# design 1

[config.mk]
export PLATFORM = sky130hd
export DESIGN_NAME = dot_scan_flat
export DESIGN_NICKNAME = d
export VERILOG_FILES = /design/src/rtl/dot_scan_if.sv /design/src/rtl/dot_scan.sv /design/src/flat_wrapper.sv
export SDC_FILE = /design/constraint.sdc
export NUM_CORES = 1
export LEC_CHECK = 0
export CELL_PAD_IN_SITES_DETAIL_PLACEMENT = 0
export CELL_PAD_IN_SITES_GLOBAL_PLACEMENT = 1
export CORE_MARGIN = 1
export CORE_UTILIZATION = 40
export DETAILED_ROUTE_END_ITERATION = 16
export PLACE_DENSITY_LB_ADDON = 0.1
export SYNTH_ARGS = -nofsm -noshare
export SYNTH_HDL_FRONTEND = slang
export SYNTH_SLANG_ARGS = --single-unit
[constraint.sdc]
create_clock -name clk -period 7 [get_ports clk]
set_input_delay 1.4 -clock clk [delete_from_list [all_inputs] [get_ports clk]]
set_output_delay 1.4 -clock clk [all_outputs]
set_load 0.01 [all_outputs]
[src/rtl/dot_scan_if.sv]
// Connection bundle for the dot-matrix row scanner.
// The master side carries enable, brightness and column word; the slave side returns the row/column drive.
interface dot_scan_if #(
   parameter int ROWS = 8
) ();
   logic            en;
   logic [3:0]      bright;
   logic [15:0]     col_in;
   logic [2:0]      row_idx;
   logic [ROWS-1:0] row;
   logic [15:0]     col_out;
   logic            frame_tick;

   modport master (
      output en, bright, col_in,
      input  row_idx, row, col_out, frame_tick
   );

   modport slave (
      input  en, bright, col_in,
      output row_idx, row, col_out, frame_tick
   );
endinterface

[src/rtl/dot_scan.sv]
// Row-scan driver for the bicolour 8x8 dot matrix: blanking between rows,
// 4-bit PWM brightness within each row dwell and a pulse on every frame wrap.
module dot_scan #(
   parameter int ROWS    = 8,
   parameter int BLANK   = 2,
   parameter int DWELL_W = 4
) (
   input logic       clk,
   input logic       rst,
   dot_scan_if.slave bus
);
   localparam int                 BW         = $clog2(BLANK);
   localparam logic [BW-1:0]      BLANK_LAST = BW'(BLANK - 1);
   localparam logic [DWELL_W-1:0] DWELL_LAST = '1;
   localparam logic [2:0]         ROW_LAST   = 3'(ROWS - 1);

   typedef enum logic [1:0] {S_IDLE, S_BLANK, S_SHOW} state_t;

   state_t             state;
   logic [BW-1:0]      blank_cnt;
   logic [DWELL_W-1:0] dwell_cnt;
   logic [15:0]        col_reg;
   logic [2:0]         row_idx;
   logic [ROWS-1:0]    row;
   logic [15:0]        col_out;
   logic               frame_tick;

   // PWM compares the top four bits of the dwell position against the level.
   function automatic logic lit(input logic [DWELL_W-1:0] d, input logic [3:0] b);
      return (b == 4'hF) || (d[DWELL_W-1 -: 4] < b);
   endfunction

   function automatic logic [ROWS-1:0] onehot(input logic [2:0] idx);
      return ROWS'(1) << idx;
   endfunction

   // Outputs are loaded with the values belonging to the state being entered.
   always_ff @(posedge clk) begin
      if (rst) begin
         state      <= S_IDLE;
         blank_cnt  <= '0;
         dwell_cnt  <= '0;
         col_reg    <= '0;
         row_idx    <= '0;
         row        <= '0;
         col_out    <= '0;
         frame_tick <= 1'b0;
      end else begin
         frame_tick <= 1'b0;
         if (!bus.en) begin
            state   <= S_IDLE;
            row     <= '0;
            col_out <= '0;
         end else begin
            case (state)
               S_IDLE: begin
                  state     <= S_BLANK;
                  blank_cnt <= '0;
                  row       <= '0;
                  col_out   <= '0;
               end
               S_BLANK: begin
                  if (blank_cnt == BLANK_LAST) begin
                     state     <= S_SHOW;
                     dwell_cnt <= '0;
                     col_reg   <= bus.col_in;
                     row       <= onehot(row_idx);
                     col_out   <= lit('0, bus.bright) ? bus.col_in : '0;
                  end else begin
                     blank_cnt <= blank_cnt + 1'b1;
                  end
               end
               S_SHOW: begin
                  if (dwell_cnt == DWELL_LAST) begin
                     state     <= S_BLANK;
                     blank_cnt <= '0;
                     row       <= '0;
                     col_out   <= '0;
                     if (row_idx == ROW_LAST) begin
                        row_idx    <= '0;
                        frame_tick <= 1'b1;
                     end else begin
                        row_idx <= row_idx + 1'b1;
                     end
                  end else begin
                     dwell_cnt <= dwell_cnt + 1'b1;
                     col_out   <= lit(dwell_cnt + 1'b1, bus.bright) ? col_reg : '0;
                  end
               end
               default: state <= S_IDLE;
            endcase
         end
      end
   end

   assign bus.row_idx    = row_idx;
   assign bus.row        = row;
   assign bus.col_out    = col_out;
   assign bus.frame_tick = frame_tick;
endmodule

[src/flat_wrapper.sv]
// flat-port wrapper written by rule: the top's interface ports become plain ports
module dot_scan_flat 
#(
   parameter int ROWS    = 8,
   parameter int BLANK   = 2,
   parameter int DWELL_W = 4
)
  (clk, rst, bus_en, bus_bright, bus_col_in, bus_row_idx, bus_row, bus_col_out, bus_frame_tick);
  dot_scan_if #(.ROWS(ROWS)) bus_i ();
  input logic clk;
  input logic rst;
  input wire logic [$bits(bus_i.en)-1:0] bus_en;
  input wire logic [$bits(bus_i.bright)-1:0] bus_bright;
  input wire logic [$bits(bus_i.col_in)-1:0] bus_col_in;
  output wire logic [$bits(bus_i.row_idx)-1:0] bus_row_idx;
  output wire logic [$bits(bus_i.row)-1:0] bus_row;
  output wire logic [$bits(bus_i.col_out)-1:0] bus_col_out;
  output wire logic [$bits(bus_i.frame_tick)-1:0] bus_frame_tick;
  assign bus_i.en = bus_en;
  assign bus_i.bright = bus_bright;
  assign bus_i.col_in = bus_col_in;
  assign bus_row_idx = bus_i.row_idx;
  assign bus_row = bus_i.row;
  assign bus_col_out = bus_i.col_out;
  assign bus_frame_tick = bus_i.frame_tick;
  dot_scan #(.ROWS(ROWS), .BLANK(BLANK), .DWELL_W(DWELL_W)) u_core (.clk(clk), .rst(rst), .bus(bus_i));
endmodule
# design 2

==> src/rtl/move_step_ctrl_pkg.sv <==
// Shared definitions for the player movement controller and its consumers.
package move_step_ctrl_pkg;

   // Hold/repeat FSM state encoding.
   typedef enum logic [1:0] {
      StIdle  = 2'd0,
      StHoldL = 2'd1,
      StHoldR = 2'd2
   } move_state_e;

   // Direction of a requested step.
   typedef enum logic [1:0] {
      DirNone  = 2'd0,
      DirLeft  = 2'd1,
      DirRight = 2'd2
   } move_dir_e;

   // Geometry defaults also used by the renderer and collision logic.
   localparam int STEP_DEFAULT      = 25;
   localparam int MAX_STEPS_DEFAULT = 11;

endpackage

==> src/rtl/btn_debounce.sv <==
// Two-flop synchroniser followed by a stable-count debouncer for one raw button.
module btn_debounce #(
   parameter int unsigned DEBOUNCE_CYC = 16
) (
   input  logic clk,
   input  logic rst,
   input  logic raw,
   output logic clean
);

   localparam int unsigned CNT_W = $clog2(DEBOUNCE_CYC + 1);

   logic             sync1_q, sync1_d;
   logic             sync2_q, sync2_d;
   logic             clean_q, clean_d;
   logic [CNT_W-1:0] cnt_q, cnt_d;

   // Count cycles of disagreement; the clean level flips on the cycle the count hits the limit.
   always_comb begin
      sync1_d = raw;
      sync2_d = sync1_q;
      clean_d = clean_q;
      cnt_d   = '0;
      if (sync2_q != clean_q) begin
         if (cnt_q == CNT_W'(DEBOUNCE_CYC - 1)) begin
            clean_d = ~clean_q;
         end else begin
            cnt_d = cnt_q + CNT_W'(1);
         end
      end
   end

   // Synchroniser and debounce state.
   always_ff @(posedge clk or posedge rst) begin
      if (rst) begin
         sync1_q <= 1'b0;
         sync2_q <= 1'b0;
         clean_q <= 1'b0;
         cnt_q   <= '0;
      end else begin
         sync1_q <= sync1_d;
         sync2_q <= sync2_d;
         clean_q <= clean_d;
         cnt_q   <= cnt_d;
      end
   end

   assign clean = clean_q;

endmodule

==> src/rtl/move_step_ctrl.sv <==
// Player horizontal position controller: debounced buttons, hold-to-repeat stepping,
// clamped signed step count and registered pixel offset.
module move_step_ctrl
   import move_step_ctrl_pkg::*;
#(
   parameter int          STEP         = STEP_DEFAULT,
   parameter int          MAX_STEPS    = MAX_STEPS_DEFAULT,
   parameter int unsigned DEBOUNCE_CYC = 16,
   parameter int unsigned REPEAT_FIRST = 6000000,
   parameter int unsigned REPEAT_NEXT  = 2500000
) (
   input  logic               clk,
   input  logic               rst,
   input  logic               pause,
   input  logic               left_btn,
   input  logic               right_btn,
   output logic signed [11:0] rel_xx,
   output logic               face_RL,
   output logic               at_left_edge,
   output logic               at_right_edge,
   output logic               move_pulse
);

   localparam int unsigned RPT_MAX = (REPEAT_FIRST > REPEAT_NEXT) ? REPEAT_FIRST : REPEAT_NEXT;
   localparam int unsigned RPT_W   = $clog2(RPT_MAX + 1);

   localparam logic signed [4:0]  POS_MAX = 5'(MAX_STEPS);
   localparam logic signed [4:0]  POS_MIN = -POS_MAX;
   localparam logic signed [11:0] STEP_S  = 12'(STEP);

   logic left_clean, right_clean;

   btn_debounce #(
      .DEBOUNCE_CYC(DEBOUNCE_CYC)
   ) u_left_db (
      .clk  (clk),
      .rst  (rst),
      .raw  (left_btn),
      .clean(left_clean)
   );

   btn_debounce #(
      .DEBOUNCE_CYC(DEBOUNCE_CYC)
   ) u_right_db (
      .clk  (clk),
      .rst  (rst),
      .raw  (right_btn),
      .clean(right_clean)
   );

   move_state_e        state_q, state_d;
   logic [RPT_W-1:0]   rpt_q, rpt_d;
   logic signed [4:0]  pos_q, pos_d;
   logic               face_q, face_d;
   logic               pulse_q, pulse_d;
   logic signed [11:0] rel_q, rel_d;
   logic               left_prev_q, left_prev_d;
   logic               right_prev_q, right_prev_d;

   logic      rise_l, fall_l, rise_r, fall_r;
   move_dir_e press_dir;
   move_dir_e step_dir;
   logic      repeat_fire;

   assign rise_l = left_clean & ~left_prev_q;
   assign fall_l = ~left_clean & left_prev_q;
   assign rise_r = right_clean & ~right_prev_q;
   assign fall_r = ~right_clean & right_prev_q;

   // Next-state: arbitration, repeat timing, clamped stepping and facing.
   always_comb begin
      state_d      = state_q;
      rpt_d        = rpt_q;
      pos_d        = pos_q;
      face_d       = face_q;
      pulse_d      = 1'b0;
      left_prev_d  = left_clean;
      right_prev_d = right_clean;
      rel_d        = STEP_S * 12'(pos_q);
      press_dir    = DirNone;
      repeat_fire  = 1'b0;

      case (state_q)
         StIdle: begin
            if (rise_l && rise_r) begin
               // Tie goes to the direction already faced.
               press_dir = face_q ? DirRight : DirLeft;
            end else if (rise_l) begin
               press_dir = DirLeft;
            end else if (rise_r) begin
               press_dir = DirRight;
            end
         end
         StHoldL: begin
            if (rise_r) begin
               press_dir = DirRight;
            end else if (fall_l) begin
               state_d = StIdle;
            end else if (!pause) begin
               if (rpt_q <= RPT_W'(1)) begin
                  repeat_fire = 1'b1;
               end else begin
                  rpt_d = rpt_q - RPT_W'(1);
               end
            end
         end
         StHoldR: begin
            if (rise_l) begin
               press_dir = DirLeft;
            end else if (fall_r) begin
               state_d = StIdle;
            end else if (!pause) begin
               if (rpt_q <= RPT_W'(1)) begin
                  repeat_fire = 1'b1;
               end else begin
                  rpt_d = rpt_q - RPT_W'(1);
               end
            end
         end
         default: state_d = StIdle;
      endcase

      step_dir = press_dir;
      if (press_dir == DirLeft) begin
         state_d = StHoldL;
      end else if (press_dir == DirRight) begin
         state_d = StHoldR;
      end
      // The repeat counter stays frozen while paused, including on a new press.
      if (press_dir != DirNone && !pause) begin
         rpt_d = RPT_W'(REPEAT_FIRST);
      end
      if (repeat_fire) begin
         rpt_d    = RPT_W'(REPEAT_NEXT);
         step_dir = (state_q == StHoldL) ? DirLeft : DirRight;
      end

      // Facing follows every accepted step; position moves only if unpaused and in range.
      if (step_dir == DirLeft) begin
         face_d = 1'b0;
         if (!pause && (pos_q < POS_MAX)) begin
            pos_d   = pos_q + 5'sd1;
            pulse_d = 1'b1;
         end
      end else if (step_dir == DirRight) begin
         face_d = 1'b1;
         if (!pause && (pos_q > POS_MIN)) begin
            pos_d   = pos_q - 5'sd1;
            pulse_d = 1'b1;
         end
      end
   end

   // FSM state and registered outputs.
   always_ff @(posedge clk or posedge rst) begin
      if (rst) begin
         state_q      <= StIdle;
         rpt_q        <= '0;
         pos_q        <= '0;
         face_q       <= 1'b1;
         pulse_q      <= 1'b0;
         rel_q        <= '0;
         left_prev_q  <= 1'b0;
         right_prev_q <= 1'b0;
      end else begin
         state_q      <= state_d;
         rpt_q        <= rpt_d;
         pos_q        <= pos_d;
         face_q       <= face_d;
         pulse_q      <= pulse_d;
         rel_q        <= rel_d;
         left_prev_q  <= left_prev_d;
         right_prev_q <= right_prev_d;
      end
   end

   assign rel_xx        = rel_q;
   assign face_RL       = face_q;
   assign move_pulse    = pulse_q;
   assign at_left_edge  = (pos_q == POS_MAX);
   assign at_right_edge = (pos_q == POS_MIN);

endmodule

==> config.mk <==
export PLATFORM = sky130hd
export DESIGN_NAME = move_step_ctrl
export DESIGN_NICKNAME = d
export VERILOG_FILES = /design/src/rtl/move_step_ctrl_pkg.sv /design/src/rtl/btn_debounce.sv /design/src/rtl/move_step_ctrl.sv
export SDC_FILE = /design/constraint.sdc
export NUM_CORES = 1
export LEC_CHECK = 0
export CORE_MARGIN = 2
export CORE_UTILIZATION = 50
export DETAILED_ROUTE_END_ITERATION = 7
export GPL_ROUTABILITY_DRIVEN = 0
export PLACE_DENSITY = 0.7
export SLEW_MARGIN = 15
export SYNTH_ARGS = -nofsm -noshare
export SYNTH_HDL_FRONTEND = slang
export SYNTH_SLANG_ARGS = --single-unit
==> constraint.sdc <==
create_clock -name clk -period 3.95 [get_ports clk]
set_input_delay 0.79 -clock clk [delete_from_list [all_inputs] [get_ports clk]]
set_output_delay 0.79 -clock clk [all_outputs]
set_load 0.03 [all_outputs]
design_1/metal_density.png
The die is cut into 15 by 15 equal tiles; black is low, pale yellow is high, scaled to the fullest tile. Values are wire area over tile area, all layers added.
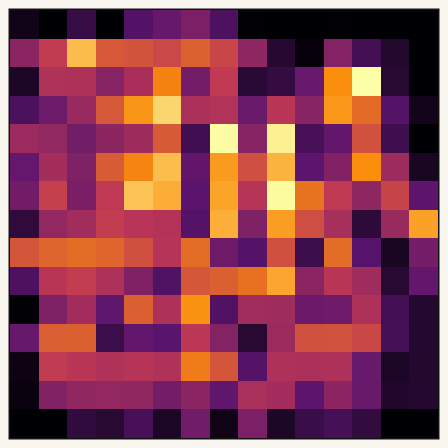
- tiles over half the peak: 28%
- fullest tile: 0.33
- nearly empty tiles: 8.0%
- densest ninth of the die: center

==> results.txt, design 1 <==
yosys + openroad results -> status=completed, most frequent logic cell in the layout=dfxtp_1, main flop type=dfxtp_1, drt pass-1 iters=4, count of library flops with an enable pin=0, register area=0.00102 mm2, Ports=51, total number of vias=1880, Seq. pwr=293 uW, clk root buf=clkbuf_8, most frequent cells in the layout=51 x dfxtp_1, 50 x clkdlybuf4s50_1, 46 x nand2_1, Fin Hold WS=0.458 ns, Max IR drop VDD=0.000101 V, DR vias/cell=5.08, Logic inverters=9, mux share=0.0181, CTS tree=done, Distinct cells, synth=35, post-layout period usage of the worst path=0.523, Setup TNS=0 ns, # rows=27, Resized Gates After CTS=0, gr usage total=0.171, combinational share of cell area=0.399, Post-CTS Hold Buffers=0, reg2reg path depth=8, Top pwr grp=registers, Layout area overhead=29.3%
design_2/placement.png
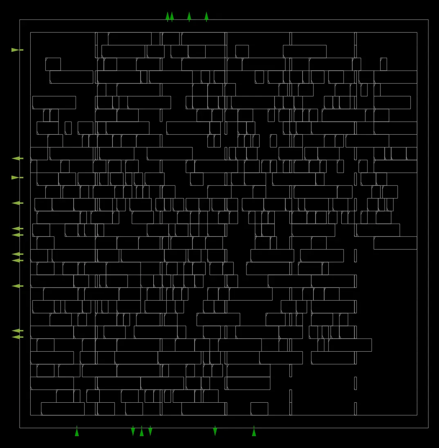
fillcell total: 570
fraction of area in registers: 0.388

==> results.txt, design 2 <==
yosys + openroad results -> AO/OA Area Share=0.104, post-layout instance area=0.00393 mm2, Post-CTS Hold Buffers=0, GRT overflow=0, Detailed Route WL=6.47 mm, M3 GR Usage=0.0284, Netlist Area Pre-Place=0.00345 mm2, Logic inverters=19, H-tree levels=3, clk root buf=clkbuf_8, FF+latch count=61, RSZ-0062 raised after global routing=false, CP startpoint=rpt_q[16]$_DFFE_PP0P_, Crit path buffers/inverters=1, status=completed, met1 WL=2.99 mm, WHS Path Cells=0, register area share after synthesis=0.443, Final clock-cell share=0.0404

==> gallery <==
The metal 3 layer.
picture 1
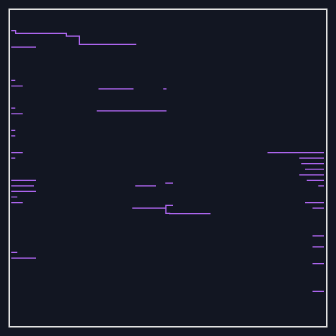
picture 2
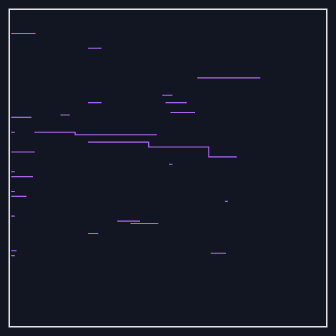
Design 2 is picture 2.
Design 1 is picture 1.

Key to picture 2:
- nets with wire on the layer: 19
- wire length on this layer: 172 um
- main direction: horizontal
- share of all routed wire: 2.7%
- longest straight run: 22.3 um


# design 3

$ cat src/rtl/imem_load_ctrl_if.sv
// Signal bundle between the load/run/dump sequencer and its surroundings:
// program loader, core fetch/halt, memory init ports, register file and dump sink.
interface imem_load_ctrl_if #(
  parameter int unsigned ADDR_W = 32,
  parameter int unsigned DATA_W = 32
);
  logic              ld_valid;
  logic              ld_ready;
  logic              ld_sel;
  logic [ADDR_W-1:0] ld_addr;
  logic [DATA_W-1:0] ld_data;
  logic              start;
  logic              core_halt;
  logic [ADDR_W-1:0] fetch_pc;
  logic              core_stall;
  logic              imem_write;
  logic [ADDR_W-1:0] imem_addr;
  logic [DATA_W-1:0] imem_wdata;
  logic              init_mem;
  logic [ADDR_W-1:0] init_addr;
  logic [DATA_W-1:0] init_data;
  logic [4:0]        rf_raddr1;
  logic [DATA_W-1:0] rf_rdata1;
  logic              dump_valid;
  logic              dump_ready;
  logic [4:0]        dump_idx;
  logic [DATA_W-1:0] dump_data;
  logic [15:0]       load_count;
  logic              align_err;
  logic              timeout;
  logic [2:0]        state;

  // Controller side
  modport slave (
    input  ld_valid, ld_sel, ld_addr, ld_data, start, core_halt, fetch_pc,
           rf_rdata1, dump_ready,
    output ld_ready, core_stall, imem_write, imem_addr, imem_wdata,
           init_mem, init_addr, init_data, rf_raddr1, dump_valid, dump_idx,
           dump_data, load_count, align_err, timeout, state
  );

  // Harness / loader side
  modport master (
    output ld_valid, ld_sel, ld_addr, ld_data, start, core_halt, fetch_pc,
           rf_rdata1, dump_ready,
    input  ld_ready, core_stall, imem_write, imem_addr, imem_wdata,
           init_mem, init_addr, init_data, rf_raddr1, dump_valid, dump_idx,
           dump_data, load_count, align_err, timeout, state
  );
endinterface

$ cat src/rtl/imem_load_ctrl.sv
// Program-load / run / drain / register-dump sequencer for the core under test.
// The bus interface instance must use the same ADDR_W/DATA_W as this module.
module imem_load_ctrl #(
  parameter int unsigned ADDR_W         = 32,
  parameter int unsigned DATA_W         = 32,
  parameter int unsigned NREGS          = 32,
  parameter int unsigned DRAIN_CYCLES   = 4,
  parameter int unsigned MAX_RUN_CYCLES = 0
) (
  input logic             clk,
  input logic             reset,
  imem_load_ctrl_if.slave bus
);

  typedef enum logic [2:0] {
    S_IDLE  = 3'd0,
    S_ARM   = 3'd1,
    S_RUN   = 3'd2,
    S_DRAIN = 3'd3,
    S_DUMP  = 3'd4,
    S_DONE  = 3'd5
  } state_e;

  state_e            state_q, state_d;
  logic              rdy_en_q;
  logic [ADDR_W-1:0] ld_addr_q, ld_addr_d;
  logic [DATA_W-1:0] ld_data_q, ld_data_d;
  logic              imem_write_q, imem_write_d;
  logic              init_mem_q, init_mem_d;
  logic [15:0]       load_count_q, load_count_d;
  logic              align_err_q, align_err_d;
  logic              timeout_q, timeout_d;
  logic              core_stall_q, core_stall_d;
  logic [31:0]       cnt_q, cnt_d;
  logic [4:0]        idx_q, idx_d;
  logic              dump_valid_q, dump_valid_d;
  logic [4:0]        dump_idx_q, dump_idx_d;
  logic [DATA_W-1:0] dump_data_q, dump_data_d;
  logic              ld_ready;
  logic              ld_hs;

  // rdy_en_q keeps the loader closed until the first clock after reset release.
  assign ld_ready = (state_q == S_IDLE) && rdy_en_q;
  assign ld_hs    = bus.ld_valid && ld_ready;

  always_comb begin
    state_d      = state_q;
    ld_addr_d    = ld_addr_q;
    ld_data_d    = ld_data_q;
    imem_write_d = 1'b0;
    init_mem_d   = 1'b0;
    load_count_d = load_count_q;
    align_err_d  = align_err_q;
    timeout_d    = timeout_q;
    cnt_d        = cnt_q;
    idx_d        = idx_q;
    dump_valid_d = dump_valid_q;
    dump_idx_d   = dump_idx_q;
    dump_data_d  = dump_data_q;

    if (ld_hs) begin
      ld_addr_d = bus.ld_addr;
      ld_data_d = bus.ld_data;
      if (bus.ld_addr[1:0] != 2'b00) begin
        align_err_d = 1'b1;
      end else begin
        imem_write_d = !bus.ld_sel;
        init_mem_d   = bus.ld_sel;
        if (load_count_q != 16'hFFFF) load_count_d = load_count_q + 16'd1;
      end
    end

    case (state_q)
      S_IDLE: if (bus.start) state_d = S_ARM;
      S_ARM: begin
        state_d = S_RUN;
        cnt_d   = '0;
      end
      S_RUN: begin
        cnt_d = cnt_q + 32'd1;
        if (bus.core_halt) begin
          state_d = S_DRAIN;
          cnt_d   = '0;
        end else if (MAX_RUN_CYCLES != 0 && cnt_q == MAX_RUN_CYCLES - 1) begin
          timeout_d = 1'b1;
          state_d   = S_DRAIN;
          cnt_d     = '0;
        end
      end
      S_DRAIN: begin
        cnt_d = cnt_q + 32'd1;
        if (cnt_q == DRAIN_CYCLES - 1) begin
          state_d = S_DUMP;
          idx_d   = '0;
        end
      end
      S_DUMP: begin
        // Invalid cycle = register-file read slot; valid cycle = offer until taken.
        if (!dump_valid_q) begin
          dump_valid_d = 1'b1;
          dump_data_d  = bus.rf_rdata1;
          dump_idx_d   = idx_q;
        end else if (bus.dump_ready) begin
          dump_valid_d = 1'b0;
          if (idx_q == 5'(NREGS - 1)) state_d = S_DONE;
          else                        idx_d   = idx_q + 5'd1;
        end
      end
      S_DONE: begin
        if (bus.start) begin
          state_d      = S_IDLE;
          load_count_d = '0;
          align_err_d  = 1'b0;
          timeout_d    = 1'b0;
          dump_idx_d   = '0;
        end
      end
      default: state_d = S_IDLE;
    endcase

    core_stall_d = (state_d != S_RUN);
  end

  always_ff @(posedge clk) begin
    if (reset) begin
      state_q      <= S_IDLE;
      rdy_en_q     <= 1'b0;
      ld_addr_q    <= '0;
      ld_data_q    <= '0;
      imem_write_q <= 1'b0;
      init_mem_q   <= 1'b0;
      load_count_q <= '0;
      align_err_q  <= 1'b0;
      timeout_q    <= 1'b0;
      core_stall_q <= 1'b1;
      cnt_q        <= '0;
      idx_q        <= '0;
      dump_valid_q <= 1'b0;
      dump_idx_q   <= '0;
      dump_data_q  <= '0;
    end else begin
      state_q      <= state_d;
      rdy_en_q     <= 1'b1;
      ld_addr_q    <= ld_addr_d;
      ld_data_q    <= ld_data_d;
      imem_write_q <= imem_write_d;
      init_mem_q   <= init_mem_d;
      load_count_q <= load_count_d;
      align_err_q  <= align_err_d;
      timeout_q    <= timeout_d;
      core_stall_q <= core_stall_d;
      cnt_q        <= cnt_d;
      idx_q        <= idx_d;
      dump_valid_q <= dump_valid_d;
      dump_idx_q   <= dump_idx_d;
      dump_data_q  <= dump_data_d;
    end
  end

  assign bus.ld_ready   = ld_ready;
  assign bus.core_stall = core_stall_q;
  assign bus.imem_write = imem_write_q;
  assign bus.imem_addr  = (state_q == S_RUN) ? bus.fetch_pc : ld_addr_q;
  assign bus.imem_wdata = ld_data_q;
  assign bus.init_mem   = init_mem_q;
  assign bus.init_addr  = ld_addr_q;
  assign bus.init_data  = ld_data_q;
  assign bus.rf_raddr1  = (state_q == S_DUMP) ? idx_q : '0;
  assign bus.dump_valid = dump_valid_q;
  assign bus.dump_idx   = dump_idx_q;
  assign bus.dump_data  = dump_data_q;
  assign bus.load_count = load_count_q;
  assign bus.align_err  = align_err_q;
  assign bus.timeout    = timeout_q;
  assign bus.state      = state_q;

endmodule

$ cat src/flat_wrapper.sv
// flat-port wrapper written by rule: the top's interface ports become plain ports
module imem_load_ctrl_flat 
#(
  parameter int unsigned ADDR_W         = 32,
  parameter int unsigned DATA_W         = 32,
  parameter int unsigned NREGS          = 32,
  parameter int unsigned DRAIN_CYCLES   = 4,
  parameter int unsigned MAX_RUN_CYCLES = 0
)
  (clk, reset, bus_ld_valid, bus_ld_sel, bus_ld_addr, bus_ld_data, bus_start, bus_core_halt, bus_fetch_pc, bus_rf_rdata1, bus_dump_ready, bus_ld_ready, bus_core_stall, bus_imem_write, bus_imem_addr, bus_imem_wdata, bus_init_mem, bus_init_addr, bus_init_data, bus_rf_raddr1, bus_dump_valid, bus_dump_idx, bus_dump_data, bus_load_count, bus_align_err, bus_timeout, bus_state);
  imem_load_ctrl_if #(.ADDR_W(ADDR_W), .DATA_W(DATA_W)) bus_i ();
  input logic clk;
  input logic reset;
  input wire logic [$bits(bus_i.ld_valid)-1:0] bus_ld_valid;
  input wire logic [$bits(bus_i.ld_sel)-1:0] bus_ld_sel;
  input wire logic [$bits(bus_i.ld_addr)-1:0] bus_ld_addr;
  input wire logic [$bits(bus_i.ld_data)-1:0] bus_ld_data;
  input wire logic [$bits(bus_i.start)-1:0] bus_start;
  input wire logic [$bits(bus_i.core_halt)-1:0] bus_core_halt;
  input wire logic [$bits(bus_i.fetch_pc)-1:0] bus_fetch_pc;
  input wire logic [$bits(bus_i.rf_rdata1)-1:0] bus_rf_rdata1;
  input wire logic [$bits(bus_i.dump_ready)-1:0] bus_dump_ready;
  output wire logic [$bits(bus_i.ld_ready)-1:0] bus_ld_ready;
  output wire logic [$bits(bus_i.core_stall)-1:0] bus_core_stall;
  output wire logic [$bits(bus_i.imem_write)-1:0] bus_imem_write;
  output wire logic [$bits(bus_i.imem_addr)-1:0] bus_imem_addr;
  output wire logic [$bits(bus_i.imem_wdata)-1:0] bus_imem_wdata;
  output wire logic [$bits(bus_i.init_mem)-1:0] bus_init_mem;
  output wire logic [$bits(bus_i.init_addr)-1:0] bus_init_addr;
  output wire logic [$bits(bus_i.init_data)-1:0] bus_init_data;
  output wire logic [$bits(bus_i.rf_raddr1)-1:0] bus_rf_raddr1;
  output wire logic [$bits(bus_i.dump_valid)-1:0] bus_dump_valid;
  output wire logic [$bits(bus_i.dump_idx)-1:0] bus_dump_idx;
  output wire logic [$bits(bus_i.dump_data)-1:0] bus_dump_data;
  output wire logic [$bits(bus_i.load_count)-1:0] bus_load_count;
  output wire logic [$bits(bus_i.align_err)-1:0] bus_align_err;
  output wire logic [$bits(bus_i.timeout)-1:0] bus_timeout;
  output wire logic [$bits(bus_i.state)-1:0] bus_state;
  assign bus_i.ld_valid = bus_ld_valid;
  assign bus_i.ld_sel = bus_ld_sel;
  assign bus_i.ld_addr = bus_ld_addr;
  assign bus_i.ld_data = bus_ld_data;
  assign bus_i.start = bus_start;
  assign bus_i.core_halt = bus_core_halt;
  assign bus_i.fetch_pc = bus_fetch_pc;
  assign bus_i.rf_rdata1 = bus_rf_rdata1;
  assign bus_i.dump_ready = bus_dump_ready;
  assign bus_ld_ready = bus_i.ld_ready;
  assign bus_core_stall = bus_i.core_stall;
  assign bus_imem_write = bus_i.imem_write;
  assign bus_imem_addr = bus_i.imem_addr;
  assign bus_imem_wdata = bus_i.imem_wdata;
  assign bus_init_mem = bus_i.init_mem;
  assign bus_init_addr = bus_i.init_addr;
  assign bus_init_data = bus_i.init_data;
  assign bus_rf_raddr1 = bus_i.rf_raddr1;
  assign bus_dump_valid = bus_i.dump_valid;
  assign bus_dump_idx = bus_i.dump_idx;
  assign bus_dump_data = bus_i.dump_data;
  assign bus_load_count = bus_i.load_count;
  assign bus_align_err = bus_i.align_err;
  assign bus_timeout = bus_i.timeout;
  assign bus_state = bus_i.state;
  imem_load_ctrl #(.ADDR_W(ADDR_W), .DATA_W(DATA_W), .NREGS(NREGS), .DRAIN_CYCLES(DRAIN_CYCLES), .MAX_RUN_CYCLES(MAX_RUN_CYCLES)) u_core (.clk(clk), .reset(reset), .bus(bus_i));
endmodule
$ cat config.mk
export PLATFORM = sky130hd
export DESIGN_NAME = imem_load_ctrl_flat
export DESIGN_NICKNAME = d
export VERILOG_FILES = /design/src/rtl/imem_load_ctrl_if.sv /design/src/rtl/imem_load_ctrl.sv /design/src/flat_wrapper.sv
export SDC_FILE = /design/constraint.sdc
export NUM_CORES = 1
export LEC_CHECK = 0
export CAP_MARGIN = 15
export CELL_PAD_IN_SITES_DETAIL_PLACEMENT = 1
export CELL_PAD_IN_SITES_GLOBAL_PLACEMENT = 2
export CORE_MARGIN = 2
export CORE_UTILIZATION = 23
export CTS_CLUSTER_SIZE = 28
export DETAILED_ROUTE_END_ITERATION = 16
export PLACE_DENSITY = 0.86
export SLEW_MARGIN = 20
export SYNTH_ARGS = -nofsm -noshare
export SYNTH_HDL_FRONTEND = slang
export SYNTH_SLANG_ARGS = --single-unit
$ cat constraint.sdc
create_clock -name clk -period 2.7 [get_ports clk]
set_input_delay 0.405 -clock clk [delete_from_list [all_inputs] [get_ports clk]]
set_output_delay 0.405 -clock clk [all_outputs]
set_load 0.02 [all_outputs]
# design 4

<file path="src/rtl/seq_shifter_pkg.sv">
// Shared types and widths for the iterative shifter: op encoding, FSM states,
// and the one-hot check applied to the incoming op flags.
package seq_shifter_pkg;

  localparam int WORD_W  = 32;
  localparam int SHAMT_W = 5;

  typedef enum logic [1:0] {SH_LSL, SH_LSR, SH_ASR} shift_op_t;

  typedef enum logic [1:0] {ST_IDLE, ST_SHIFT, ST_DONE} state_t;

  function automatic logic op_onehot(input logic lsl, input logic lsr, input logic asr);
    return ({lsl, lsr, asr} == 3'b100) || ({lsl, lsr, asr} == 3'b010) ||
           ({lsl, lsr, asr} == 3'b001);
  endfunction

endpackage

</file>
<file path="src/rtl/seq_shifter_if.sv">
// Request/response bundle between the ALU and the iterative shifter.
// The ALU drives the request side (master); the shifter answers (slave).
interface seq_shifter_if;
  import seq_shifter_pkg::*;

  logic               start;
  logic               is_lsl;
  logic               is_lsr;
  logic               is_asr;
  logic [WORD_W-1:0]  m;
  logic [SHAMT_W-1:0] n;
  logic               busy;
  logic               done;
  logic               err;
  logic [WORD_W-1:0]  aluResult;

  modport master (
    output start, is_lsl, is_lsr, is_asr, m, n,
    input  busy, done, err, aluResult
  );

  modport slave (
    input  start, is_lsl, is_lsr, is_asr, m, n,
    output busy, done, err, aluResult
  );

endinterface

</file>
<file path="src/rtl/seq_shifter_shift_step.sv">
// One shift step of up to STEP bits: combinational, zero latency.
// ASR fill comes from i_sign (the original operand's bit 31), not the working word.
module shift_step
  import seq_shifter_pkg::*;
(
  input  logic [WORD_W-1:0]  i_data,
  input  shift_op_t          i_op,
  input  logic               i_sign,
  input  logic [SHAMT_W-1:0] i_k,
  output logic [WORD_W-1:0]  o_data
);

  logic [WORD_W-1:0] w_fill;

  always_comb begin
    w_fill = '0;
    o_data = i_data;
    case (i_op)
      SH_LSL: o_data = i_data << i_k;
      SH_LSR: o_data = i_data >> i_k;
      SH_ASR: begin
        w_fill = i_sign ? ~({WORD_W{1'b1}} >> i_k) : '0;
        o_data = (i_data >> i_k) | w_fill;
      end
      default: o_data = i_data;
    endcase
  end

endmodule

</file>
<file path="src/rtl/seq_shifter.sv">
// Iterative LSL/LSR/ASR unit; done arrives 1+ceil(n/STEP) cycles after accept.
// Starts are accepted only in IDLE; anything presented while busy or in DONE is dropped.
module seq_shifter
  import seq_shifter_pkg::*;
#(
  parameter int STEP = 1
) (
  input logic         clk,
  input logic         reset,
  seq_shifter_if.slave bus
);

  localparam logic [SHAMT_W-1:0] STEP_K = SHAMT_W'(STEP);

  state_t             r_state;
  logic [WORD_W-1:0]  r_data;
  shift_op_t          r_op;
  logic               r_sign;
  logic [SHAMT_W-1:0] r_rem;
  logic               r_busy;
  logic               r_done;
  logic               r_err;
  logic [WORD_W-1:0]  r_result;

  logic               w_onehot;
  shift_op_t          w_op;
  logic [SHAMT_W-1:0] w_k;
  logic [WORD_W-1:0]  w_shifted;

  assign w_onehot = op_onehot(bus.is_lsl, bus.is_lsr, bus.is_asr);
  assign w_op     = bus.is_lsl ? SH_LSL : (bus.is_lsr ? SH_LSR : SH_ASR);
  assign w_k      = (r_rem < STEP_K) ? r_rem : STEP_K;

  shift_step u_step (
    .i_data (r_data),
    .i_op   (r_op),
    .i_sign (r_sign),
    .i_k    (w_k),
    .o_data (w_shifted)
  );

  always_ff @(posedge clk) begin
    if (reset) begin
      r_state  <= ST_IDLE;
      r_data   <= '0;
      r_op     <= SH_LSL;
      r_sign   <= 1'b0;
      r_rem    <= '0;
      r_busy   <= 1'b0;
      r_done   <= 1'b0;
      r_err    <= 1'b0;
      r_result <= '0;
    end else begin
      case (r_state)
        ST_IDLE: begin
          r_done <= 1'b0;
          r_err  <= 1'b0;
          if (bus.start) begin
            r_data <= bus.m;
            r_sign <= bus.m[WORD_W-1];
            r_op   <= w_op;
            r_rem  <= bus.n;
            // Zero shift and malformed ops skip straight to DONE with the operand.
            if (bus.n == '0 || !w_onehot) begin
              r_state  <= ST_DONE;
              r_done   <= 1'b1;
              r_err    <= !w_onehot;
              r_result <= bus.m;
            end else begin
              r_state <= ST_SHIFT;
              r_busy  <= 1'b1;
            end
          end
        end
        ST_SHIFT: begin
          r_data <= w_shifted;
          r_rem  <= r_rem - w_k;
          if (r_rem == w_k) begin
            r_result <= w_shifted;
            r_state  <= ST_DONE;
            r_busy   <= 1'b0;
            r_done   <= 1'b1;
          end
        end
        ST_DONE: begin
          r_done  <= 1'b0;
          r_err   <= 1'b0;
          r_state <= ST_IDLE;
        end
        default: begin
          r_state <= ST_IDLE;
          r_busy  <= 1'b0;
          r_done  <= 1'b0;
          r_err   <= 1'b0;
        end
      endcase
    end
  end

  assign bus.busy      = r_busy;
  assign bus.done      = r_done;
  assign bus.err       = r_err;
  assign bus.aluResult = r_result;

endmodule
</file>
<file path="src/flat_wrapper.sv">
// flat-port wrapper written by rule: the top's interface ports become plain ports
module seq_shifter_flat import seq_shifter_pkg::*;
#(
  parameter int STEP = 1
)
  (clk, reset, bus_start, bus_is_lsl, bus_is_lsr, bus_is_asr, bus_m, bus_n, bus_busy, bus_done, bus_err, bus_aluResult);
  seq_shifter_if bus_i ();
  input logic clk;
  input logic reset;
  input wire logic [$bits(bus_i.start)-1:0] bus_start;
  input wire logic [$bits(bus_i.is_lsl)-1:0] bus_is_lsl;
  input wire logic [$bits(bus_i.is_lsr)-1:0] bus_is_lsr;
  input wire logic [$bits(bus_i.is_asr)-1:0] bus_is_asr;
  input wire logic [$bits(bus_i.m)-1:0] bus_m;
  input wire logic [$bits(bus_i.n)-1:0] bus_n;
  output wire logic [$bits(bus_i.busy)-1:0] bus_busy;
  output wire logic [$bits(bus_i.done)-1:0] bus_done;
  output wire logic [$bits(bus_i.err)-1:0] bus_err;
  output wire logic [$bits(bus_i.aluResult)-1:0] bus_aluResult;
  assign bus_i.start = bus_start;
  assign bus_i.is_lsl = bus_is_lsl;
  assign bus_i.is_lsr = bus_is_lsr;
  assign bus_i.is_asr = bus_is_asr;
  assign bus_i.m = bus_m;
  assign bus_i.n = bus_n;
  assign bus_busy = bus_i.busy;
  assign bus_done = bus_i.done;
  assign bus_err = bus_i.err;
  assign bus_aluResult = bus_i.aluResult;
  seq_shifter #(.STEP(STEP)) u_core (.clk(clk), .reset(reset), .bus(bus_i));
endmodule
</file>
<file path="config.mk">
export PLATFORM = sky130hd
export DESIGN_NAME = seq_shifter_flat
export DESIGN_NICKNAME = d
export VERILOG_FILES = /design/src/rtl/seq_shifter_pkg.sv /design/src/rtl/seq_shifter_if.sv /design/src/rtl/seq_shifter_shift_step.sv /design/src/rtl/seq_shifter.sv /design/src/flat_wrapper.sv
export SDC_FILE = /design/constraint.sdc
export NUM_CORES = 1
export LEC_CHECK = 0
export ABC_AREA = 1
export CAP_MARGIN = 20
export CORE_ASPECT_RATIO = 1.25
export CORE_UTILIZATION = 50
export CTS_CLUSTER_SIZE = 40
export DETAILED_ROUTE_END_ITERATION = 8
export PLACE_DENSITY = 0.76
export SYNTH_ARGS = -nofsm -noshare
export SYNTH_HDL_FRONTEND = slang
export SYNTH_SLANG_ARGS = --single-unit
</file>
<file path="constraint.sdc">
create_clock -name clk -period 4.18 [get_ports clk]
set_input_delay 0.418 -clock clk [delete_from_list [all_inputs] [get_ports clk]]
set_output_delay 0.418 -clock clk [all_outputs]
set_load 0.01 [all_outputs]
</file>
design_4/io_fan.png
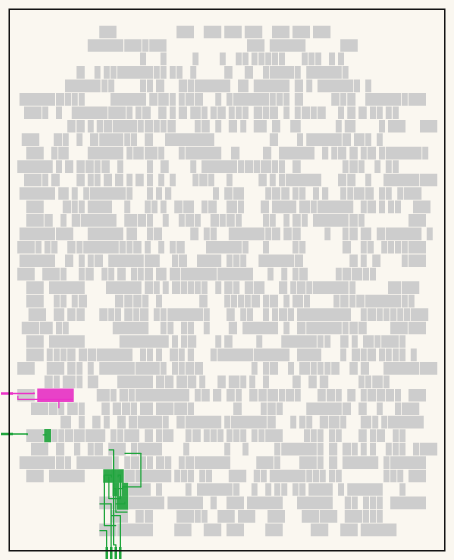
- magenta: bus_done (bits 1; direction output; end cells 1; buffers 1; wire 18.0 um)
- green: bus_n (bits 5; direction input; end cells 7; buffers 5; wire 101 um)

design_4/placement.png
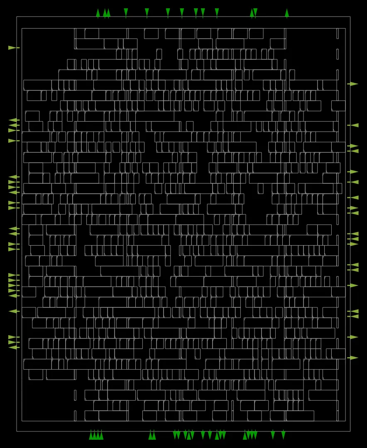
core area: 0.00880 mm2
FF+latch count: 77
Well Taps: 120
fraction of area in registers: 0.274

==> results.txt, design 4 <==
yosys + openroad results -> WHS Path Cells=2, initial DRC count=361, Combinational Gates=541, Setup TNS=0 ns, post-layout instance area=0.00563 mm2, chip height=109 um, Ports=78, Synth top area share=0.336, Post-layout nets=874, Hold EP=u_core.bus.done$_SDFFE_PP0N_, met3 wire length=657 um, Top pwr grp=combinational logic, Pint=1.60 mW, fin worst setup slack=1.47 ns, CTS Buffer Depth=2, CP max FO=38, Die Area=0.00958 mm2, status=completed, XORs/XNORs by Area=0.00191, first-pass GRT wire length=19.7 mm, placed cell areas=0.00538 mm2, Critical Path AT=2.97 ns, Max IR drop VDD=0.000238 V, Antenna Violating Nets Remaining=0, Slew @ Worst Pin=0.749 ns, Sw Pwr=977 uW, Worst Hold Class=flop to flop, Seq pwr share=0.347, Seq. pwr=895 uW, Required @ worst endpoint=4.45 ns
design_3/placement.png
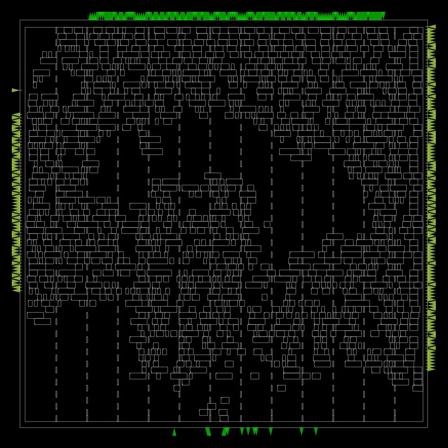
Layout Utilization: 0.369
FF+latch count: 163

==> results.txt, design 3 <==
yosys + openroad results -> met2 wire len=13.7 mm, status=completed, first-pass GRT wire length=43.0 mm, P per Cell Area=525 mW/mm2, fillcell total=3675, Leak=4.41 nW, CTS Buffer Depth=2, Comb area=0.00361 mm2, top cells, area=dfxtp_1 44%, nand2_1 11%, a21oi_1 7.8%, mux2_2 4.9%, buf_4 3.4%, Final clock-cell share=0.0540, most frequent cells in the layout=290 x clkdlybuf4s50_1, 222 x nand2_1, 162 x dfxtp_1, Floorplan Nets=1043, YS chip area=0.00736 mm2, port bufs=329, number of max-cap violations=0, placed cell areas=0.0109 mm2

# design 5

design_5/flops_by_reg.png
Other sequential cells in the stronger gray, the rest of the logic in the fainter gray.
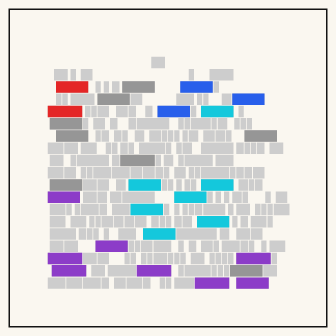

**config.mk**
```make
export PLATFORM = sky130hd
export DESIGN_NAME = led_shift_out
export DESIGN_NICKNAME = d
export VERILOG_FILES = /design/src/rtl/led_pkg.sv /design/src/rtl/led_shift_tick.sv /design/src/rtl/led_shift_out.sv
export SDC_FILE = /design/constraint.sdc
export NUM_CORES = 1
export LEC_CHECK = 0
export ABC_AREA = 1
export CORE_MARGIN = 8
export CORE_UTILIZATION = 50
export DETAILED_ROUTE_END_ITERATION = 8
export PLACE_DENSITY = 0.85
export SYNTH_ARGS = -nofsm -noshare
export SYNTH_HDL_FRONTEND = slang
export SYNTH_HIERARCHICAL = 1
export SYNTH_SLANG_ARGS = --single-unit
```
**constraint.sdc**
```tcl
create_clock -name CLK -period 1.3 [get_ports CLK]
set_input_delay 0.13 -clock CLK [delete_from_list [all_inputs] [get_ports CLK]]
set_output_delay 0.13 -clock CLK [all_outputs]
set_load 0.02 [all_outputs]
```
**src/rtl/led_pkg.sv**
```systemverilog
// Shared definitions for the LED counter / serializer family.
//   shift_state_t : serializer FSM state encoding
//   LED_WIDTH     : default LED word width
//   LED_CLKDIV    : default CLK cycles per SCLK half-period
package led_pkg;

  localparam int LED_WIDTH  = 8;
  localparam int LED_CLKDIV = 4;

  typedef enum logic [1:0] {
    IDLE   = 2'd0,
    LOW    = 2'd1,
    HIGH   = 2'd2,
    STROBE = 2'd3
  } shift_state_t;

endpackage

```
**src/rtl/led_shift_tick.sv**
```systemverilog
// Phase timer for the LED serializer: counts CLKDIV cycles per phase.
//   CLK        : system clock
//   RST        : synchronous active-high reset
//   restart    : hold the count at 0 (used while the serializer is idle)
//   phase_done : high on the last cycle of a CLKDIV-cycle phase
module led_shift_tick
  import led_pkg::*;
#(
  parameter int CLKDIV = LED_CLKDIV
) (
  input  logic CLK,
  input  logic RST,
  input  logic restart,
  output logic phase_done
);

  // One bit minimum so CLKDIV=1 still yields a legal vector.
  localparam int DW = (CLKDIV > 1) ? $clog2(CLKDIV) : 1;
  localparam logic [DW-1:0] LAST = DW'(CLKDIV - 1);

  logic [DW-1:0] divcnt;

  // Wrapping on phase_done means every phase starts from 0 without
  // the FSM having to request a restart at each transition.
  always_ff @(posedge CLK) begin
    if (RST || restart || phase_done) divcnt <= '0;
    else                              divcnt <= divcnt + DW'(1);
  end

  assign phase_done = (divcnt == LAST);

endmodule

```
**src/rtl/led_shift_out.sv**
```systemverilog
// LED word serializer for a 74HC595-style chain. Whenever LED_IN differs
// from the last word sent (or after reset), shifts it out on SCLK/SDATA
// and strobes LATCH.
//   CLK    : system clock, rising edge
//   RST    : synchronous active-high reset
//   LED_IN : parallel LED word, sampled only while idle
//   SCLK   : serial clock, idles low
//   SDATA  : serial data, changes only while SCLK is low
//   LATCH  : storage strobe, CLKDIV cycles wide
//   BUSY   : high for the whole transfer including the latch phase
//   DONE   : one-cycle pulse in the first cycle after BUSY falls
module led_shift_out
  import led_pkg::*;
#(
  parameter int WIDTH     = LED_WIDTH,
  parameter int CLKDIV    = LED_CLKDIV,
  parameter bit MSB_FIRST = 1'b1
) (
  input  logic             CLK,
  input  logic             RST,
  input  logic [WIDTH-1:0] LED_IN,
  output logic             SCLK,
  output logic             SDATA,
  output logic             LATCH,
  output logic             BUSY,
  output logic             DONE
);

  localparam int BW = (WIDTH > 1) ? $clog2(WIDTH) : 1;
  localparam logic [BW-1:0] LAST_BIT = BW'(WIDTH - 1);

  shift_state_t     state, state_n;
  logic [WIDTH-1:0] shreg, shreg_n;
  logic [WIDTH-1:0] last, last_n;
  logic [BW-1:0]    bitcnt, bitcnt_n;
  logic             init_pend, init_pend_n;
  logic             sclk_n, sdata_n, latch_n, busy_n, done_n;
  logic             phase_done;

  function automatic logic lead_bit(input logic [WIDTH-1:0] w);
    return MSB_FIRST ? w[WIDTH-1] : w[0];
  endfunction

  function automatic logic [WIDTH-1:0] shift_word(input logic [WIDTH-1:0] w);
    return MSB_FIRST ? (w << 1) : (w >> 1);
  endfunction

  led_shift_tick #(.CLKDIV(CLKDIV)) u_tick (
    .CLK       (CLK),
    .RST       (RST),
    .restart   (state == IDLE),
    .phase_done(phase_done)
  );

  always_comb begin
    // NOTE: every output of this block gets a default first, so no path
    // through the case statement can leave a signal unassigned (latch).
    state_n     = state;
    shreg_n     = shreg;
    last_n      = last;
    bitcnt_n    = bitcnt;
    init_pend_n = init_pend;
    sclk_n      = SCLK;
    sdata_n     = SDATA;
    latch_n     = LATCH;
    busy_n      = BUSY;
    done_n      = 1'b0;

    unique case (state)
      IDLE: begin
        if (init_pend || (LED_IN != last)) begin
          shreg_n     = LED_IN;
          last_n      = LED_IN;
          init_pend_n = 1'b0;
          bitcnt_n    = '0;
          sdata_n     = lead_bit(LED_IN);
          busy_n      = 1'b1;
          state_n     = LOW;
        end
      end
      LOW: begin
        if (phase_done) begin
          sclk_n  = 1'b1;
          state_n = HIGH;
        end
      end
      HIGH: begin
        if (phase_done) begin
          sclk_n = 1'b0;
          if (bitcnt != LAST_BIT) begin
            shreg_n  = shift_word(shreg);
            sdata_n  = lead_bit(shift_word(shreg));
            bitcnt_n = bitcnt + BW'(1);
            state_n  = LOW;
          end else begin
            sdata_n = 1'b0;
            latch_n = 1'b1;
            state_n = STROBE;
          end
        end
      end
      STROBE: begin
        if (phase_done) begin
          latch_n = 1'b0;
          busy_n  = 1'b0;
          done_n  = 1'b1;
          state_n = IDLE;
        end
      end
      default: state_n = IDLE;
    endcase
  end

  // NOTE: reset is synchronous here, so it sits inside the clocked branch
  // rather than in the sensitivity list; all state uses non-blocking <=.
  always_ff @(posedge CLK) begin
    if (RST) begin
      state     <= IDLE;
      shreg     <= '0;
      last      <= '0;
      bitcnt    <= '0;
      init_pend <= 1'b1;
      SCLK      <= 1'b0;
      SDATA     <= 1'b0;
      LATCH     <= 1'b0;
      BUSY      <= 1'b0;
      DONE      <= 1'b0;
    end else begin
      state     <= state_n;
      shreg     <= shreg_n;
      last      <= last_n;
      bitcnt    <= bitcnt_n;
      init_pend <= init_pend_n;
      SCLK      <= sclk_n;
      SDATA     <= sdata_n;
      LATCH     <= latch_n;
      BUSY      <= busy_n;
      DONE      <= done_n;
    end
  end

endmodule

```
# design 6

**config.mk**
```make
export PLATFORM = sky130hd
export DESIGN_NAME = instruction_fetch_ram_flat
export DESIGN_NICKNAME = d
export VERILOG_FILES = /design/src/rtl/instruction_fetch_ram_pkg.sv /design/src/rtl/instruction_fetch_ram_if.sv /design/src/rtl/instruction_fetch_ram_instr_mem_array.sv /design/src/rtl/instruction_fetch_ram.sv /design/src/flat_wrapper.sv
export SDC_FILE = /design/constraint.sdc
export NUM_CORES = 1
export LEC_CHECK = 0
export CORE_MARGIN = 1.5
export CORE_UTILIZATION = 45
export DETAILED_ROUTE_END_ITERATION = 10
export DONT_BUFFER_PORTS = 1
export GPL_ROUTABILITY_DRIVEN = 0
export PLACE_DENSITY = 0.56
export SLEW_MARGIN = 20
export SYNTH_ARGS = -nofsm -noshare
export SYNTH_HDL_FRONTEND = slang
export SYNTH_SLANG_ARGS = --single-unit
```
**constraint.sdc**
```tcl
create_clock -name clk -period 3.7 [get_ports clk]
set_input_delay 0.74 -clock clk [delete_from_list [all_inputs] [get_ports clk]]
set_output_delay 0.74 -clock clk [all_outputs]
set_load 0.01 [all_outputs]
```
**src/rtl/instruction_fetch_ram_pkg.sv**
```systemverilog
// Shared definitions for the instruction fetch RAM: sequencer state encoding
// and the builder for the default END_OF_PROGRAM terminator word.
package instruction_fetch_ram_pkg;

   localparam logic [1:0] IDLE_ENC    = 2'd0;
   localparam logic [1:0] FETCH_ENC   = 2'd1;
   localparam logic [1:0] PRESENT_ENC = 2'd2;
   localparam logic [1:0] DONE_ENC    = 2'd3;

   typedef enum logic [1:0] {
      IDLE    = IDLE_ENC,
      FETCH   = FETCH_ENC,
      PRESENT = PRESENT_ENC,
      DONE    = DONE_ENC
   } fetch_state_e;

   // All-ones mask of the requested width, truncated by the caller to DATA_WIDTH.
   function automatic logic [63:0] eop_default(input int unsigned width);
      logic [63:0] mask;
      if (width >= 32'd64) begin
         mask = {64{1'b1}};
      end else begin
         mask = (64'd1 << width) - 64'd1;
      end
      return mask;
   endfunction

endpackage

```
**src/rtl/instruction_fetch_ram_if.sv**
```systemverilog
// Valid/ready channel carrying fetched instructions from the sequencer to the
// controller; master is the fetch unit, slave is the consumer.
interface instruction_fetch_ram_if #(
   parameter int DATA_WIDTH = 8,
   parameter int ADDR_WIDTH = 8
);
   logic                  instr_valid;
   logic                  instr_ready;
   logic [DATA_WIDTH-1:0] instr_data;
   logic [ADDR_WIDTH-1:0] instr_addr;

   modport master (
      output instr_valid,
      output instr_data,
      output instr_addr,
      input  instr_ready
   );

   modport slave (
      input  instr_valid,
      input  instr_data,
      input  instr_addr,
      output instr_ready
   );
endinterface

```
**src/rtl/instruction_fetch_ram_instr_mem_array.sv**
```systemverilog
// Instruction storage: one bounds-checked write port and one registered read
// port. Contents survive reset so a program can be rerun without reloading.
module instr_mem_array #(
   parameter int DATA_WIDTH = 8,
   parameter int DEPTH      = 16,
   parameter int ADDR_WIDTH = 8
) (
   input  logic                  clk,
   input  logic                  we_i,
   input  logic [ADDR_WIDTH-1:0] waddr_i,
   input  logic [DATA_WIDTH-1:0] wdata_i,
   input  logic [ADDR_WIDTH-1:0] raddr_i,
   output logic [DATA_WIDTH-1:0] rdata_o
);
   localparam int IDX_W = $clog2(DEPTH);
   localparam logic [ADDR_WIDTH:0] DEPTH_W = (ADDR_WIDTH + 1)'(DEPTH);

   logic [DATA_WIDTH-1:0] mem_q [DEPTH];
   logic [DATA_WIDTH-1:0] rdata_q;
   logic                  wr_in_range_s;
   logic                  rd_in_range_s;

   assign wr_in_range_s = ({1'b0, waddr_i} < DEPTH_W);
   assign rd_in_range_s = ({1'b0, raddr_i} < DEPTH_W);

   always_ff @(posedge clk) begin
      if (we_i && wr_in_range_s) begin
         mem_q[waddr_i[IDX_W-1:0]] <= wdata_i;
      end
   end

   // Read-before-write: a same-edge write to raddr_i is seen one cycle later.
   always_ff @(posedge clk) begin
      if (rd_in_range_s) begin
         rdata_q <= mem_q[raddr_i[IDX_W-1:0]];
      end else begin
         rdata_q <= {DATA_WIDTH{1'b0}};
      end
   end

   assign rdata_o = rdata_q;

endmodule

```
**src/rtl/instruction_fetch_ram.sv**
```systemverilog
// Writable instruction memory with a fetch sequencer that walks the program
// from address 0 and hands each word to the controller over valid/ready.
module instruction_fetch_ram
   import instruction_fetch_ram_pkg::*;
#(
   parameter int                    DATA_WIDTH     = 8,
   parameter int                    DEPTH          = 16,
   parameter int                    ADDR_WIDTH     = 8,
   parameter logic [DATA_WIDTH-1:0] END_OF_PROGRAM = DATA_WIDTH'(eop_default(DATA_WIDTH))
) (
   input  logic                  clk,
   input  logic                  reset,
   input  logic                  wr_en,
   input  logic [ADDR_WIDTH-1:0] wr_addr,
   input  logic [DATA_WIDTH-1:0] wr_data,
   input  logic                  start,
   instruction_fetch_ram_if.master fetch_if,
   output logic                  busy,
   output logic                  done,
   output logic                  error
);
   localparam logic [ADDR_WIDTH-1:0] LAST_ADDR = ADDR_WIDTH'(DEPTH - 1);

   fetch_state_e          state_q, state_d;
   logic [ADDR_WIDTH-1:0] pc_q, pc_d;
   logic [ADDR_WIDTH-1:0] addr_q, addr_d;
   logic [DATA_WIDTH-1:0] data_q, data_d;
   logic                  prime_q, prime_d;
   logic                  valid_q, valid_d;
   logic                  busy_q, busy_d;
   logic                  done_q, done_d;
   logic                  error_q, error_d;
   logic                  mem_we_s;
   logic [DATA_WIDTH-1:0] rd_data_s;

   assign mem_we_s = wr_en && ((state_q == IDLE) || (state_q == DONE));

   // Read address follows pc_d so the word for the next FETCH is ready on entry.
   instr_mem_array #(
      .DATA_WIDTH (DATA_WIDTH),
      .DEPTH      (DEPTH),
      .ADDR_WIDTH (ADDR_WIDTH)
   ) u_mem (
      .clk     (clk),
      .we_i    (mem_we_s),
      .waddr_i (wr_addr),
      .wdata_i (wr_data),
      .raddr_i (pc_d),
      .rdata_o (rd_data_s)
   );

   // The first FETCH of a run spends one priming cycle re-reading address 0,
   // so a write landing on the start edge is visible to that fetch.
   always_comb begin
      state_d = state_q;
      pc_d    = pc_q;
      addr_d  = addr_q;
      data_d  = data_q;
      prime_d = prime_q;
      valid_d = valid_q;
      done_d  = done_q;
      error_d = error_q;
      case (state_q)
         IDLE, DONE: begin
            if (start) begin
               state_d = FETCH;
               pc_d    = {ADDR_WIDTH{1'b0}};
               prime_d = 1'b1;
               done_d  = 1'b0;
               error_d = 1'b0;
            end else begin
               state_d = state_q;
            end
         end
         FETCH: begin
            if (prime_q) begin
               prime_d = 1'b0;
            end else begin
               data_d = rd_data_s;
               addr_d = pc_q;
               if (rd_data_s == END_OF_PROGRAM) begin
                  valid_d = 1'b0;
                  done_d  = 1'b1;
                  error_d = 1'b0;
                  state_d = DONE;
               end else begin
                  valid_d = 1'b1;
                  state_d = PRESENT;
               end
            end
         end
         PRESENT: begin
            if (fetch_if.instr_ready) begin
               valid_d = 1'b0;
               if (pc_q == LAST_ADDR) begin
                  done_d  = 1'b1;
                  error_d = 1'b1;
                  state_d = DONE;
               end else begin
                  pc_d    = pc_q + ADDR_WIDTH'(1);
                  state_d = FETCH;
               end
            end else begin
               state_d = PRESENT;
            end
         end
         default: begin
            state_d = IDLE;
            valid_d = 1'b0;
         end
      endcase
      busy_d = (state_d == FETCH) || (state_d == PRESENT);
   end

   always_ff @(posedge clk) begin
      if (reset) begin
         state_q <= IDLE;
         pc_q    <= {ADDR_WIDTH{1'b0}};
         addr_q  <= {ADDR_WIDTH{1'b0}};
         data_q  <= {DATA_WIDTH{1'b0}};
         prime_q <= 1'b0;
         valid_q <= 1'b0;
         busy_q  <= 1'b0;
         done_q  <= 1'b0;
         error_q <= 1'b0;
      end else begin
         state_q <= state_d;
         pc_q    <= pc_d;
         addr_q  <= addr_d;
         data_q  <= data_d;
         prime_q <= prime_d;
         valid_q <= valid_d;
         busy_q  <= busy_d;
         done_q  <= done_d;
         error_q <= error_d;
      end
   end

   assign fetch_if.instr_valid = valid_q;
   assign fetch_if.instr_data  = data_q;
   assign fetch_if.instr_addr  = addr_q;
   assign busy                 = busy_q;
   assign done                 = done_q;
   assign error                = error_q;

endmodule

```
**src/flat_wrapper.sv**
```systemverilog
// flat-port wrapper written by rule: the top's interface ports become plain ports
module instruction_fetch_ram_flat import instruction_fetch_ram_pkg::*;
#(
   parameter int                    DATA_WIDTH     = 8,
   parameter int                    DEPTH          = 16,
   parameter int                    ADDR_WIDTH     = 8,
   parameter logic [DATA_WIDTH-1:0] END_OF_PROGRAM = DATA_WIDTH'(eop_default(DATA_WIDTH))
)
  (clk, reset, wr_en, wr_addr, wr_data, start, busy, done, error, fetch_if_instr_valid, fetch_if_instr_data, fetch_if_instr_addr, fetch_if_instr_ready);
  instruction_fetch_ram_if #(.DATA_WIDTH(DATA_WIDTH), .ADDR_WIDTH(ADDR_WIDTH)) fetch_if_i ();
  input  logic clk;
  input  logic reset;
  input  logic wr_en;
  input  logic [ADDR_WIDTH-1:0] wr_addr;
  input  logic [DATA_WIDTH-1:0] wr_data;
  input  logic start;
  output logic busy;
  output logic done;
  output logic error;
  output wire logic [$bits(fetch_if_i.instr_valid)-1:0] fetch_if_instr_valid;
  output wire logic [$bits(fetch_if_i.instr_data)-1:0] fetch_if_instr_data;
  output wire logic [$bits(fetch_if_i.instr_addr)-1:0] fetch_if_instr_addr;
  input wire logic [$bits(fetch_if_i.instr_ready)-1:0] fetch_if_instr_ready;
  assign fetch_if_instr_valid = fetch_if_i.instr_valid;
  assign fetch_if_instr_data = fetch_if_i.instr_data;
  assign fetch_if_instr_addr = fetch_if_i.instr_addr;
  assign fetch_if_i.instr_ready = fetch_if_instr_ready;
  instruction_fetch_ram #(.DATA_WIDTH(DATA_WIDTH), .DEPTH(DEPTH), .ADDR_WIDTH(ADDR_WIDTH), .END_OF_PROGRAM(END_OF_PROGRAM)) u_core (.clk(clk), .reset(reset), .wr_en(wr_en), .wr_addr(wr_addr), .wr_data(wr_data), .start(start), .fetch_if(fetch_if_i), .busy(busy), .done(done), .error(error));
endmodule
```
# design 7

--- config.mk ---
export PLATFORM = sky130hd
export DESIGN_NAME = microstep_hbridge
export DESIGN_NICKNAME = d
export VERILOG_FILES = /design/src/rtl/microstep_hbridge.sv
export SDC_FILE = /design/constraint.sdc
export NUM_CORES = 1
export LEC_CHECK = 0
export ABC_CLOCK_PERIOD_IN_PS = 4650
export CAP_MARGIN = 10
export CORE_MARGIN = 2
export CORE_UTILIZATION = 50
export DETAILED_ROUTE_END_ITERATION = 6
export HOLD_SLACK_MARGIN = 0.03
export PLACE_DENSITY = 0.68
export SYNTH_ARGS = -nofsm -noshare
export SYNTH_HDL_FRONTEND = slang
export SYNTH_SLANG_ARGS = --single-unit
--- constraint.sdc ---
create_clock -name CLK -period 4.65 [get_ports CLK]
set_clock_uncertainty 0.05 [all_clocks]
set_input_delay 1.395 -clock CLK [delete_from_list [all_inputs] [get_ports CLK]]
set_output_delay 1.395 -clock CLK [all_outputs]
set_load 0.02 [all_outputs]
--- src/rtl/microstep_hbridge.sv ---
// Dual H-bridge driver: synchronised step/dir feed an electrical phase accumulator that drives
// the legs from full/half-step tables or from sine/cosine PWM with once-per-period duty latching.
module microstep_hbridge #(
    parameter int unsigned MICRO_LOG2 = 6,
    parameter int unsigned PWM_BITS   = 8
) (
    input  logic                  CLK,
    input  logic                  resetn,
    input  logic                  enable,
    input  logic                  step,
    input  logic                  dir,
    input  logic [2:0]            microsteps,
    output logic                  phase_a1,
    output logic                  phase_a2,
    output logic                  phase_b1,
    output logic                  phase_b2,
    output logic [MICRO_LOG2+1:0] phase
);
    localparam int unsigned PhaseBits    = MICRO_LOG2 + 2;
    localparam int unsigned QuarterSteps = 1 << MICRO_LOG2;

    // Quarter-wave table, evaluated at elaboration.
    function automatic logic [PWM_BITS-1:0] sine_entry(input int unsigned k);
        real full_scale;
        real angle;
        full_scale = real'((1 << PWM_BITS) - 1);
        angle      = 3.14159265358979323846 / 2.0 * real'(k) / real'(QuarterSteps);
        return PWM_BITS'($rtoi(full_scale * $sin(angle) + 0.5));
    endfunction

    // Odd quadrants run the quarter-wave backwards.
    function automatic logic [MICRO_LOG2:0] lut_index(input logic [PhaseBits-1:0] p);
        logic [MICRO_LOG2:0] i;
        i = {1'b0, p[MICRO_LOG2-1:0]};
        return p[MICRO_LOG2] ? (MICRO_LOG2 + 1)'(QuarterSteps) - i : i;
    endfunction

    function automatic logic [3:0] full_step_legs(input logic [1:0] sel);
        logic [3:0] legs;
        unique case (sel)
            2'd0: legs = 4'b1010;
            2'd1: legs = 4'b0110;
            2'd2: legs = 4'b0101;
            2'd3: legs = 4'b1001;
        endcase
        return legs;
    endfunction

    function automatic logic [3:0] half_step_legs(input logic [2:0] sel);
        logic [3:0] legs;
        unique case (sel)
            3'd0: legs = 4'b1010;
            3'd1: legs = 4'b0010;
            3'd2: legs = 4'b0110;
            3'd3: legs = 4'b0100;
            3'd4: legs = 4'b0101;
            3'd5: legs = 4'b0001;
            3'd6: legs = 4'b1001;
            3'd7: legs = 4'b1000;
        endcase
        return legs;
    endfunction

    logic [PWM_BITS-1:0] lut [QuarterSteps+1];
    for (genvar k = 0; k <= QuarterSteps; k++) begin : g_lut
        assign lut[k] = sine_entry(k);
    end

    logic step_s1_q, step_s2_q, step_prev_q;
    logic dir_s1_q, dir_s2_q;
    logic step_edge;

    always_ff @(posedge CLK or negedge resetn) begin
        if (!resetn) begin
            step_s1_q   <= 1'b0;
            step_s2_q   <= 1'b0;
            step_prev_q <= 1'b0;
            dir_s1_q    <= 1'b0;
            dir_s2_q    <= 1'b0;
        end else begin
            step_s1_q   <= step;
            step_s2_q   <= step_s1_q;
            step_prev_q <= step_s2_q;
            dir_s1_q    <= dir;
            dir_s2_q    <= dir_s1_q;
        end
    end

    assign step_edge = step_s2_q & ~step_prev_q;

    logic [PhaseBits-1:0] step_inc;
    int                   inc_shift;
    logic [PhaseBits-1:0] phase_q, phase_d;

    always_comb begin
        inc_shift = 0;
        if (microsteps <= 3'd1) begin
            inc_shift = int'(MICRO_LOG2);
        end else if (microsteps == 3'd2) begin
            inc_shift = int'(MICRO_LOG2) - 1;
        end else begin
            inc_shift = int'(PhaseBits) - int'(microsteps);
        end
        // Divisions finer than the accumulator resolution saturate at one LSB.
        if (inc_shift < 0) begin
            inc_shift = 0;
        end
        step_inc = PhaseBits'(1) << inc_shift;
    end

    always_comb begin
        phase_d = phase_q;
        if (step_edge) begin
            phase_d = dir_s2_q ? phase_q - step_inc : phase_q + step_inc;
        end
    end

    logic [PWM_BITS-1:0]  pwm_cnt_q;
    logic [PWM_BITS-1:0]  duty_a_q, duty_b_q;
    logic                 neg_a_q, neg_b_q;
    logic                 run_q;
    logic [PhaseBits-1:0] phase_b_ref;
    logic [PWM_BITS-1:0]  mag_a, mag_b;
    logic                 pwm_wrap;

    assign phase_b_ref = phase_q + PhaseBits'(QuarterSteps);
    assign mag_a       = lut[lut_index(phase_q)];
    assign mag_b       = lut[lut_index(phase_b_ref)];
    assign pwm_wrap    = &pwm_cnt_q;

    always_ff @(posedge CLK or negedge resetn) begin
        if (!resetn) begin
            phase_q   <= '0;
            pwm_cnt_q <= '0;
            duty_a_q  <= '0;
            duty_b_q  <= '0;
            neg_a_q   <= 1'b0;
            neg_b_q   <= 1'b0;
            run_q     <= 1'b0;
        end else begin
            phase_q   <= phase_d;
            pwm_cnt_q <= pwm_cnt_q + PWM_BITS'(1);
            // Duty and polarity only move at the period boundary so no period is truncated.
            if (pwm_wrap) begin
                duty_a_q <= mag_a;
                duty_b_q <= mag_b;
                neg_a_q  <= phase_q[PhaseBits-1];
                neg_b_q  <= phase_b_ref[PhaseBits-1];
                run_q    <= enable;
            end else if (!enable) begin
                run_q <= 1'b0;
            end
        end
    end

    logic [3:0] legs_q, legs_d;
    logic       pwm_on_a, pwm_on_b;

    always_comb begin
        legs_d   = 4'b0000;
        pwm_on_a = pwm_cnt_q < duty_a_q;
        pwm_on_b = pwm_cnt_q < duty_b_q;
        if (enable) begin
            if (microsteps <= 3'd1) begin
                legs_d = full_step_legs(phase_q[PhaseBits-1 -: 2]);
            end else if (microsteps == 3'd2) begin
                legs_d = half_step_legs(phase_q[PhaseBits-1 -: 3]);
            end else if (run_q) begin
                legs_d = {pwm_on_a & ~neg_a_q, pwm_on_a & neg_a_q,
                          pwm_on_b & ~neg_b_q, pwm_on_b & neg_b_q};
            end
        end
    end

    always_ff @(posedge CLK or negedge resetn) begin
        if (!resetn) begin
            legs_q <= 4'b0000;
        end else begin
            legs_q <= legs_d;
        end
    end

    assign {phase_a1, phase_a2, phase_b1, phase_b2} = legs_q;
    assign phase = phase_q;

endmodule

# design 8

--- config.mk ---
export PLATFORM = sky130hd
export DESIGN_NAME = mips_inst_encoder
export DESIGN_NICKNAME = d
export VERILOG_FILES = /design/src/rtl/mips_inst_encoder.sv
export SDC_FILE = /design/constraint.sdc
export NUM_CORES = 1
export LEC_CHECK = 0
export CORE_MARGIN = 2
export CORE_UTILIZATION = 44
export CTS_CLUSTER_SIZE = 30
export DETAILED_ROUTE_END_ITERATION = 12
export GPL_TIMING_DRIVEN = 1
export HOLD_SLACK_MARGIN = 0.02
export PLACE_DENSITY_LB_ADDON = 0.12
export SYNTH_ARGS = -nofsm -noshare
export SYNTH_HDL_FRONTEND = slang
export SYNTH_SLANG_ARGS = --single-unit
--- constraint.sdc ---
create_clock -name clk -period 2.4 [get_ports clk]
set_input_delay 0.24 -clock clk [delete_from_list [all_inputs] [get_ports clk]]
set_output_delay 0.24 -clock clk [all_outputs]
set_load 0.01 [all_outputs]
--- src/rtl/mips_inst_encoder.sv ---
// Packs symbolic MIPS R/I/J instructions into 32-bit words and writes them to instruction memory.
// Optional running XOR checksum of written words is enabled with ENC_CHECKSUM_EN.
module mips_inst_encoder #(
    parameter int ADDR_W    = 6,
    parameter int BASE_ADDR = 0
) (
    input  logic              clk,
    input  logic              rst_n,
    input  logic              start,
    input  logic              finish,
    input  logic              in_valid,
    output logic              in_ready,
    input  logic [4:0]        mnem,
    input  logic [4:0]        rs,
    input  logic [4:0]        rt,
    input  logic [4:0]        rd,
    input  logic [15:0]       imm,
    input  logic [25:0]       target,
    output logic              Inst_Write,
    output logic [ADDR_W-1:0] Inst_Addr,
    output logic [31:0]       Inst_Data,
    output logic [ADDR_W:0]   count,
    output logic              busy,
    output logic              full,
    output logic              done,
    output logic              err
`ifdef ENC_CHECKSUM_EN
    ,
    output logic [31:0]       checksum
`endif
);

    typedef enum logic [2:0] {
        S_IDLE  = 3'd0,
        S_LOAD  = 3'd1,
        S_WRITE = 3'd2,
        S_FULL  = 3'd3,
        S_DONE  = 3'd4
    } state_t;

    localparam logic [ADDR_W-1:0] BASE_A    = BASE_ADDR[ADDR_W-1:0];
    localparam logic [ADDR_W-1:0] ADDR_ONE  = {{(ADDR_W-1){1'b0}}, 1'b1};
    localparam logic [ADDR_W:0]   COUNT_ONE = {{ADDR_W{1'b0}}, 1'b1};
    localparam logic [ADDR_W-1:0] ADDR_LAST = {ADDR_W{1'b1}};

    // Returns {legal, word}; an illegal mnemonic yields legal=0 and a zero word.
    function automatic logic [32:0] encode(
        input logic [4:0]  m,
        input logic [4:0]  f_rs,
        input logic [4:0]  f_rt,
        input logic [4:0]  f_rd,
        input logic [15:0] f_imm,
        input logic [25:0] f_tgt
    );
        logic [5:0]  fn;
        logic [5:0]  op;
        logic [32:0] res;
        fn  = 6'b000000;
        op  = 6'b000000;
        res = 33'd0;
        case (m)
            5'd0:    fn = 6'b100000;
            5'd1:    fn = 6'b100010;
            5'd2:    fn = 6'b100100;
            5'd3:    fn = 6'b100101;
            5'd4:    fn = 6'b100110;
            5'd5:    fn = 6'b100111;
            5'd6:    fn = 6'b101011;
            5'd7:    fn = 6'b000100;
            5'd9:    op = 6'b001000;
            5'd10:   op = 6'b001100;
            5'd11:   op = 6'b001110;
            5'd12:   op = 6'b001011;
            5'd13:   op = 6'b100011;
            5'd14:   op = 6'b101011;
            5'd15:   op = 6'b000100;
            5'd16:   op = 6'b000101;
            5'd17:   op = 6'b000010;
            5'd18:   op = 6'b000011;
            default: fn = 6'b000000;
        endcase
        if (m <= 5'd7) begin
            res = {1'b1, 6'b000000, f_rs, f_rt, f_rd, 5'b00000, fn};
        end else if (m == 5'd8) begin
            res = {1'b1, 6'b000000, f_rs, 5'b00000, 5'b00000, 5'b00000, 6'b001000};
        end else if (m <= 5'd16) begin
            res = {1'b1, op, f_rs, f_rt, f_imm};
        end else if (m <= 5'd18) begin
            res = {1'b1, op, f_tgt};
        end else begin
            res = 33'd0;
        end
        return res;
    endfunction

    state_t              state_q, state_d;
    logic [ADDR_W-1:0]   addr_q, addr_d;
    logic [ADDR_W-1:0]   waddr_q, waddr_d;
    logic [ADDR_W:0]     count_q, count_d;
    logic [31:0]         data_q, data_d;
    logic                full_q, full_d;
    logic                err_q, err_d;
    logic                pend_q, pend_d;
    logic                wr_q, wr_d;
    logic                rdy_q, rdy_d;
    logic                busy_q, busy_d;
    logic                done_q, done_d;
    logic                accept_s;
    logic [32:0]         enc_s;
`ifdef ENC_CHECKSUM_EN
    logic [31:0]         csum_q, csum_d;
`endif

    // Next-state, datapath and registered-output decode.
    always_comb begin
        state_d  = state_q;
        addr_d   = addr_q;
        waddr_d  = waddr_q;
        count_d  = count_q;
        data_d   = data_q;
        full_d   = full_q;
        err_d    = err_q;
        pend_d   = pend_q;
        accept_s = in_valid & rdy_q;
        enc_s    = encode(mnem, rs, rt, rd, imm, target);
        case (state_q)
            S_IDLE: begin
                if (start) begin
                    addr_d  = BASE_A;
                    count_d = '0;
                    full_d  = 1'b0;
                    err_d   = 1'b0;
                    pend_d  = 1'b0;
                    state_d = S_LOAD;
                end else begin
                    state_d = S_IDLE;
                end
            end
            S_LOAD: begin
                if (accept_s && enc_s[32]) begin
                    data_d  = enc_s[31:0];
                    waddr_d = addr_q;
                    pend_d  = finish;
                    state_d = S_WRITE;
                end else begin
                    if (accept_s) begin
                        err_d = 1'b1;
                    end else begin
                        err_d = err_q;
                    end
                    if (finish) begin
                        state_d = S_DONE;
                    end else begin
                        state_d = S_LOAD;
                    end
                end
            end
            S_WRITE: begin
                addr_d  = addr_q + ADDR_ONE;
                count_d = count_q + COUNT_ONE;
                // The last slot blocks further writes so the address never wraps.
                if (waddr_q == ADDR_LAST) begin
                    full_d  = 1'b1;
                    state_d = S_FULL;
                end else if (pend_q || finish) begin
                    pend_d  = 1'b0;
                    state_d = S_DONE;
                end else begin
                    state_d = S_LOAD;
                end
            end
            S_FULL: begin
                if (finish || pend_q) begin
                    pend_d  = 1'b0;
                    state_d = S_DONE;
                end else begin
                    state_d = S_FULL;
                end
            end
            S_DONE:  state_d = S_IDLE;
            default: state_d = S_IDLE;
        endcase
        wr_d   = (state_d == S_WRITE);
        rdy_d  = (state_d == S_LOAD);
        busy_d = (state_d == S_LOAD) || (state_d == S_WRITE);
        done_d = (state_d == S_DONE);
`ifdef ENC_CHECKSUM_EN
        csum_d = csum_q;
        if ((state_q == S_IDLE) && start) begin
            csum_d = 32'd0;
        end else if (wr_q) begin
            csum_d = csum_q ^ data_q;
        end else begin
            csum_d = csum_q;
        end
`endif
    end

    // State and output registers with synchronous active-low reset.
    always_ff @(posedge clk) begin
        if (!rst_n) begin
            state_q <= S_IDLE;
            addr_q  <= '0;
            waddr_q <= '0;
            count_q <= '0;
            data_q  <= 32'd0;
            full_q  <= 1'b0;
            err_q   <= 1'b0;
            pend_q  <= 1'b0;
            wr_q    <= 1'b0;
            rdy_q   <= 1'b0;
            busy_q  <= 1'b0;
            done_q  <= 1'b0;
`ifdef ENC_CHECKSUM_EN
            csum_q  <= 32'd0;
`endif
        end else begin
            state_q <= state_d;
            addr_q  <= addr_d;
            waddr_q <= waddr_d;
            count_q <= count_d;
            data_q  <= data_d;
            full_q  <= full_d;
            err_q   <= err_d;
            pend_q  <= pend_d;
            wr_q    <= wr_d;
            rdy_q   <= rdy_d;
            busy_q  <= busy_d;
            done_q  <= done_d;
`ifdef ENC_CHECKSUM_EN
            csum_q  <= csum_d;
`endif
        end
    end

    assign in_ready   = rdy_q;
    assign Inst_Write = wr_q;
    assign Inst_Addr  = waddr_q;
    assign Inst_Data  = data_q;
    assign count      = count_q;
    assign busy       = busy_q;
    assign full       = full_q;
    assign done       = done_q;
    assign err        = err_q;
`ifdef ENC_CHECKSUM_EN
    assign checksum   = csum_q;
`endif

endmodule


==> gallery <==
Wiring heat map.
(a)
The die is cut into 14 by 14 equal tiles; black is low, pale yellow is high, scaled to the fullest tile. Values are wire area over tile area, all layers added.
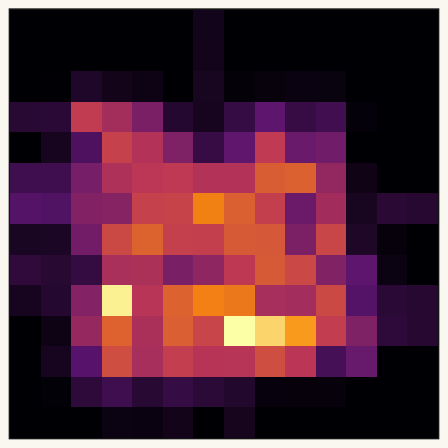
(b)
The die is cut into 20 by 20 equal tiles; black is low, pale yellow is high, scaled to the fullest tile. Values are wire area over tile area, all layers added.
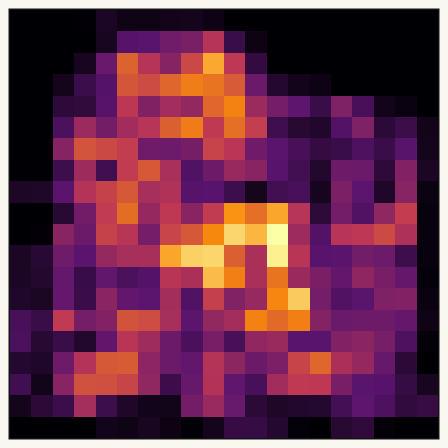
(c)
The die is cut into 18 by 18 equal tiles; black is low, pale yellow is high, scaled to the fullest tile. Values are wire area over tile area, all layers added.
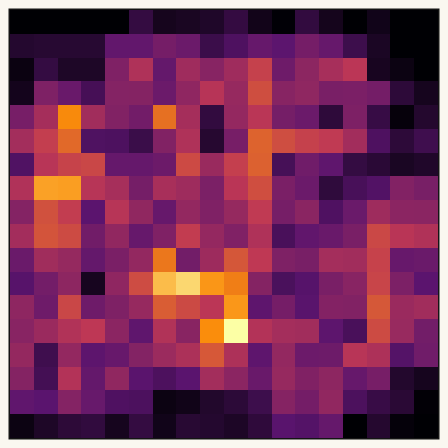
(d)
The die is cut into 25 by 25 equal tiles; black is low, pale yellow is high, scaled to the fullest tile. Values are wire area over tile area, all layers added.
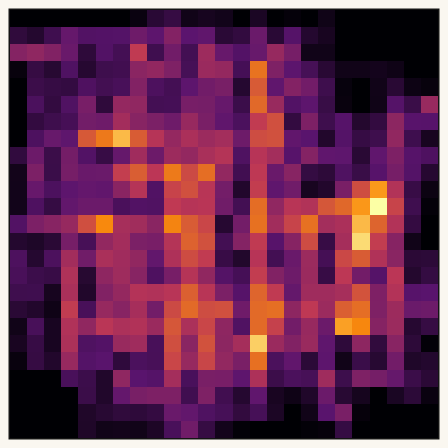
| from | picture |
|---|---|
| design 7 | (b) |
| design 5 | (a) |
| design 8 | (c) |
| design 6 | (d) |

design_8/io_fan.png
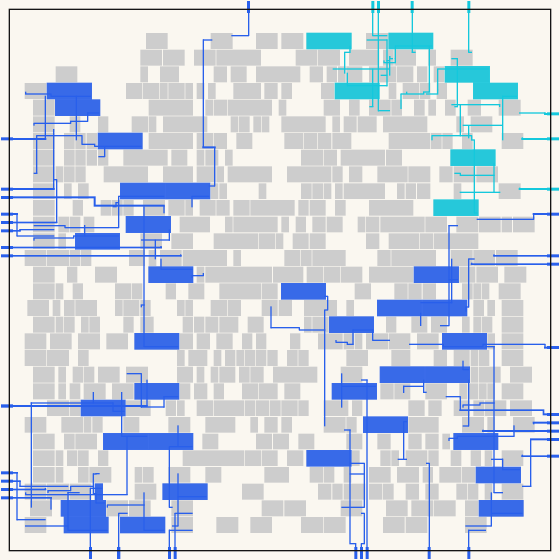
- cyan: count (bits 7; direction output; end cells 7; buffers 7; wire 217 um)
- blue: Inst_Data (bits 32; direction output; end cells 32; buffers 31; wire 990 um)
port bufs: 116
Ports: 118

==> results.txt, design 8 <==
yosys + openroad results -> status=completed, Worst path slowest cell=dfxtp_1, CP max FO=11, Floorplan Nets=457, Seq. pwr=1.02 mW, most frequent cells in the layout=115 x clkdlybuf4s50_1, 63 x nand2_1, 60 x dfxtp_1, Comb area=0.00175 mm2, Resized Gates After CTS=0, count of library flops with an enable pin=0, YS warnings=0, Required @ worst endpoint=2.63 ns, largest net degree at the start of global routing=29, Post-CTS Setup Inserts=0, asr flop ratio synth=0, CP delay by family, top=simple AND/OR/NAND/NOR gates, FF+latch count=60, GRT overflow=0, Post-DP HPWL=6.31 mm, Sw Ratio=0.264, Inserted Clock Buffers=9, clk sink count=60, Final Hold Viols=0, Placer Congestion=0.857, # clk buffers=9, CP Launch Type=flop, Top pwr grp=registers, mux share=0.00645, # rows=30, Registers, synthesis=60
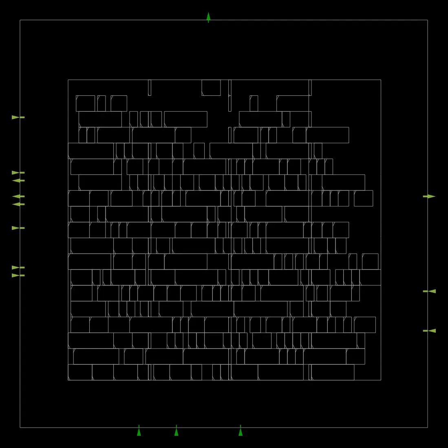
design_5/placement.png
fraction of area in registers: 0.284
Layout Utilization: 0.721
fillcell total: 202
FF+latch count: 28

## Picture notes: design_5/flops_by_reg.png
- cyan: shreg (placed flops 7; where center)
- purple: last (placed flops 8)
- blue: bitcnt (placed flops 3)
- red: u_tick/divcnt (placed flops 2)
register area: 569 um2
Seq. pwr: 1.05 mW

==> results.txt, design 5 <==
yosys + openroad results -> largest registers=last x8, shreg x7, bitcnt x3, CP cell instances=inv_1 > nand2_1 > o211ai_1 > nor2_4 > nand3_4 > nand3_4 > nand2_1 > nand2_1 > nor2_1, failing checks=setup timing, fin worst setup slack=-0.164 ns, final tally of setup violations=23, vias in the first global route=1292, status=finished with violations, number of cells on the critical path=9, Registers, synthesis=28, Max Clk Rate=683 MHz, GRT overflow=0, DR vias/cell=5.20, Slew @ Worst Pin=0.330 ns, Hold EP=last[5]$_SDFFE_PP0P_, Die W=70.1 um
design_6/layer_met3.png
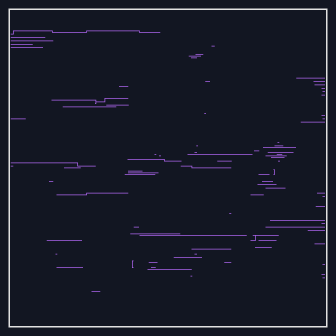
- main direction: horizontal
- nets with wire on the layer: 63
- share of all routed wire: 4.5%
- wire length on this layer: 728 um
- longest straight run: 42.8 um

==> results.txt, design 6 <==
yosys + openroad results -> Post-DP HPWL=11.0 mm, Crit path buffers/inverters=1, fraction of layout cells with a size suffix above 1=0.122, fraction of area in registers=0.596, Basic Gates by Area=0.126, CP max FO=10, fin worst setup slack=0.551 ns, Die Area=0.0161 mm2, Antenna Violating Nets Remaining=0, CP cell instances=inv_1 > ha_1 > nand2b_1 > nand3_1 > nor2_1 > a21oi_2 > nor2_1 > a221oi_1 > a32o_1, WS Path Type=flop to flop, status=completed, final tally of setup violations=0, P per Cell Area=584 mW/mm2, clock skew=0.00499 ns, clk sink count=167, Logic inverters=5, Post-CTS Setup Inserts=0, total tool warning count=27, Cells after Synth=526, max reg flops=128, first-pass GRT wire length=25.2 mm
design_7/flops_by_reg.png
Other sequential cells in the stronger gray, the rest of the logic in the fainter gray.
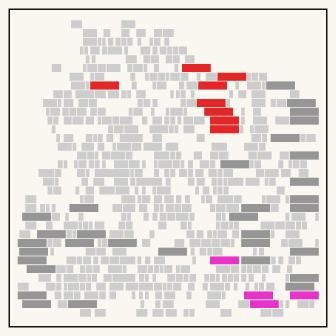
- magenta: legs_q (placed flops 4; where south-east)
- red: duty_a_q (placed flops 8)

design_7/placement.png
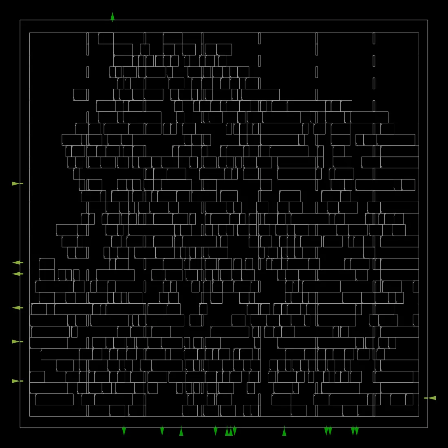
Well Taps: 108
fin cells: 645
fillcell total: 807

==> results.txt, design 7 <==
yosys + openroad results -> non-clk buf share=0.0535, fraction of layout cells with a size suffix above 1=0.0764, H-tree levels=2, Cells after Synth=546, Syn Area/Cell=8.14 um2, Comb power frac=0.743, number of max-cap violations=0, Clock transition at path regs=0.11 ns, P_comb=2.57 mW, Placer Congestion=0.867, Worst path slowest cell=clkdlybuf4s50_1, Die Area=0.00966 mm2, status=completed, P per Cell Area=733 mW/mm2, clk root buf=clkbuf_8, AO/OA Area Share=0.290, DR vias/cell=6.34, CP startpoint=microsteps[0], CP Launch Type=input pin, Max Clk Rate=243 MHz, GRT overflow=0, clk latency of the worst-skew pair=0.32 ns


## Gallery

Cell outlines without signal wires.
shot_01.png
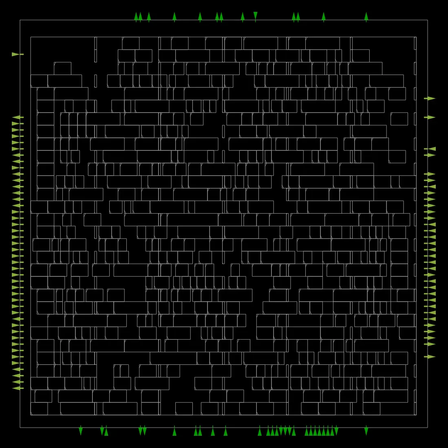
shot_02.png
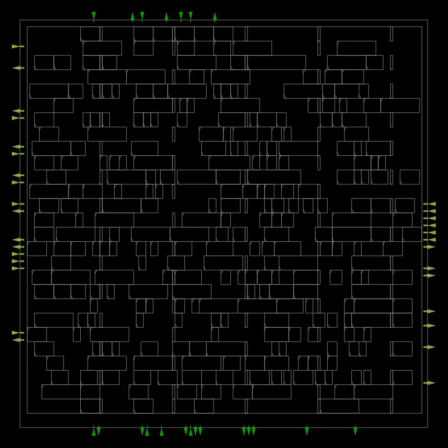
shot_03.png
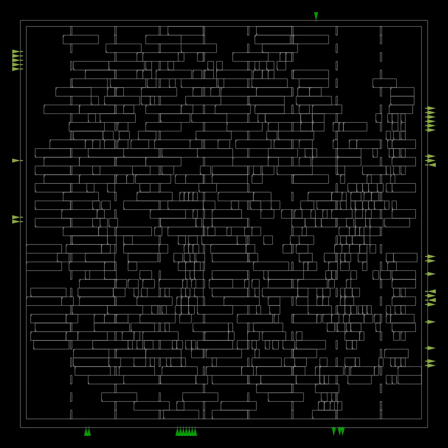
shot_02.png: design 1
shot_01.png: design 8
shot_03.png: design 6
Of these, fewest cells: shot_02.png
Of these, most cells: shot_03.png


==> screenshots <==
Where the registers sit.
Other sequential cells in the stronger gray, the rest of the logic in the fainter gray.
panel A
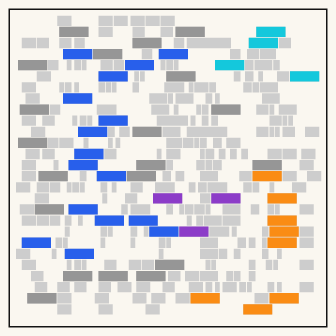
panel B
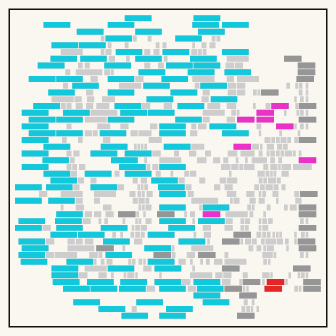
panel C
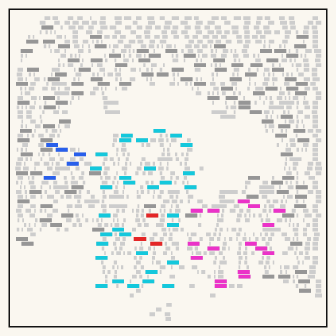
panel D
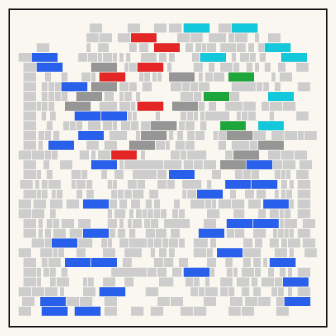
panel E
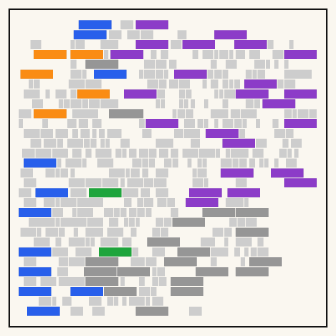
panel F
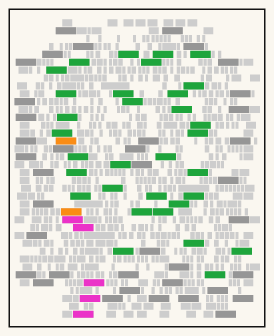
| from | picture |
|---|---|
| design 8 | panel D |
| design 4 | panel F |
| design 6 | panel B |
| design 3 | panel C |
| design 2 | panel E |
| design 1 | panel A |
The one with the fewest cells is panel A.
The one with the most cells is panel C.

Power figures rest on the tool's default switching activity, not on a simulated workload.
